######## control_unit_param ########
control_unit_param, I/O pins on the die edge:
Pins as bars across the die edge, other pins in gray.
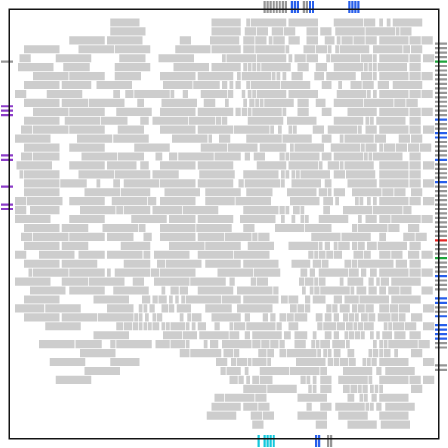

$ cat src/rtl/control_unit_param.sv
// Microcoded control FSM for the 8-bit processor family: fetch/decode/sequence
// with a hardware return stack, memory wait states, flag jumps and a sticky fault.
module control_unit_param #(
  parameter int FIELD_W     = 8,
  parameter int STACK_DEPTH = 16,
  parameter int SP_W        = $clog2(STACK_DEPTH)
) (
  input  logic                   clk,
  input  logic                   rst,
  input  logic [3*FIELD_W-1:0]   command_word,
  input  logic                   ReadyRegFlag,
  input  logic [FIELD_W-1:0]     PC_current_value,
  input  logic                   alu_zero,
  input  logic                   mem_ready,
  output logic [FIELD_W-1:0]     PC_load,
  output logic                   PC_en,
  output logic                   PC_inc,
  output logic                   MAR_load,
  output logic                   IR_load,
  output logic [FIELD_W-1:0]     write_data,
  output logic [FIELD_W-1:0]     ALU_sel,
  output logic [FIELD_W-1:0]     ADR_1,
  output logic [FIELD_W-1:0]     ADR_2,
  output logic [FIELD_W-1:0]     ADR_3,
  output logic                   regWriteEnable,
  output logic                   regReadEnable,
  output logic [1:0]             Path_Type,
  output logic                   rd_en,
  output logic                   wr_en,
  output logic [4:0]             current_state_out,
  output logic                   fault,
  output logic [SP_W:0]          stack_count
);

  localparam logic [FIELD_W-1:0] OP_NOP     = FIELD_W'(8'h00);
  localparam logic [FIELD_W-1:0] OP_STR_IMM = FIELD_W'(8'h01);
  localparam logic [FIELD_W-1:0] OP_LOA_DIR = FIELD_W'(8'h02);
  localparam logic [FIELD_W-1:0] OP_STR_DIR = FIELD_W'(8'h03);
  localparam logic [FIELD_W-1:0] OP_MOV     = FIELD_W'(8'h04);
  localparam logic [FIELD_W-1:0] OP_ALU_LO  = FIELD_W'(8'h10);
  localparam logic [FIELD_W-1:0] OP_ALU_HI  = FIELD_W'(8'h2F);
  localparam logic [FIELD_W-1:0] OP_JMP     = FIELD_W'(8'h30);
  localparam logic [FIELD_W-1:0] OP_JZ      = FIELD_W'(8'h31);
  localparam logic [FIELD_W-1:0] OP_JNZ     = FIELD_W'(8'h32);
  localparam logic [FIELD_W-1:0] OP_CALL    = FIELD_W'(8'h33);
  localparam logic [FIELD_W-1:0] OP_RET     = FIELD_W'(8'h34);
  localparam logic [SP_W:0]      CNT_FULL   = (SP_W+1)'(STACK_DEPTH);

  typedef enum logic [4:0] {
    FETCH_0 = 5'd0,  FETCH_1 = 5'd1,  FETCH_2 = 5'd2,  DECODE = 5'd3,
    EXEC    = 5'd4,  MEM_RD  = 5'd5,  MEM_WB  = 5'd6,  MEM_WR = 5'd7,
    ALU_0   = 5'd8,  ALU_1   = 5'd9,  ALU_2   = 5'd10, JUMP   = 5'd11,
    FAULT   = 5'd31
  } state_t;

  state_t                 state_r, state_s;
  logic [3*FIELD_W-1:0]   ir_r, instr_s;
  logic [FIELD_W-1:0]     op_s, fa_s, fb_s, jump_tgt_s;
  logic                   is_alu_s, is_mov_s, push_s, pop_s;
  logic [FIELD_W-1:0]     stack_mem [STACK_DEPTH];
  logic [SP_W-1:0]        sp_r, sp_dec_s;
  logic [SP_W:0]          count_r;

  logic [FIELD_W-1:0] pc_load_s, write_data_s, alu_sel_s, adr_1_s, adr_2_s, adr_3_s;
  logic               pc_en_s, pc_inc_s, mar_load_s, ir_load_s, reg_we_s, reg_re_s;
  logic               rd_en_s, wr_en_s, fault_s;
  logic [1:0]         path_type_s;

  // The IR is live during DECODE; later execute states use the latched copy.
  always_comb begin
    if (state_r == DECODE) begin
      instr_s = command_word;
    end else begin
      instr_s = ir_r;
    end
  end

  assign op_s     = instr_s[3*FIELD_W-1:2*FIELD_W];
  assign fa_s     = instr_s[2*FIELD_W-1:FIELD_W];
  assign fb_s     = instr_s[FIELD_W-1:0];
  assign is_alu_s = (op_s >= OP_ALU_LO) && (op_s <= OP_ALU_HI);
  assign is_mov_s = (op_s == OP_MOV);
  assign sp_dec_s = sp_r - SP_W'(1);

  // Next-state selection, stack push/pop requests and jump target.
  always_comb begin
    state_s    = state_r;
    push_s     = 1'b0;
    pop_s      = 1'b0;
    jump_tgt_s = fa_s;
    case (state_r)
      FETCH_0: state_s = FETCH_1;
      FETCH_1: state_s = FETCH_2;
      FETCH_2: begin
        if (ReadyRegFlag) state_s = DECODE;
        else              state_s = FETCH_0;
      end
      DECODE: begin
        if      (op_s == OP_NOP)          state_s = FETCH_0;
        else if (op_s == OP_STR_IMM)      state_s = EXEC;
        else if (op_s == OP_LOA_DIR)      state_s = MEM_RD;
        else if (op_s == OP_STR_DIR)      state_s = MEM_WR;
        else if (is_mov_s || is_alu_s)    state_s = ALU_0;
        else if (op_s == OP_JMP)          state_s = JUMP;
        else if (op_s == OP_JZ)           state_s = alu_zero ? JUMP : FETCH_0;
        else if (op_s == OP_JNZ)          state_s = alu_zero ? FETCH_0 : JUMP;
        else if (op_s == OP_CALL) begin
          if (count_r == CNT_FULL) begin
            state_s = FAULT;
          end else begin
            push_s  = 1'b1;
            state_s = JUMP;
          end
        end else if (op_s == OP_RET) begin
          if (count_r == '0) begin
            state_s = FAULT;
          end else begin
            pop_s      = 1'b1;
            jump_tgt_s = stack_mem[sp_dec_s];
            state_s    = JUMP;
          end
        end else begin
          state_s = FAULT;
        end
      end
      EXEC:    state_s = FETCH_0;
      MEM_RD: begin
        if (mem_ready) state_s = MEM_WB;
        else           state_s = MEM_RD;
      end
      MEM_WB:  state_s = FETCH_0;
      MEM_WR: begin
        if (mem_ready) state_s = FETCH_0;
        else           state_s = MEM_WR;
      end
      ALU_0:   state_s = is_mov_s ? ALU_2 : ALU_1;
      ALU_1:   state_s = ALU_2;
      ALU_2:   state_s = FETCH_0;
      JUMP:    state_s = FETCH_0;
      FAULT:   state_s = FAULT;
      default: state_s = FAULT;
    endcase
  end

  // Output values for the state being entered; registered below so they line up with it.
  always_comb begin
    pc_load_s    = '0;
    write_data_s = '0;
    alu_sel_s    = '0;
    adr_1_s      = '0;
    adr_2_s      = '0;
    adr_3_s      = '0;
    pc_en_s      = 1'b0;
    pc_inc_s     = 1'b0;
    mar_load_s   = 1'b0;
    ir_load_s    = 1'b0;
    reg_we_s     = 1'b0;
    reg_re_s     = 1'b0;
    rd_en_s      = 1'b0;
    wr_en_s      = 1'b0;
    fault_s      = 1'b0;
    path_type_s  = 2'b00;
    case (state_s)
      FETCH_0: mar_load_s = 1'b1;
      FETCH_1: pc_inc_s   = 1'b1;
      FETCH_2: ir_load_s  = 1'b1;
      EXEC: begin
        reg_we_s     = 1'b1;
        adr_3_s      = fa_s;
        write_data_s = fb_s;
        path_type_s  = 2'b10;
      end
      MEM_RD: begin
        rd_en_s = 1'b1;
        adr_3_s = fa_s;
        adr_1_s = fb_s;
      end
      MEM_WB: begin
        reg_we_s    = 1'b1;
        adr_3_s     = fa_s;
        path_type_s = 2'b01;
      end
      MEM_WR: begin
        reg_re_s = 1'b1;
        wr_en_s  = 1'b1;
        adr_1_s  = fa_s;
        adr_2_s  = fb_s;
      end
      ALU_0: begin
        reg_re_s  = 1'b1;
        alu_sel_s = op_s;
        adr_1_s   = is_mov_s ? fb_s : fa_s;
        adr_2_s   = is_mov_s ? '0 : fb_s;
      end
      ALU_1:   alu_sel_s = op_s;
      ALU_2: begin
        reg_we_s  = 1'b1;
        alu_sel_s = op_s;
        adr_3_s   = fa_s;
      end
      JUMP: begin
        pc_en_s   = 1'b1;
        pc_load_s = jump_tgt_s;
      end
      FAULT:   fault_s = 1'b1;
      default: fault_s = 1'b0;
    endcase
  end

  // State, instruction latch, stack pointer and registered outputs.
  always_ff @(posedge clk or posedge rst) begin
    if (rst) begin
      state_r        <= FETCH_0;
      ir_r           <= '0;
      sp_r           <= '0;
      count_r        <= '0;
      PC_load        <= '0;
      write_data     <= '0;
      ALU_sel        <= '0;
      ADR_1          <= '0;
      ADR_2          <= '0;
      ADR_3          <= '0;
      PC_en          <= 1'b0;
      PC_inc         <= 1'b0;
      MAR_load       <= 1'b0;
      IR_load        <= 1'b0;
      regWriteEnable <= 1'b0;
      regReadEnable  <= 1'b0;
      rd_en          <= 1'b0;
      wr_en          <= 1'b0;
      fault          <= 1'b0;
      Path_Type      <= 2'b00;
    end else begin
      state_r        <= state_s;
      ir_r           <= instr_s;
      PC_load        <= pc_load_s;
      write_data     <= write_data_s;
      ALU_sel        <= alu_sel_s;
      ADR_1          <= adr_1_s;
      ADR_2          <= adr_2_s;
      ADR_3          <= adr_3_s;
      PC_en          <= pc_en_s;
      PC_inc         <= pc_inc_s;
      MAR_load       <= mar_load_s;
      IR_load        <= ir_load_s;
      regWriteEnable <= reg_we_s;
      regReadEnable  <= reg_re_s;
      rd_en          <= rd_en_s;
      wr_en          <= wr_en_s;
      fault          <= fault_s;
      Path_Type      <= path_type_s;
      if (push_s) begin
        sp_r    <= sp_r + SP_W'(1);
        count_r <= count_r + (SP_W+1)'(1);
      end else if (pop_s) begin
        sp_r    <= sp_dec_s;
        count_r <= count_r - (SP_W+1)'(1);
      end else begin
        sp_r    <= sp_r;
        count_r <= count_r;
      end
    end
  end

  // Return-stack storage; contents are don't-care after reset.
  always_ff @(posedge clk) begin
    if (push_s) begin
      stack_mem[sp_r] <= PC_current_value;
    end
  end

  assign current_state_out = state_r;
  assign stack_count       = count_r;

endmodule

$ cat config.mk
export PLATFORM = sky130hd
export DESIGN_NAME = control_unit_param
export DESIGN_NICKNAME = d
export VERILOG_FILES = /design/src/rtl/control_unit_param.sv
export SDC_FILE = /design/constraint.sdc
export NUM_CORES = 1
export LEC_CHECK = 0
export CAP_MARGIN = 20
export CORE_UTILIZATION = 56
export CTS_CLUSTER_DIAMETER = 150
export DETAILED_ROUTE_END_ITERATION = 12
export PLACE_DENSITY = 0.8
export SYNTH_ARGS = -nofsm -noshare
export SYNTH_HDL_FRONTEND = slang
export SYNTH_SLANG_ARGS = --single-unit
$ cat constraint.sdc
create_clock -name clk -period 4.88 [get_ports clk]
set_clock_uncertainty 0.1 [all_clocks]
set_input_delay 0.488 -clock clk [delete_from_list [all_inputs] [get_ports clk]]
set_output_delay 0.488 -clock clk [all_outputs]
set_load 0.02 [all_outputs]
######## sram_sel_encoder ########
===== src/rtl/sram_sel_encoder.sv =====
// Round-robin request-to-select encoder feeding the 4:16 SRAM word decoder.
// Requests collect in a pending vector and issue one at a time as {enable, sel}, with valid/ready backpressure.
module sram_sel_encoder (
  input  logic        clk,
  input  logic        rst_n,
  input  logic [15:0] req,
  input  logic        clr,
  input  logic        ready,
  output logic [3:0]  sel,
  output logic        enable,
  output logic [15:0] pending,
  output logic        overflow
);

  typedef enum logic {IDLE = 1'b0, GRANT = 1'b1} state_t;

  state_t      state;
  logic [3:0]  ptr;
  logic        found;
  logic [3:0]  idx;
  logic [3:0]  probe;
  logic        load;
  logic [15:0] load_mask;

  // First set bit of pending at or above ptr, wrapping 15 -> 0.
  always_comb begin
    found = 1'b0;
    idx   = 4'd0;
    probe = 4'd0;
    for (int i = 0; i < 16; i++) begin
      probe = ptr + 4'(i);
      if (!found && pending[probe]) begin
        found = 1'b1;
        idx   = probe;
      end
    end
  end

  always_comb begin
    load      = found && ((state == IDLE) || ready);
    load_mask = load ? (16'h0001 << idx) : 16'h0000;
  end

  always_ff @(posedge clk) begin
    if (!rst_n) begin
      state    <= IDLE;
      sel      <= 4'd0;
      enable   <= 1'b0;
      pending  <= 16'h0000;
      overflow <= 1'b0;
      ptr      <= 4'd0;
    end else if (clr) begin
      state    <= IDLE;
      enable   <= 1'b0;
      pending  <= 16'h0000;
      overflow <= 1'b0;
    end else begin
      pending <= (pending & ~load_mask) | req;
      // A bit being loaded this edge may be re-requested without loss.
      if (|(req & pending & ~load_mask))
        overflow <= 1'b1;
      if (load) begin
        state  <= GRANT;
        sel    <= idx;
        enable <= 1'b1;
        ptr    <= idx + 4'd1;
      end else if (state == GRANT && ready) begin
        state  <= IDLE;
        enable <= 1'b0;
      end
    end
  end

endmodule


===== config.mk =====
export PLATFORM = sky130hd
export DESIGN_NAME = sram_sel_encoder
export DESIGN_NICKNAME = d
export VERILOG_FILES = /design/src/rtl/sram_sel_encoder.sv
export SDC_FILE = /design/constraint.sdc
export NUM_CORES = 1
export LEC_CHECK = 0
export CAP_MARGIN = 10
export CELL_PAD_IN_SITES_DETAIL_PLACEMENT = 1
export CELL_PAD_IN_SITES_GLOBAL_PLACEMENT = 1
export CORE_ASPECT_RATIO = 0.9
export CORE_UTILIZATION = 39
export DETAILED_ROUTE_END_ITERATION = 16
export PLACE_DENSITY = 0.82
export SKIP_LAST_GASP = 1
export SYNTH_ARGS = -nofsm -noshare
export SYNTH_HDL_FRONTEND = slang
export SYNTH_SLANG_ARGS = --single-unit

===== constraint.sdc =====
create_clock -name clk -period 5.6 [get_ports clk]
set_input_delay 1.12 -clock clk [delete_from_list [all_inputs] [get_ports clk]]
set_output_delay 1.12 -clock clk [all_outputs]
set_load 0.05 [all_outputs]

######## shift_register_ctrl_flat ########
$ cat src/rtl/shift_register_ctrl_if.sv
// Host and chain signals of the shift-register sequencer.
// The controller uses the slave modport; the host/chain side uses master.
interface shift_register_ctrl_if #(
    parameter int WIDTH = 32
);
    logic             load_valid;
    logic             load_ready;
    logic [WIDTH-1:0] load_data;
    logic             hold_in;
    logic             sr_clk_en;
    logic             sr_serial_in;
    logic             sr_serial_out;
    logic             busy;
    logic             cap_valid;
    logic [WIDTH-1:0] cap_data;

    modport slave (
        input  load_valid, load_data, hold_in, sr_serial_out,
        output load_ready, sr_clk_en, sr_serial_in, busy, cap_valid, cap_data
    );

    modport master (
        output load_valid, load_data, hold_in, sr_serial_out,
        input  load_ready, sr_clk_en, sr_serial_in, busy, cap_valid, cap_data
    );
endinterface

$ cat src/rtl/shift_register_ctrl.sv
// Serialises parallel words into a clock-enabled shift chain and captures the word shifted out.
// Define SRL_CTRL_CAPTURE_EN to build the capture path; otherwise cap_data is 0 and cap_valid is a completion strobe.
module shift_register_ctrl #(
    parameter int WIDTH     = 32,
    parameter bit MSB_FIRST = 1'b1
) (
    input  logic                  clk_in,
    input  logic                  rst_n_in,
    shift_register_ctrl_if.slave  bus
);
    localparam int CW = $clog2(WIDTH) + 1;

    typedef enum logic [1:0] {IDLE = 2'd0, SHIFT = 2'd1, DONE = 2'd2} state_t;

    state_t           state, state_nxt;
    logic [CW-1:0]    cnt;
    logic [WIDTH-1:0] tx;
    logic             accept;
    logic             shift_en;
    logic             last;

    // The chain always shifts MSB-first, so LSB-first words are reversed on entry and exit.
    function automatic logic [WIDTH-1:0] order(input logic [WIDTH-1:0] v);
        logic [WIDTH-1:0] r;
        r = v;
        if (!MSB_FIRST)
            for (int i = 0; i < WIDTH; i++) r[i] = v[WIDTH-1-i];
        return r;
    endfunction

    assign accept   = (state == IDLE) && bus.load_valid;
    assign shift_en = (state == SHIFT) && !bus.hold_in;
    assign last     = shift_en && (cnt == CW'(WIDTH - 1));

    always_ff @(posedge clk_in or negedge rst_n_in) begin
        if (!rst_n_in) state <= IDLE;
        else           state <= state_nxt;
    end

    always_comb begin
        state_nxt        = state;
        bus.load_ready   = 1'b0;
        bus.busy         = 1'b0;
        bus.sr_clk_en    = 1'b0;
        bus.sr_serial_in = 1'b0;
        bus.cap_valid    = 1'b0;
        case (state)
            IDLE: begin
                bus.load_ready = 1'b1;
                if (accept) state_nxt = SHIFT;
            end
            SHIFT: begin
                bus.busy         = 1'b1;
                bus.sr_clk_en    = shift_en;
                bus.sr_serial_in = tx[WIDTH-1];
                if (last) state_nxt = DONE;
            end
            DONE: begin
                bus.busy      = 1'b1;
                bus.cap_valid = 1'b1;
                state_nxt     = IDLE;
            end
            default: state_nxt = IDLE;
        endcase
    end

    always_ff @(posedge clk_in or negedge rst_n_in) begin
        if (!rst_n_in) begin
            cnt <= '0;
            tx  <= '0;
        end else if (accept) begin
            cnt <= '0;
            tx  <= order(bus.load_data);
        end else if (shift_en) begin
            cnt <= cnt + 1'b1;
            tx  <= tx << 1;
        end
    end

`ifdef SRL_CTRL_CAPTURE_EN
    logic [WIDTH-1:0] cap_shift;
    logic [WIDTH-1:0] cap_data;

    // The final sample is folded straight into cap_data so it is valid in DONE.
    always_ff @(posedge clk_in or negedge rst_n_in) begin
        if (!rst_n_in) begin
            cap_shift <= '0;
            cap_data  <= '0;
        end else if (shift_en) begin
            cap_shift <= {cap_shift[WIDTH-2:0], bus.sr_serial_out};
            if (last) cap_data <= order({cap_shift[WIDTH-2:0], bus.sr_serial_out});
        end
    end

    assign bus.cap_data = cap_data;
`else
    logic unused_serial_out;
    assign unused_serial_out = bus.sr_serial_out;
    assign bus.cap_data      = '0;
`endif
endmodule

$ cat src/flat_wrapper.sv
// flat-port wrapper written by rule: the top's interface ports become plain ports
module shift_register_ctrl_flat 
#(
    parameter int WIDTH     = 32,
    parameter bit MSB_FIRST = 1'b1
)
  (clk_in, rst_n_in, bus_load_valid, bus_load_data, bus_hold_in, bus_sr_serial_out, bus_load_ready, bus_sr_clk_en, bus_sr_serial_in, bus_busy, bus_cap_valid, bus_cap_data);
  shift_register_ctrl_if #(.WIDTH(WIDTH)) bus_i ();
  input  logic clk_in;
  input  logic rst_n_in;
  input wire logic [$bits(bus_i.load_valid)-1:0] bus_load_valid;
  input wire logic [$bits(bus_i.load_data)-1:0] bus_load_data;
  input wire logic [$bits(bus_i.hold_in)-1:0] bus_hold_in;
  input wire logic [$bits(bus_i.sr_serial_out)-1:0] bus_sr_serial_out;
  output wire logic [$bits(bus_i.load_ready)-1:0] bus_load_ready;
  output wire logic [$bits(bus_i.sr_clk_en)-1:0] bus_sr_clk_en;
  output wire logic [$bits(bus_i.sr_serial_in)-1:0] bus_sr_serial_in;
  output wire logic [$bits(bus_i.busy)-1:0] bus_busy;
  output wire logic [$bits(bus_i.cap_valid)-1:0] bus_cap_valid;
  output wire logic [$bits(bus_i.cap_data)-1:0] bus_cap_data;
  assign bus_i.load_valid = bus_load_valid;
  assign bus_i.load_data = bus_load_data;
  assign bus_i.hold_in = bus_hold_in;
  assign bus_i.sr_serial_out = bus_sr_serial_out;
  assign bus_load_ready = bus_i.load_ready;
  assign bus_sr_clk_en = bus_i.sr_clk_en;
  assign bus_sr_serial_in = bus_i.sr_serial_in;
  assign bus_busy = bus_i.busy;
  assign bus_cap_valid = bus_i.cap_valid;
  assign bus_cap_data = bus_i.cap_data;
  shift_register_ctrl #(.WIDTH(WIDTH), .MSB_FIRST(MSB_FIRST)) u_core (.clk_in(clk_in), .rst_n_in(rst_n_in), .bus(bus_i));
endmodule
$ cat config.mk
export PLATFORM = sky130hd
export DESIGN_NAME = shift_register_ctrl_flat
export DESIGN_NICKNAME = d
export VERILOG_FILES = /design/src/rtl/shift_register_ctrl_if.sv /design/src/rtl/shift_register_ctrl.sv /design/src/flat_wrapper.sv
export SDC_FILE = /design/constraint.sdc
export NUM_CORES = 1
export LEC_CHECK = 0
export ABC_AREA = 1
export CAP_MARGIN = 0
export CORE_ASPECT_RATIO = 2
export CORE_UTILIZATION = 46
export CTS_CLUSTER_SIZE = 20
export DETAILED_ROUTE_END_ITERATION = 10
export PLACE_DENSITY = 0.78
export SKIP_CTS_REPAIR_TIMING = 1
export SYNTH_ARGS = -nofsm -noshare
export SYNTH_HDL_FRONTEND = slang
export SYNTH_SLANG_ARGS = --single-unit
$ cat constraint.sdc
create_clock -name clk_in -period 1.6 [get_ports clk_in]
set_input_delay 0.16 -clock clk_in [delete_from_list [all_inputs] [get_ports clk_in]]
set_output_delay 0.16 -clock clk_in [all_outputs]
set_load 0.01 [all_outputs]

==> gallery <==
Nets reached from selected ports.
image #1
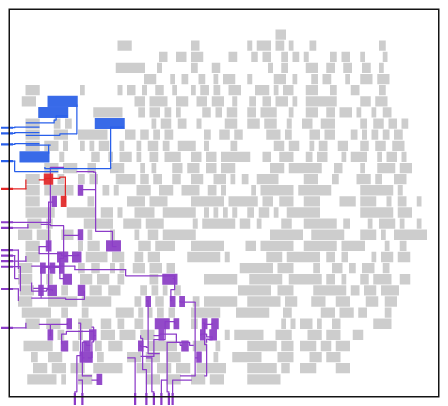
image #2
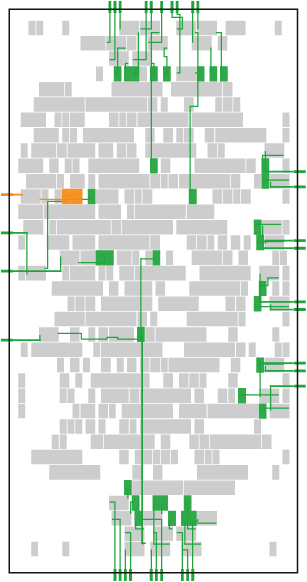
image #3
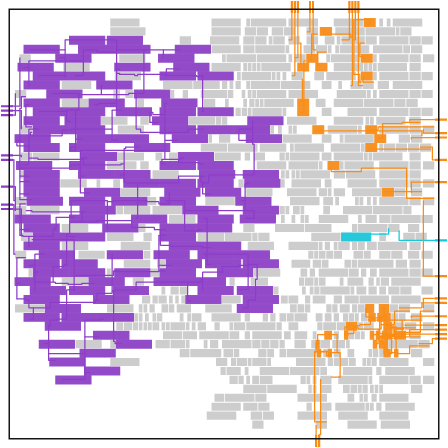
Of these, fewest cells: image #2
Image #2 comes from shift_register_ctrl_flat.
Image #3 comes from control_unit_param.
Image #1 comes from sram_sel_encoder.

shift_register_ctrl_flat, routed metal, one color a layer:
Bar = 20 µm.
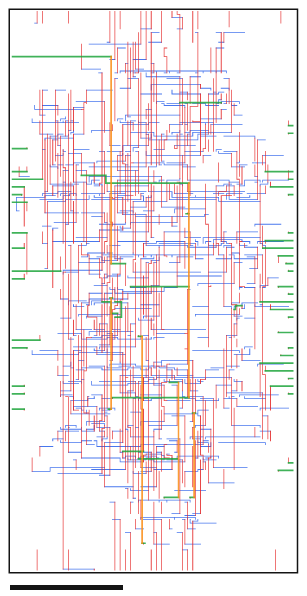
- metal 4: orange (wire length 167 µm)
- metal 3: green (wire length 211 µm)
- metal 1: blue (wire length 1760 µm)
- metal 2: red (wire length 2460 µm)
total via count in the routed design: 1858
DRT Wirelength: 4590 µm
total track usage: 19.6%
post-DR wirelength/cell: 12.4 µm

shift_register_ctrl_flat, cell outlines without signal wires:
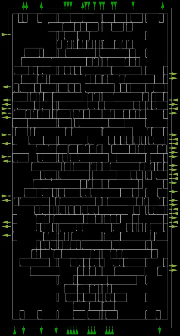
number of standard cells in the final layout excluding fillers: 370
floorplan core area: 4600 µm²
number of tap instances: 55
Seq Cell Count: 40

==> impl_metrics.ini, shift_register_ctrl_flat <==
; physical design summary
[layout]
seqCellArea_um2 = 1000
layout_top_cells = nand2_1 (80), nand3_1 (67), dfrtp_1 (39), clkdlybuf4s50_1 (34), conb_1 (32)
nFillCells = 409

[critical_path]
timing.critical_path.cells = inv_2, ha_4, inv_2, nor2_4, buf_8, nand3_1, nand2_1, nand2_1, nand2_1, nand2_1
critical-path-max-stage-delay_ps = 390
critPathSlowestCell = dfrtp_1
critPathMaxFanout = 16
timing.critical_path.max_delay_family = simple AND/OR/NAND/NOR gates

[placed_design]
port-buffer-count = 40
gpl.final_weighted_congestion = 0.787
dpl_worst_slack_ps = -56.2

[route]
top_layer = met4

[floorplan]
starting_utilization_of_the_core_area_pct = 47.8
die-area_um2 = 5070

[power]
switching_share_pct = 36.9
leakage_uw = 0.00140
sequentialPowerShare_pct = 38.8

[timing]
post-route-min-period_ps = 1500
slew_headroom_pct = 65.4
pins_over_slew_limit = 0
setup_violations_final = 0

[grt]
grtUsageMet1_pct = 20.6
antenna_found_initial = 0

[synth]
asyncSetResetFlopFracSynth_pct = 100
yosys-top-cells-area = dfrtp_1 (46%), nand3_1 (15%), nand2_1 (14%), buf_4 (12%), ha_1 (3.4%)
top_cell_area_share_pct = 45.6

[status]
outcome = finished, final reports clean

[flow_run]
max_cap_viol_count = 0

[clock_tree]
clk-insertion-delay-late_ps = 300
cts_root_buf = clkbuf_8
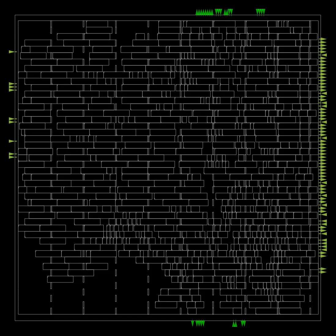
control_unit_param: cell outlines without signal wires
number of standard cells in the final layout excluding fillers: 980
end-of-flow core utilization: 70.3%

control_unit_param, routed metal, one color a layer:
Bar = 50 µm.
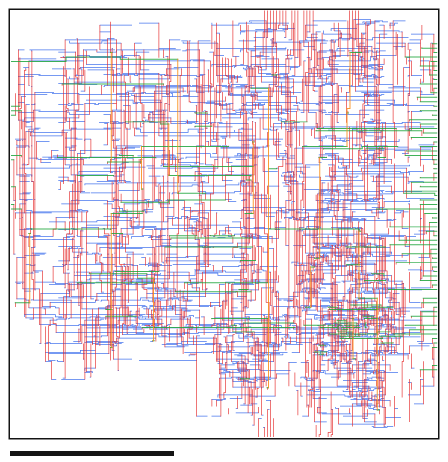
- metal 2: red (wire length 9470 µm)
- metal 4: orange (wire length 435 µm)
- metal 1: blue (wire length 7900 µm)
- metal 3: green (wire length 1310 µm)
total track usage: 23.7%
DRT Wirelength: 19100 µm
total via count in the routed design: 5723
post-DR wirelength/cell: 19.5 µm

## Picture notes: 'I/O pins on the die edge' of control_unit_param
- `PC_current_value`: purple (pins 8; direction input; edge left)
- `MAR_load`: red (pins 1; direction output; edge right)
- `Path_Type`: green (pins 2; direction output; edge right)
- `stack_count`: cyan (pins 5; direction output; edge bottom)
- `command_word`: blue (pins 24; direction input; edge 13 right, 9 top, 2 bottom)
- all pins by edge: 69 right, 19 top, 9 bottom, 9 left
die extent in y: 130 µm
number of buffer cells added on primary ports: 105

==> impl_metrics.ini, control_unit_param <==
; physical design summary
[layout]
clkbuf_count = 30
seq_cell_count = 225
mi_logic_area_um2 = 2730
area_dominant_class = sequential cells
layout_top_cells = edfxtp_1 (128), clkdlybuf4s50_1 (105), dfrtp_1 (96), nor2_1 (59), nand2_1 (55)

[power]
net-switching-power_uw = 718
intPower_uw = 3060
sequentialPowerShare_pct = 53.2
leakage_uw = 0.00420

[synth]
top_cell_area_share_pct = 41.7
synth.yosys.chip_area_um2 = 9210

[timing]
final_setup_margin_ps = 1080
tightestPinTransition_ps = 1010
rsz_0062_raised_after_global_routing = false

[placed_design]
dp.cells = 939

[grt]
antenna_found_initial = 0
grt_start_max_net_pins = 71

[critical_path]
critPathCaptureType = flop
cp-startpoint = current_state_out[4]
critical_path_class = flop to flop

[status]
outcome = finished, final reports clean

[clock_tree]
cts_repair_resize_count = 0
sram_sel_encoder, routed metal, one color a layer:
Bar = 20 µm.
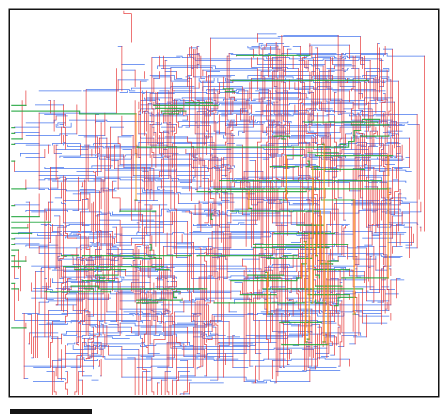
- metal 4: orange (wire length 280 µm)
- metal 3: green (wire length 918 µm)
- metal 2: red (wire length 6800 µm)
- metal 1: blue (wire length 6240 µm)
total track usage: 29.6%
post-DR wirelength/cell: 23.5 µm
DRT Wirelength: 14200 µm
total via count in the routed design: 4034

==> impl_metrics.ini, sram_sel_encoder <==
; physical design summary
[status]
outcome = finished, final reports clean

[timing]
rsz_0062_raised_after_global_routing = false
post-route-min-period_ps = 5270
pins_over_slew_limit = 0

[grt]
globalRoute.busiestLayer = met2
antenna_found_initial = 0

[synth]
flop_cell = dfxtp_1
mux_area_share_pct = 27.0
synth_cells = 450
yosys-top-cells-area = mux4_2 (18%), dfxtp_1 (14%), a21oi_1 (5.4%), mux2i_1 (5.1%), nand2_1 (5.0%)

[route]
vias_per_cell = 6.66
detail_route.wirelength.met1_um = 6240

[layout]
seq_share_pct = 12.1
seqCellArea_um2 = 520
antenna_cells_inserted = 0
comb-cell-share_pct = 68.3
biggestRegsByFlops = pending: 16 flops, ptr: 4 flops, sel: 4 flops

[clock_tree]
cts.hold.buffers_added = 0
post_cts_buffers = 0
tritoncts_clock_tree = yes
cts_root_buf = clkbuf_8

[critical_path]
critPathMaxFanout = 11
cp-startpoint = ptr[1]
endpoint = overflow

[floorplan]
die.size.x_um = 105

[placed_design]
postPlaceCellArea_um2 = 4250
dp.cells = 603

[min_path]
min_from = state

######## router_ctrl ########
## src/rtl/router_pkg.sv

```systemverilog
// Shared types and constants for the 1x3 router write-side controller.
package router_pkg;

    localparam int ADDR_W      = 2;
    localparam int NUM_PORTS   = 3;
    localparam int TIMEOUT_DEF = 30;

    // Header address 3 has no FIFO behind it; such packets are dropped.
    localparam logic [ADDR_W-1:0] ADDR_INVALID = 2'd3;

    typedef enum logic [2:0] {
        DECODE_ADDRESS,
        LOAD_FIRST_DATA,
        LOAD_DATA,
        LOAD_PARITY,
        FIFO_FULL_STATE,
        LOAD_AFTER_FULL,
        WAIT_TILL_EMPTY,
        CHECK_PARITY_ERROR
    } state_t;

endpackage

```

## src/rtl/router_sft_timer.sv

```systemverilog
// Read-timeout watchdog for one FIFO: counts idle cycles with valid data and
// emits a registered one-cycle soft reset at the terminal count.
module router_sft_timer
    import router_pkg::*;
#(
    parameter int TIMEOUT = TIMEOUT_DEF
) (
    input  logic clk,
    input  logic rst,
    input  logic vld_out,
    input  logic read_enb,
    output logic soft_reset
);

    localparam int               CNT_W = $clog2(TIMEOUT);
    localparam logic [CNT_W-1:0] TERM  = CNT_W'(TIMEOUT - 1);

    logic [CNT_W-1:0] count;
    logic             hit;

    // A read landing on the terminal count wins: no pulse, counter restarts.
    assign hit = vld_out && !read_enb && (count == TERM);

    always_ff @(posedge clk or negedge rst) begin
        if (!rst) begin
            count      <= '0;
            soft_reset <= 1'b0;
        end else begin
            soft_reset <= hit;
            if (!vld_out || read_enb || hit) begin
                count <= '0;
            end else begin
                count <= count + 1'b1;
            end
        end
    end

endmodule

```

## src/rtl/router_ctrl.sv

```systemverilog
// Write-side controller of the 1x3 router: header decode, load-sequencing FSM,
// per-FIFO valid flags and read-timeout soft resets.
module router_ctrl
    import router_pkg::*;
#(
    parameter int DATA_W  = 8,
    parameter int TIMEOUT = TIMEOUT_DEF
) (
    input  logic                 clk,
    input  logic                 rst,
    input  logic                 pkt_valid,
    input  logic [DATA_W-1:0]    data_in,
    input  logic                 full_0,
    input  logic                 full_1,
    input  logic                 full_2,
    input  logic                 empty_0,
    input  logic                 empty_1,
    input  logic                 empty_2,
    input  logic                 read_enb_0,
    input  logic                 read_enb_1,
    input  logic                 read_enb_2,
    input  logic                 parity_done,
    input  logic                 low_pkt_valid,
    output logic [NUM_PORTS-1:0] write_enb,
    output logic                 fifo_full,
    output logic                 detect_add,
    output logic                 lfd_state,
    output logic                 ld_state,
    output logic                 laf_state,
    output logic                 full_state,
    output logic                 rst_int_reg,
    output logic                 busy,
    output logic                 vld_out_0,
    output logic                 vld_out_1,
    output logic                 vld_out_2,
    output logic                 soft_reset_0,
    output logic                 soft_reset_1,
    output logic                 soft_reset_2
);

    state_t            state, next_state;
    logic [ADDR_W-1:0] addr, sel_addr;
    logic [3:0]        full_v, empty_v, sft_v;
    logic              write_enb_reg;
    logic              unused_hdr;

    // Address 3 indexes a constant-0 slot so the flag vectors need no guards.
    assign full_v  = {1'b0, full_2, full_1, full_0};
    assign empty_v = {1'b0, empty_2, empty_1, empty_0};
    assign sft_v   = {1'b0, soft_reset_2, soft_reset_1, soft_reset_0};

    // The header byte is live on data_in while decoding; afterwards the latch holds it.
    assign sel_addr   = (state == DECODE_ADDRESS) ? data_in[ADDR_W-1:0] : addr;
    assign fifo_full  = full_v[addr];
    assign write_enb  = write_enb_reg ? (NUM_PORTS'(1) << addr) : '0;
    assign unused_hdr = ^data_in[DATA_W-1:ADDR_W];

    assign vld_out_0 = !empty_0;
    assign vld_out_1 = !empty_1;
    assign vld_out_2 = !empty_2;

    router_sft_timer #(.TIMEOUT(TIMEOUT)) u_tmr_0 (
        .clk(clk), .rst(rst), .vld_out(vld_out_0), .read_enb(read_enb_0), .soft_reset(soft_reset_0)
    );
    router_sft_timer #(.TIMEOUT(TIMEOUT)) u_tmr_1 (
        .clk(clk), .rst(rst), .vld_out(vld_out_1), .read_enb(read_enb_1), .soft_reset(soft_reset_1)
    );
    router_sft_timer #(.TIMEOUT(TIMEOUT)) u_tmr_2 (
        .clk(clk), .rst(rst), .vld_out(vld_out_2), .read_enb(read_enb_2), .soft_reset(soft_reset_2)
    );

    always_ff @(posedge clk or negedge rst) begin
        if (!rst) begin
            state <= DECODE_ADDRESS;
            addr  <= '0;
        end else begin
            state <= next_state;
            if (detect_add && pkt_valid) begin
                addr <= data_in[ADDR_W-1:0];
            end
        end
    end

    always_comb begin
        next_state    = state;
        detect_add    = 1'b0;
        lfd_state     = 1'b0;
        ld_state      = 1'b0;
        laf_state     = 1'b0;
        full_state    = 1'b0;
        rst_int_reg   = 1'b0;
        busy          = 1'b0;
        write_enb_reg = 1'b0;
        case (state)
            DECODE_ADDRESS: begin
                detect_add = 1'b1;
                if (pkt_valid && (sel_addr != ADDR_INVALID)) begin
                    next_state = empty_v[sel_addr] ? LOAD_FIRST_DATA : WAIT_TILL_EMPTY;
                end
            end
            LOAD_FIRST_DATA: begin
                lfd_state  = 1'b1;
                busy       = 1'b1;
                next_state = LOAD_DATA;
            end
            LOAD_DATA: begin
                ld_state      = 1'b1;
                write_enb_reg = 1'b1;
                if (fifo_full)       next_state = FIFO_FULL_STATE;
                else if (!pkt_valid) next_state = LOAD_PARITY;
            end
            LOAD_PARITY: begin
                busy          = 1'b1;
                write_enb_reg = 1'b1;
                next_state    = CHECK_PARITY_ERROR;
            end
            FIFO_FULL_STATE: begin
                full_state = 1'b1;
                busy       = 1'b1;
                if (!fifo_full) next_state = LOAD_AFTER_FULL;
            end
            LOAD_AFTER_FULL: begin
                laf_state     = 1'b1;
                busy          = 1'b1;
                write_enb_reg = 1'b1;
                if (parity_done)        next_state = DECODE_ADDRESS;
                else if (low_pkt_valid) next_state = LOAD_PARITY;
                else                    next_state = LOAD_DATA;
            end
            WAIT_TILL_EMPTY: begin
                busy = 1'b1;
                if (empty_v[addr]) next_state = LOAD_FIRST_DATA;
            end
            CHECK_PARITY_ERROR: begin
                rst_int_reg = 1'b1;
                busy        = 1'b1;
                next_state  = fifo_full ? FIFO_FULL_STATE : DECODE_ADDRESS;
            end
        endcase
        // A timed-out FIFO abandons whatever the FSM was doing.
        if (sft_v[addr]) next_state = DECODE_ADDRESS;
    end

endmodule

```

## config.mk

```make
export PLATFORM = sky130hd
export DESIGN_NAME = router_ctrl
export DESIGN_NICKNAME = d
export VERILOG_FILES = /design/src/rtl/router_pkg.sv /design/src/rtl/router_sft_timer.sv /design/src/rtl/router_ctrl.sv
export SDC_FILE = /design/constraint.sdc
export NUM_CORES = 1
export LEC_CHECK = 0
export ABC_AREA = 0
export CAP_MARGIN = 20
export CORE_ASPECT_RATIO = 1.1
export CORE_UTILIZATION = 42
export DETAILED_ROUTE_END_ITERATION = 10
export GPL_ROUTABILITY_DRIVEN = 1
export PLACE_DENSITY = 0.75
export SYNTH_ARGS = -nofsm -noshare
export SYNTH_HDL_FRONTEND = slang
export SYNTH_SLANG_ARGS = --single-unit
```

## constraint.sdc

```tcl
create_clock -name clk -period 1.52 [get_ports clk]
set_clock_uncertainty 0.1 [all_clocks]
set_input_delay 0.152 -clock clk [delete_from_list [all_inputs] [get_ports clk]]
set_output_delay 0.152 -clock clk [all_outputs]
set_load 0.01 [all_outputs]
```

######## set_input_delay_rx ########
<file path="config.mk">
export PLATFORM = sky130hd
export DESIGN_NAME = set_input_delay_rx
export DESIGN_NICKNAME = d
export VERILOG_FILES = /design/src/rtl/set_input_delay_rx.sv
export SDC_FILE = /design/constraint.sdc
export NUM_CORES = 1
export LEC_CHECK = 0
export CAP_MARGIN = 20
export CORE_ASPECT_RATIO = 0.7
export CORE_MARGIN = 3
export CORE_UTILIZATION = 40
export CTS_BUF_LIST = sky130_fd_sc_hd__clkbuf_8 sky130_fd_sc_hd__clkbuf_16
export DETAILED_ROUTE_END_ITERATION = 6
export PLACE_DENSITY_LB_ADDON = 0.2
export SYNTH_ARGS = -nofsm -noshare
export SYNTH_HDL_FRONTEND = slang
export SYNTH_SLANG_ARGS = --single-unit
export TNS_END_PERCENT = 20
</file>
<file path="constraint.sdc">
create_clock -name src_clk -period 1.4 [get_ports src_clk]
set_input_delay 0.14 -clock src_clk [delete_from_list [all_inputs] [get_ports src_clk]]
set_output_delay 0.14 -clock src_clk [all_outputs]
set_load 0.1 [all_outputs]
</file>
<file path="src/rtl/set_input_delay_rx.sv">
// Serial frame receiver: input ports land directly in capture flops (the input-delay targets).
// A three-process FSM then deserializes LSB-first payload bits and checks the trailing parity bit.
module set_input_delay_rx_ref_ff (
  input  logic clk,
  input  logic rst_n,
  input  logic d,
  output logic q
);

  // Reference flop whose clock pin is the timing reference ff_ref/clk
  always_ff @(posedge clk or negedge rst_n) begin
    if (!rst_n) begin
      q <= 1'b0;
    end else begin
      q <= d;
    end
  end

endmodule

module set_input_delay_rx #(
  parameter int WIDTH      = 8,
  parameter bit PARITY_ODD = 1'b0
) (
  input  logic             src_clk,
  input  logic             rst_n,
  input  logic             port1,
  input  logic             port2,
  output logic [WIDTH-1:0] data_out,
  output logic             data_valid,
  output logic             parity_err,
  output logic             frame_abort,
  output logic             ref_q
);

  localparam int CW = (WIDTH > 1) ? $clog2(WIDTH) : 1;
  localparam logic [CW-1:0] LAST_BIT = CW'(WIDTH - 1);

  typedef enum logic [1:0] {
    S_IDLE   = 2'd0,
    S_SHIFT  = 2'd1,
    S_PARITY = 2'd2
  } state_t;

  state_t           r_state;
  state_t           w_state_nxt;
  logic             r_port1_q;
  logic             r_port2_q;
  logic [CW-1:0]    r_cnt;
  logic [WIDTH-1:0] r_shift;
  logic             r_acc;
  logic             w_load;
  logic             w_shift;
  logic             w_done;
  logic             w_abort;
  logic             w_ref_q;

  // Capture stage: ports go straight into flops with no logic in front
  always_ff @(posedge src_clk or negedge rst_n) begin
    if (!rst_n) begin
      r_port1_q <= 1'b0;
      r_port2_q <= 1'b0;
    end else begin
      r_port1_q <= port1;
      r_port2_q <= port2;
    end
  end

  set_input_delay_rx_ref_ff ff_ref (
    .clk   (src_clk),
    .rst_n (rst_n),
    .d     (port1),
    .q     (w_ref_q)
  );

  assign ref_q = w_ref_q;

  // FSM state register
  always_ff @(posedge src_clk or negedge rst_n) begin
    if (!rst_n) begin
      r_state <= S_IDLE;
    end else begin
      r_state <= w_state_nxt;
    end
  end

  // Next-state logic; a start on the last SHIFT edge aborts, a start in PARITY is back-to-back
  always_comb begin
    w_state_nxt = r_state;
    case (r_state)
      S_IDLE: begin
        if (r_port2_q) begin
          w_state_nxt = S_SHIFT;
        end else begin
          w_state_nxt = S_IDLE;
        end
      end
      S_SHIFT: begin
        if (r_port2_q) begin
          w_state_nxt = S_SHIFT;
        end else if (r_cnt == LAST_BIT) begin
          w_state_nxt = S_PARITY;
        end else begin
          w_state_nxt = S_SHIFT;
        end
      end
      S_PARITY: begin
        if (r_port2_q) begin
          w_state_nxt = S_SHIFT;
        end else begin
          w_state_nxt = S_IDLE;
        end
      end
      default: w_state_nxt = S_IDLE;
    endcase
  end

  // FSM output decode driving the datapath
  always_comb begin
    w_load  = 1'b0;
    w_shift = 1'b0;
    w_done  = 1'b0;
    w_abort = 1'b0;
    case (r_state)
      S_IDLE: begin
        w_load = r_port2_q;
      end
      S_SHIFT: begin
        w_load  = r_port2_q;
        w_abort = r_port2_q;
        w_shift = ~r_port2_q;
      end
      S_PARITY: begin
        w_load = r_port2_q;
        w_done = 1'b1;
      end
      default: begin
        w_load = 1'b0;
      end
    endcase
  end

  // Bit counter, shift register and parity accumulator
  always_ff @(posedge src_clk or negedge rst_n) begin
    if (!rst_n) begin
      r_cnt   <= '0;
      r_shift <= '0;
      r_acc   <= 1'b0;
    end else if (w_load) begin
      r_cnt   <= '0;
      r_shift <= '0;
      r_acc   <= PARITY_ODD;
    end else if (w_shift) begin
      r_shift[r_cnt] <= r_port1_q;
      r_acc          <= r_acc ^ r_port1_q;
      r_cnt          <= r_cnt + CW'(1);
    end else begin
      r_cnt   <= r_cnt;
      r_shift <= r_shift;
      r_acc   <= r_acc;
    end
  end

  // Registered result outputs; data_out and parity_err hold between frames
  always_ff @(posedge src_clk or negedge rst_n) begin
    if (!rst_n) begin
      data_out    <= '0;
      data_valid  <= 1'b0;
      parity_err  <= 1'b0;
      frame_abort <= 1'b0;
    end else begin
      data_valid  <= w_done;
      frame_abort <= w_abort;
      if (w_done) begin
        data_out   <= r_shift;
        parity_err <= r_acc ^ r_port1_q;
      end else begin
        data_out   <= data_out;
        parity_err <= parity_err;
      end
    end
  end

endmodule

</file>
######## muldiv_iter_unit_flat ########
==> config.mk <==
export PLATFORM = sky130hd
export DESIGN_NAME = muldiv_iter_unit_flat
export DESIGN_NICKNAME = d
export VERILOG_FILES = /design/src/rtl/muldiv_iter_unit_pkg.sv /design/src/rtl/muldiv_iter_unit_if.sv /design/src/rtl/muldiv_iter_unit_sign_fix.sv /design/src/rtl/muldiv_iter_unit.sv /design/src/flat_wrapper.sv
export SDC_FILE = /design/constraint.sdc
export NUM_CORES = 1
export LEC_CHECK = 0
export CORE_UTILIZATION = 39
export DETAILED_ROUTE_END_ITERATION = 8
export PLACE_DENSITY = 0.66
export REMOVE_ABC_BUFFERS = 1
export SETUP_SLACK_MARGIN = 0.05
export SYNTH_ARGS = -nofsm -noshare
export SYNTH_HDL_FRONTEND = slang
export SYNTH_SLANG_ARGS = --single-unit
==> constraint.sdc <==
create_clock -name clock -period 9 [get_ports clock]
set_clock_uncertainty 0.1 [all_clocks]
set_input_delay 1.8 -clock clock [delete_from_list [all_inputs] [get_ports clock]]
set_output_delay 1.8 -clock clock [all_outputs]
set_load 0.005 [all_outputs]
==> src/rtl/muldiv_iter_unit_pkg.sv <==
// Shared encodings for the iterative multiply/divide unit: operation codes,
// FSM states and small op-decoding helpers.
package muldiv_pkg;

  typedef enum logic [1:0] {
    OP_MUL  = 2'b00,
    OP_MULU = 2'b01,
    OP_DIV  = 2'b10,
    OP_DIVU = 2'b11
  } op_e;

  typedef enum logic [1:0] {
    S_IDLE = 2'b00,
    S_RUN  = 2'b01,
    S_FIX  = 2'b10,
    S_DONE = 2'b11
  } state_e;

  function automatic logic op_is_div(op_e op);
    return op[1];
  endfunction

  function automatic logic op_is_signed(op_e op);
    return ~op[0];
  endfunction

endpackage

==> src/rtl/muldiv_iter_unit_if.sv <==
// Handshake and operand/result bundle between CPU control and the
// iterative multiply/divide unit.
interface muldiv_if #(
  parameter int WIDTH = 32
);
  logic             start;
  logic [1:0]       op;
  logic [WIDTH-1:0] a;
  logic [WIDTH-1:0] b;
  logic             busy;
  logic             done;
  logic [WIDTH-1:0] hi;
  logic [WIDTH-1:0] lo;
  logic             div_zero;

  modport master (
    output start, op, a, b,
    input  busy, done, hi, lo, div_zero
  );

  modport slave (
    input  start, op, a, b,
    output busy, done, hi, lo, div_zero
  );
endinterface

==> src/rtl/muldiv_iter_unit_sign_fix.sv <==
// Combinational two's-complement conditioning: negates each half on its own,
// or the joined {x_hi,x_lo} as one 2*WIDTH value when joint is set.
module muldiv_sign_fix #(
  parameter int WIDTH = 32
) (
  input  logic [WIDTH-1:0] x_hi,
  input  logic [WIDTH-1:0] x_lo,
  input  logic             neg_hi,
  input  logic             neg_lo,
  input  logic             joint,
  output logic [WIDTH-1:0] y_hi,
  output logic [WIDTH-1:0] y_lo
);

  logic [2*WIDTH-1:0] joint_val;

  always_comb begin
    joint_val = {x_hi, x_lo};
    y_hi      = x_hi;
    y_lo      = x_lo;
    if (joint) begin
      // Product case: the 2*WIDTH value is negated as a whole, neg_lo carries its sign
      if (neg_lo) begin
        joint_val = -joint_val;
      end
      y_hi = joint_val[2*WIDTH-1:WIDTH];
      y_lo = joint_val[WIDTH-1:0];
    end else begin
      if (neg_hi) y_hi = -x_hi;
      if (neg_lo) y_lo = -x_lo;
    end
  end

endmodule

==> src/rtl/muldiv_iter_unit.sv <==
// Iterative signed/unsigned multiply and restoring divide, one step per cycle.
// Build option: define MULDIV_RADIX4_EN to retire two multiplier bits per cycle.
module muldiv_iter_unit
  import muldiv_pkg::*;
#(
  parameter int WIDTH = 32,
  parameter int CNT_W = $clog2(WIDTH) + 1
) (
  input logic      clock,
  input logic      clear,
  muldiv_if.slave  bus
);

  localparam logic [CNT_W-1:0] LAST_DIV = CNT_W'(WIDTH - 1);
`ifdef MULDIV_RADIX4_EN
  localparam logic [CNT_W-1:0] LAST_MUL = CNT_W'(WIDTH / 2 - 1);
`else
  localparam logic [CNT_W-1:0] LAST_MUL = CNT_W'(WIDTH - 1);
`endif

  state_e             state_q, state_d;
  op_e                op_q, op_d;
  logic [CNT_W-1:0]   cnt_q, cnt_d;
  logic [WIDTH-1:0]   addend_q, addend_d;
  logic [2*WIDTH-1:0] acc_q, acc_d;
  logic               neg_q, neg_d;
  logic               rem_neg_q, rem_neg_d;
  logic               dz_q, dz_d;
  logic [WIDTH-1:0]   hi_q, hi_d;
  logic [WIDTH-1:0]   lo_q, lo_d;
  logic               div_zero_q, div_zero_d;
`ifdef MULDIV_RADIX4_EN
  logic [WIDTH+1:0]   addend3_q, addend3_d;
  logic [WIDTH+1:0]   pp;
  logic [WIDTH+1:0]   mul_sum;
`else
  logic [WIDTH:0]     mul_sum;
`endif

  op_e              in_op;
  logic             in_signed;
  logic             in_div;
  logic [WIDTH-1:0] mag_a, mag_b;
  logic [WIDTH-1:0] res_hi, res_lo;
  logic [2*WIDTH-1:0] mul_next, div_next;
  logic [WIDTH:0]   div_shift, div_diff;
  logic             div_ge;

  assign in_op     = op_e'(bus.op);
  assign in_signed = op_is_signed(in_op);
  assign in_div    = op_is_div(in_op);

  muldiv_sign_fix #(.WIDTH(WIDTH)) u_operand_fix (
    .x_hi   (bus.a),
    .x_lo   (bus.b),
    .neg_hi (in_signed & bus.a[WIDTH-1]),
    .neg_lo (in_signed & bus.b[WIDTH-1]),
    .joint  (1'b0),
    .y_hi   (mag_a),
    .y_lo   (mag_b)
  );

  muldiv_sign_fix #(.WIDTH(WIDTH)) u_result_fix (
    .x_hi   (acc_q[2*WIDTH-1:WIDTH]),
    .x_lo   (acc_q[WIDTH-1:0]),
    .neg_hi (rem_neg_q),
    .neg_lo (neg_q),
    .joint  (~op_is_div(op_q)),
    .y_hi   (res_hi),
    .y_lo   (res_lo)
  );

  // Multiply step: acc_hi accumulates, multiplier bits shift out of acc_lo
  always_comb begin
`ifdef MULDIV_RADIX4_EN
    unique case (acc_q[1:0])
      2'd0:    pp = '0;
      2'd1:    pp = {2'b00, addend_q};
      2'd2:    pp = {1'b0, addend_q, 1'b0};
      default: pp = addend3_q;
    endcase
    mul_sum  = {2'b00, acc_q[2*WIDTH-1:WIDTH]} + pp;
    mul_next = {mul_sum, acc_q[WIDTH-1:2]};
`else
    mul_sum  = {1'b0, acc_q[2*WIDTH-1:WIDTH]} + (acc_q[0] ? {1'b0, addend_q} : '0);
    mul_next = {mul_sum, acc_q[WIDTH-1:1]};
`endif
  end

  // Restoring divide step: acc_hi is the partial remainder, quotient bits enter acc_lo
  always_comb begin
    div_shift = {acc_q[2*WIDTH-1:WIDTH], acc_q[WIDTH-1]};
    div_diff  = div_shift - {1'b0, addend_q};
    div_ge    = div_shift >= {1'b0, addend_q};
    div_next  = {(div_ge ? div_diff[WIDTH-1:0] : div_shift[WIDTH-1:0]),
                 acc_q[WIDTH-2:0], div_ge};
  end

  always_comb begin
    state_d    = state_q;
    op_d       = op_q;
    cnt_d      = cnt_q;
    addend_d   = addend_q;
    acc_d      = acc_q;
    neg_d      = neg_q;
    rem_neg_d  = rem_neg_q;
    dz_d       = dz_q;
    hi_d       = hi_q;
    lo_d       = lo_q;
    div_zero_d = div_zero_q;
`ifdef MULDIV_RADIX4_EN
    addend3_d  = addend3_q;
`endif
    unique case (state_q)
      S_IDLE: begin
        if (bus.start) begin
          op_d      = in_op;
          cnt_d     = '0;
          neg_d     = in_signed & (bus.a[WIDTH-1] ^ bus.b[WIDTH-1]);
          rem_neg_d = in_signed & in_div & bus.a[WIDTH-1];
          addend_d  = in_div ? mag_b : mag_a;
`ifdef MULDIV_RADIX4_EN
          addend3_d = {2'b00, mag_a} + {1'b0, mag_a, 1'b0};
`endif
          if (in_div && bus.b == '0) begin
            // Divide-by-zero skips iteration; the result halves pass through unsigned
            dz_d      = 1'b1;
            neg_d     = 1'b0;
            rem_neg_d = 1'b0;
            acc_d     = {bus.a, {WIDTH{1'b1}}};
            state_d   = S_FIX;
          end else begin
            dz_d    = 1'b0;
            acc_d   = {{WIDTH{1'b0}}, (in_div ? mag_a : mag_b)};
            state_d = S_RUN;
          end
        end
      end
      S_RUN: begin
        acc_d = op_is_div(op_q) ? div_next : mul_next;
        cnt_d = cnt_q + CNT_W'(1);
        if (cnt_q == (op_is_div(op_q) ? LAST_DIV : LAST_MUL)) begin
          state_d = S_FIX;
        end
      end
      S_FIX: begin
        hi_d       = res_hi;
        lo_d       = res_lo;
        div_zero_d = dz_q;
        state_d    = S_DONE;
      end
      default: state_d = S_IDLE;
    endcase
  end

  always_ff @(posedge clock) begin
    if (clear) begin
      state_q    <= S_IDLE;
      cnt_q      <= '0;
      hi_q       <= '0;
      lo_q       <= '0;
      div_zero_q <= 1'b0;
    end else begin
      state_q    <= state_d;
      cnt_q      <= cnt_d;
      hi_q       <= hi_d;
      lo_q       <= lo_d;
      div_zero_q <= div_zero_d;
    end
  end

  always_ff @(posedge clock) begin
    op_q      <= op_d;
    addend_q  <= addend_d;
    acc_q     <= acc_d;
    neg_q     <= neg_d;
    rem_neg_q <= rem_neg_d;
    dz_q      <= dz_d;
`ifdef MULDIV_RADIX4_EN
    addend3_q <= addend3_d;
`endif
  end

  assign bus.busy     = (state_q == S_RUN) || (state_q == S_FIX);
  assign bus.done     = (state_q == S_DONE);
  assign bus.hi       = hi_q;
  assign bus.lo       = lo_q;
  assign bus.div_zero = div_zero_q;

endmodule

==> src/flat_wrapper.sv <==
// flat-port wrapper written by rule: the top's interface ports become plain ports
module muldiv_iter_unit_flat import muldiv_pkg::*;
#(
  parameter int WIDTH = 32,
  parameter int CNT_W = $clog2(WIDTH) + 1
)
  (clock, clear, bus_start, bus_op, bus_a, bus_b, bus_busy, bus_done, bus_hi, bus_lo, bus_div_zero);
  muldiv_if #(.WIDTH(WIDTH)) bus_i ();
  input logic clock;
  input logic clear;
  input wire logic [$bits(bus_i.start)-1:0] bus_start;
  input wire logic [$bits(bus_i.op)-1:0] bus_op;
  input wire logic [$bits(bus_i.a)-1:0] bus_a;
  input wire logic [$bits(bus_i.b)-1:0] bus_b;
  output wire logic [$bits(bus_i.busy)-1:0] bus_busy;
  output wire logic [$bits(bus_i.done)-1:0] bus_done;
  output wire logic [$bits(bus_i.hi)-1:0] bus_hi;
  output wire logic [$bits(bus_i.lo)-1:0] bus_lo;
  output wire logic [$bits(bus_i.div_zero)-1:0] bus_div_zero;
  assign bus_i.start = bus_start;
  assign bus_i.op = bus_op;
  assign bus_i.a = bus_a;
  assign bus_i.b = bus_b;
  assign bus_busy = bus_i.busy;
  assign bus_done = bus_i.done;
  assign bus_hi = bus_i.hi;
  assign bus_lo = bus_i.lo;
  assign bus_div_zero = bus_i.div_zero;
  muldiv_iter_unit #(.WIDTH(WIDTH), .CNT_W(CNT_W)) u_core (.clock(clock), .clear(clear), .bus(bus_i));
endmodule
######## fetch_unit ########
<file path="config.mk">
export PLATFORM = sky130hd
export DESIGN_NAME = fetch_unit
export DESIGN_NICKNAME = d
export VERILOG_FILES = /design/src/rtl/fetch_pkg.sv /design/src/rtl/fetch_unit_branch_target_gen.sv /design/src/rtl/fetch_unit.sv
export SDC_FILE = /design/constraint.sdc
export NUM_CORES = 1
export LEC_CHECK = 0
export CAP_MARGIN = 20
export CORE_MARGIN = 2
export CORE_UTILIZATION = 49
export DETAILED_ROUTE_END_ITERATION = 8
export PLACE_DENSITY = 0.85
export SETUP_SLACK_MARGIN = 0.4
export SYNTH_ARGS = -nofsm -noshare
export SYNTH_HDL_FRONTEND = slang
export SYNTH_SLANG_ARGS = --single-unit
</file>
<file path="constraint.sdc">
create_clock -name clk -period 3.3 [get_ports clk]
set_input_delay 0.66 -clock clk [delete_from_list [all_inputs] [get_ports clk]]
set_output_delay 0.66 -clock clk [all_outputs]
set_load 0.01 [all_outputs]
</file>
<file path="src/rtl/fetch_pkg.sv">
// Shared types and constants for the instruction-fetch stage.
package fetch_pkg;

    // Fetch sequencer states.
    typedef enum logic [1:0] {
        RUN,
        HOLD,
        DRAIN
    } fetch_state_e;

    localparam int DEFAULT_ADDR_W = 64;  // PC / address width
    localparam int INSTR_W        = 32;  // instruction word width
    localparam int PC_INC         = 4;   // bytes per instruction

endpackage : fetch_pkg

</file>
<file path="src/rtl/fetch_unit_branch_target_gen.sv">
// Branch target generator: sign-extends the word offset selected by
// uncond_br, scales it to bytes and adds it to the IF/ID PC. A
// register-sourced branch overrides the PC-relative result.
module branch_target_gen
    import fetch_pkg::*;
#(
    parameter int ADDR_W = DEFAULT_ADDR_W
) (
    input  logic [ADDR_W-1:0] instr_pc,
    input  logic              uncond_br,
    input  logic              br_reg,
    input  logic [ADDR_W-1:0] br_reg_target,
    input  logic [25:0]       BrAddr26,
    input  logic [18:0]       CondAddr19,
    output logic [ADDR_W-1:0] target
);

    logic [ADDR_W-1:0] offset_ext;

    // Select and sign-extend the offset, then form the target address.
    always_comb begin
        // NOTE: every signal written here gets a value on every path, so no latch is inferred.
        offset_ext = '0;
        target     = '0;
        if (uncond_br) begin
            offset_ext = {{(ADDR_W-26){BrAddr26[25]}}, BrAddr26};
        end else begin
            offset_ext = {{(ADDR_W-19){CondAddr19[18]}}, CondAddr19};
        end
        if (br_reg) begin
            target = br_reg_target;
        end else begin
            target = instr_pc + (offset_ext << 2);
        end
    end

endmodule : branch_target_gen

</file>
<file path="src/rtl/fetch_unit.sv">
// Instruction-fetch stage. Owns the PC, requests words from instruction
// memory over a req/ready handshake and drives the IF/ID register.
// Optional feature macro: FETCH_PERF_CNT_EN adds fetch_bubbles and
// flush_count saturating performance counters.
module fetch_unit
    import fetch_pkg::*;
#(
    parameter int              ADDR_W   = DEFAULT_ADDR_W,
    parameter logic [ADDR_W-1:0] RESET_PC = '0
) (
    input  logic               clk,
    input  logic               reset,
    output logic               imem_req,
    output logic [ADDR_W-1:0]  imem_addr,
    input  logic               imem_ready,
    input  logic [INSTR_W-1:0] imem_rdata,
    input  logic               stall,
    input  logic               br_taken,
    input  logic               uncond_br,
    input  logic               br_reg,
    input  logic [ADDR_W-1:0]  br_reg_target,
    input  logic [25:0]        BrAddr26,
    input  logic [18:0]        CondAddr19,
    output logic [INSTR_W-1:0] instruction,
    output logic [ADDR_W-1:0]  instr_pc,
    output logic [ADDR_W-1:0]  pc_plus4,
    output logic               instr_valid
`ifdef FETCH_PERF_CNT_EN
    ,
    output logic [31:0]        fetch_bubbles,
    output logic [31:0]        flush_count
`endif
);

    fetch_state_e       state;
    logic [ADDR_W-1:0]  pc;
    logic [ADDR_W-1:0]  pc_seq;
    logic [ADDR_W-1:0]  redirect_pc;
    logic [ADDR_W-1:0]  br_target;
    logic [INSTR_W-1:0] skid_instr;
    logic [ADDR_W-1:0]  skid_pc;

    // The fetch address is the PC itself; in DRAIN the PC is frozen so the
    // outstanding request address stays stable until the memory answers.
    assign imem_addr = pc;
    assign pc_seq    = pc + ADDR_W'(PC_INC);
    assign pc_plus4  = instr_pc + ADDR_W'(PC_INC);

    branch_target_gen #(
        .ADDR_W (ADDR_W)
    ) u_branch_target_gen (
        .instr_pc      (instr_pc),
        .uncond_br     (uncond_br),
        .br_reg        (br_reg),
        .br_reg_target (br_reg_target),
        .BrAddr26      (BrAddr26),
        .CondAddr19    (CondAddr19),
        .target        (br_target)
    );

    // Fetch sequencer: PC, request, skid buffer and IF/ID register updates.
    always_ff @(posedge clk or negedge reset) begin
        if (!reset) begin
            state       <= RUN;
            pc          <= RESET_PC;
            redirect_pc <= '0;
            imem_req    <= 1'b1;
            instruction <= '0;
            instr_pc    <= '0;
            instr_valid <= 1'b0;
            skid_instr  <= '0;
            skid_pc     <= '0;
        end else begin
            // NOTE: non-blocking assignments make every branch read the pre-edge state.
            case (state)
                RUN: begin
                    if (br_taken) begin
                        instr_valid <= 1'b0;
                        if (imem_ready) begin
                            // Word fetched this cycle is the wrong path; drop it.
                            pc <= br_target;
                        end else begin
                            // Request still outstanding: let it finish first.
                            redirect_pc <= br_target;
                            state       <= DRAIN;
                        end
                    end else if (imem_ready) begin
                        pc <= pc_seq;
                        if (stall) begin
                            skid_instr <= imem_rdata;
                            skid_pc    <= pc;
                            imem_req   <= 1'b0;
                            state      <= HOLD;
                        end else begin
                            instruction <= imem_rdata;
                            instr_pc    <= pc;
                            instr_valid <= 1'b1;
                        end
                    end else if (!stall) begin
                        instr_valid <= 1'b0;
                    end
                end

                HOLD: begin
                    if (br_taken) begin
                        pc          <= br_target;
                        instr_valid <= 1'b0;
                        imem_req    <= 1'b1;
                        state       <= RUN;
                    end else if (!stall) begin
                        instruction <= skid_instr;
                        instr_pc    <= skid_pc;
                        instr_valid <= 1'b1;
                        imem_req    <= 1'b1;
                        state       <= RUN;
                    end
                end

                DRAIN: begin
                    if (imem_ready) begin
                        pc    <= redirect_pc;
                        state <= RUN;
                    end
                end

                default: begin
                    state    <= RUN;
                    imem_req <= 1'b1;
                end
            endcase
        end
    end

`ifdef FETCH_PERF_CNT_EN
    logic br_accept;

    // A redirect only counts when the sequencer acts on it (not in DRAIN).
    assign br_accept = br_taken && (state != DRAIN);

    // Saturating bubble and flush counters.
    always_ff @(posedge clk or negedge reset) begin
        if (!reset) begin
            fetch_bubbles <= '0;
            flush_count   <= '0;
        end else begin
            if (!instr_valid && !stall && (fetch_bubbles != '1)) begin
                fetch_bubbles <= fetch_bubbles + 32'd1;
            end
            if (br_accept && (flush_count != '1)) begin
                flush_count <= flush_count + 32'd1;
            end
        end
    end
`endif

endmodule : fetch_unit
</file>
muldiv_iter_unit_flat, nets reached from selected ports:
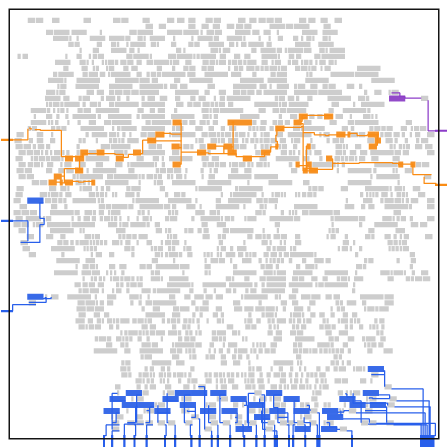
- `bus_op`: orange (bits 2; direction input; edge 1 right, 1 left; end cells 43; buffers 3; wire 456 µm)
- `bus_hi`: blue (bits 32; direction output; edge 30 bottom, 2 left; end cells 32; buffers 32; wire 900 µm)
- `bus_div_zero`: purple (bits 1; direction output; edge right; end cells 1; buffers 1; wire 33.5 µm)
number of buffer cells added on primary ports: 135
Top-Level Pins: 136

muldiv_iter_unit_flat, routed metal, one color a layer:
Bar = 50 µm.
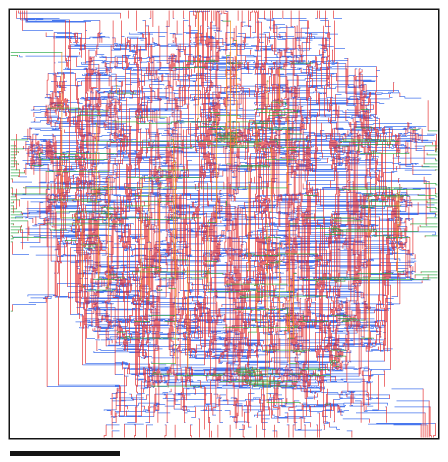
- metal 1: blue (wire length 22.3 mm)
- metal 2: red (wire length 22.7 mm)
- metal 3: green (wire length 2720 µm)
- metal 4: orange (wire length 1340 µm)
post-DR wirelength/cell: 21.7 µm
total track usage: 25.7%
total via count in the routed design: 13600

==> impl_metrics.ini, muldiv_iter_unit_flat <==
; physical design summary
[clock_tree]
cts_repair_resize_count = 0
tritoncts_clock_tree = yes
cts.path.max_buffers = 2

[min_path]
hold_path_class = flop to flop
count_of_cells_along_the_worst_hold_path = 2

[synth]
synth.ff_latch_count = 173
ys_types = 77

[layout]
largest-register = u_core.acc_q
post_layout_nonfiller_instances = 2254

[critical_path]
critPathSlowestCell = and4_1
critical_path_data_required_time_ps = 9170
critical_path.most_common_cell = nor4_1

[timing]
fmaxAchievable_ghz = 0.196
tightestPinTransition_ps = 1230
final_hold_slack_ps = 374
post-route-period-util_pct = 56.6

[power]
maxPowerGroup = combinational logic

[status]
outcome = finished, final reports clean

[placed_design]
postPlaceCellArea_um2 = 16100

[grt]
first_global_vias = 12700

[floorplan]
core_area_um2 = 35800
set_input_delay_rx, routed metal, one color a layer:
Bar = 20 µm.
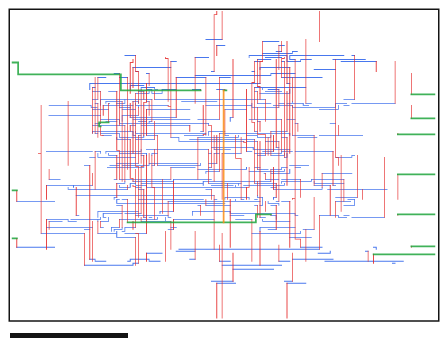
- metal 3: green (wire length 107 µm)
- metal 2: red (wire length 1060 µm)
- metal 1: blue (wire length 1230 µm)
- metal 4: orange (wire length 22.4 µm)
total via count in the routed design: 880
post-DR wirelength/cell: 15.2 µm
total track usage: 14.6%
DRT Wirelength: 2420 µm

==> impl_metrics.ini, set_input_delay_rx <==
; physical design summary
[status]
outcome = finished, final reports clean

[clock_tree]
cts_root_buf = clkbuf_8
clk-insertion-delay-late_ps = 280
clkSinkCount = 27

[power]
combinationalPowerShare_pct = 12.7

[timing]
fmaxAchievable_ghz = 0.750

[layout]
layout_top_cells = dfrtp_1 (26), buf_12 (12), nand2_1 (7), buf_4 (7)
clkbuf_count = 3
post_layout_nonfiller_instances = 160
nNonClkBuffers = 22
fin_area_um2 = 1610
inverter_count = 7
nFillCells = 256

[critical_path]
reg2regPathDepth = 3
worstReg2RegEnd = r_cnt[2]
critPathSlowestCell = dfrtp_1

[synth]
yosys_warnings = 0
post-synth-top-area-cell = dfrtp_1
synth_xor_xnor_area_share_pct = 0.700
ys_types = 37

[grt]
grtUsageMet1_pct = 20.6
globalRoute.busiestLayer = met2

[placed_design]
dp_hpwl_um = 1710

[route]
met3WireLength_um = 107
top_layer = met4
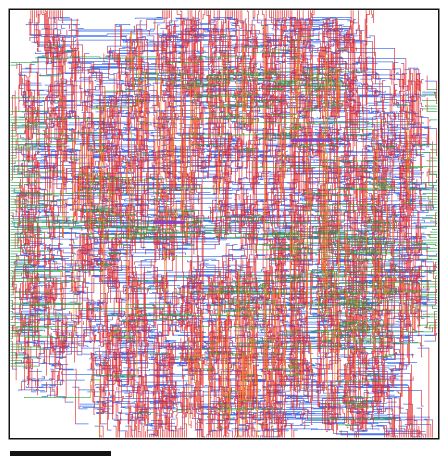
fetch_unit: routed metal, one color a layer
Bar = 50 µm.
- metal 3: green (wire length 7490 µm)
- metal 2: red (wire length 42.2 mm)
- metal 1: blue (wire length 33.5 mm)
- metal 4: orange (wire length 4550 µm)
- metal 5: purple (wire length 32.2 µm)
total track usage: 37.1%
DRT Wirelength: 87800 µm
post-DR wirelength/cell: 23.0 µm

==> impl_metrics.ini, fetch_unit <==
; physical design summary
[power]
switching_share_pct = 43.1

[layout]
post_layout_nonfiller_instances = 3819
n_multi_input_combinational_cell = 1908
antenna_cells_inserted = 0

[route]
vias_per_cell = 6.12
met2_wirelength_um = 42200

[synth]
yosys-top-cells-area = dfrtp_1 (38%), nand2_1 (7.1%), o21ai_0 (6.6%), mux2_2 (5.9%), mux2i_1 (5.8%)
mapped_cell_area_um2 = 21300
synth.ff_latch_count = 324

[timing]
worst_clock_skew_ps = 13.4
tightestPinTransition_ps = 1060
final_setup_margin_ps = -430
setup_violations_final = 125

[clock_tree]
cts.path.max_buffers = 3
cts-buffers-inserted = 37
clk-insertion-delay-late_ps = 580
cts_root_buf = clkbuf_16

[floorplan]
well_tap_count = 585

[status]
violated_checks = setup timing
outcome = complete, but fails checks

[grt]
first_pass_grt_wire_length_um = 130000
antenna_found_initial = 2
first_global_vias = 23700

[critical_path]
path_depth = 21
router_ctrl, routed metal, one color a layer:
Bar = 20 µm.
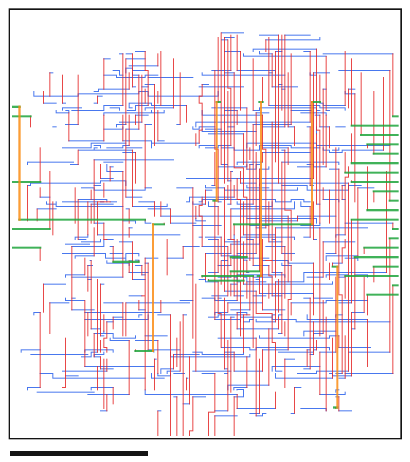
- metal 1: blue (wire length 1510 µm)
- metal 4: orange (wire length 112 µm)
- metal 2: red (wire length 1900 µm)
- metal 3: green (wire length 161 µm)
post-DR wirelength/cell: 14.9 µm
DRT Wirelength: 3680 µm

==> impl_metrics.ini, router_ctrl <==
; physical design summary
[status]
violated_checks = setup timing
outcome = complete, but fails checks

[grt]
track_usage_pct = 22.0

[route]
drt_pass1_iterations = 4

[layout]
synthToLayoutAreaGrowth_pct = 60.3
biggestRegsByFlops = u_tmr_0.count: 5 flops, u_tmr_1.count: 5 flops, u_tmr_2.count: 5 flops
nFillCells = 225
comb-cell-share_pct = 38.7

[timing]
setup_violations_final = 13
final_setup_margin_ps = -222
rsz_0062_raised_after_global_routing = true

[floorplan]
ios = 39

[placed_design]
dp.cells = 227
port-buffer-count = 32

[power]
sequentialPowerShare_pct = 22.5

==> layout pictures side by side <==
Clock network drawn from the DEF.
picture 1
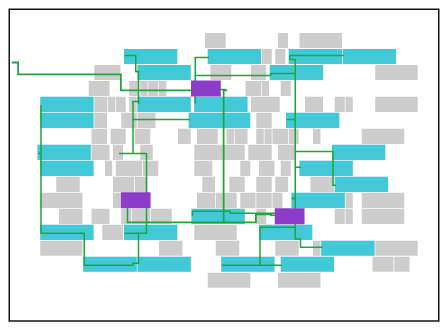
picture 2
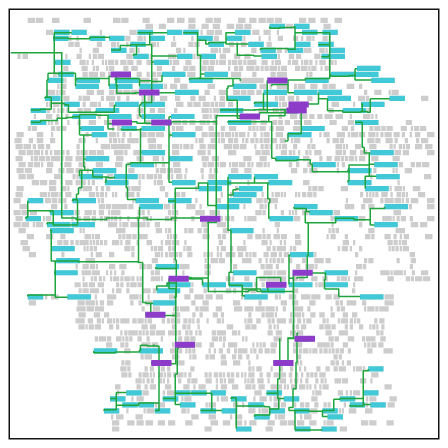
picture 3
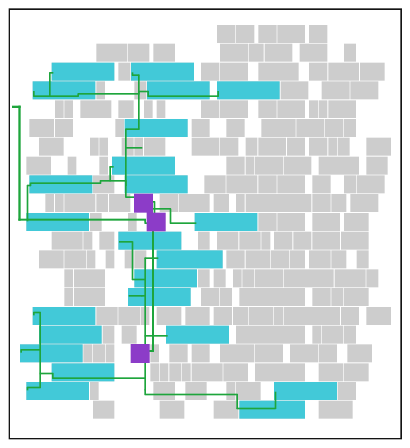
picture 4
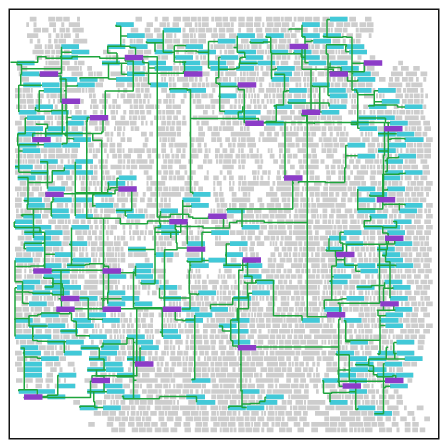
muldiv_iter_unit_flat -> picture 2
fetch_unit -> picture 4
router_ctrl -> picture 3
set_input_delay_rx -> picture 1
Of these, most sequential cells: picture 4



==> notes/layouts.md <==
Pictures saved along the way, in no particular order.

Nets reached from selected ports.
(a)
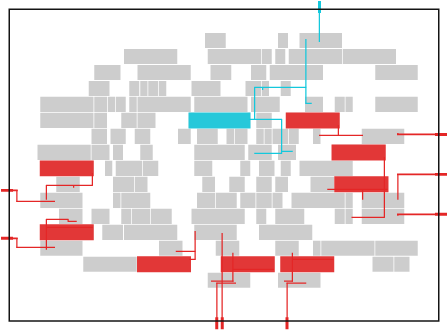
(b)
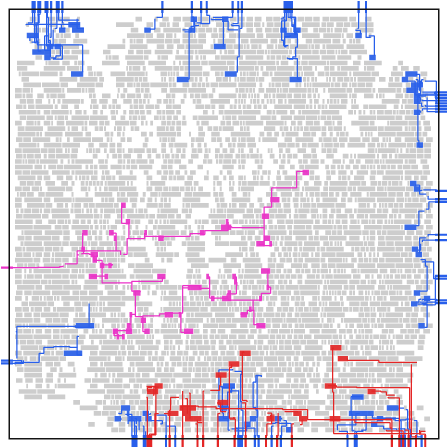
(c)
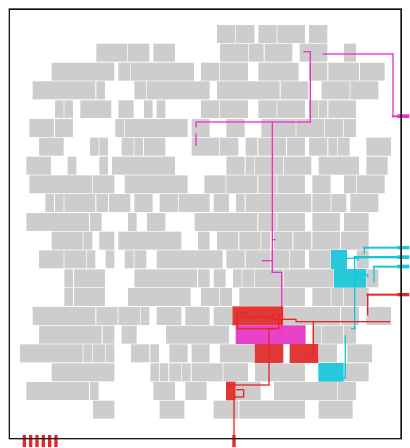
| from | picture |
|---|---|
| fetch_unit | (b) |
| router_ctrl | (c) |
| set_input_delay_rx | (a) |
- fewest cells: (a)


## Gallery

I/O pins on the die edge.
Pins as bars across the die edge, other pins in gray.
panel A
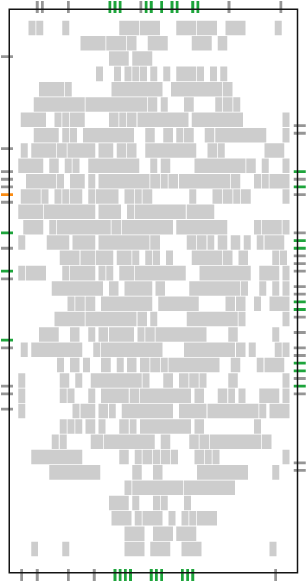
panel B
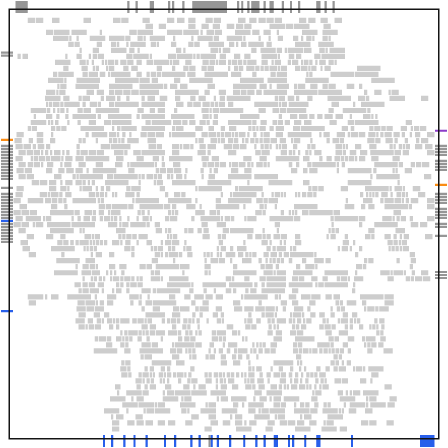
panel C
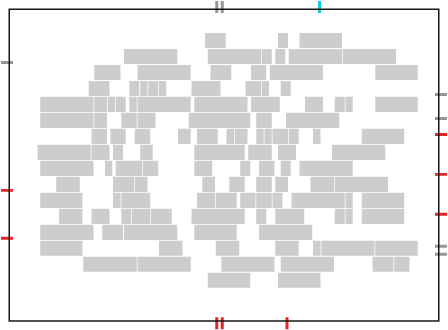
panel D
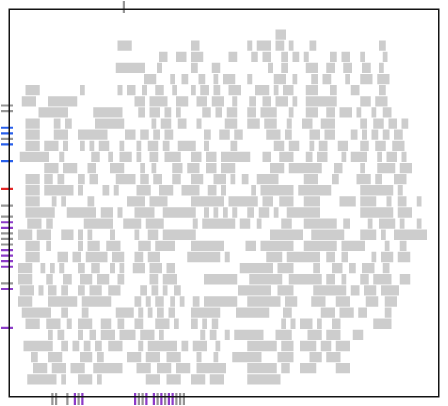
panel E
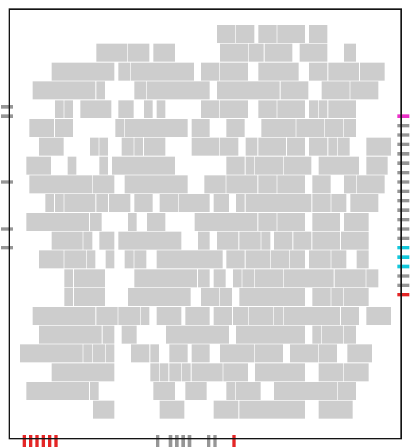
panel F
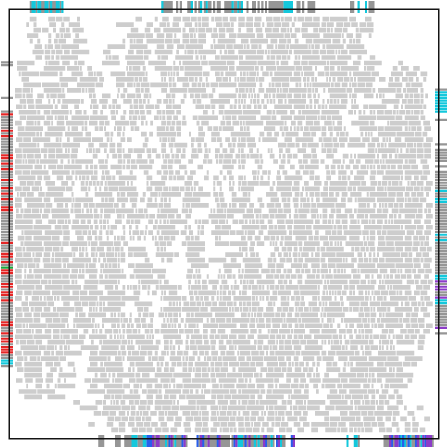
For shift_register_ctrl_flat, see panel A.
For router_ctrl, see panel E.
For muldiv_iter_unit_flat, see panel B.
For set_input_delay_rx, see panel C.
For fetch_unit, see panel F.
For sram_sel_encoder, see panel D.
Of these, most pins: panel F
Of these, fewest pins: panel C

Key to panel C:
- `data_out`: red (pins 8; direction output; edge 3 bottom, 3 right, 2 left)
- `ref_q`: cyan (pins 1; direction output; edge top)
- all pins by edge: 7 right, 3 bottom, 3 left, 3 top

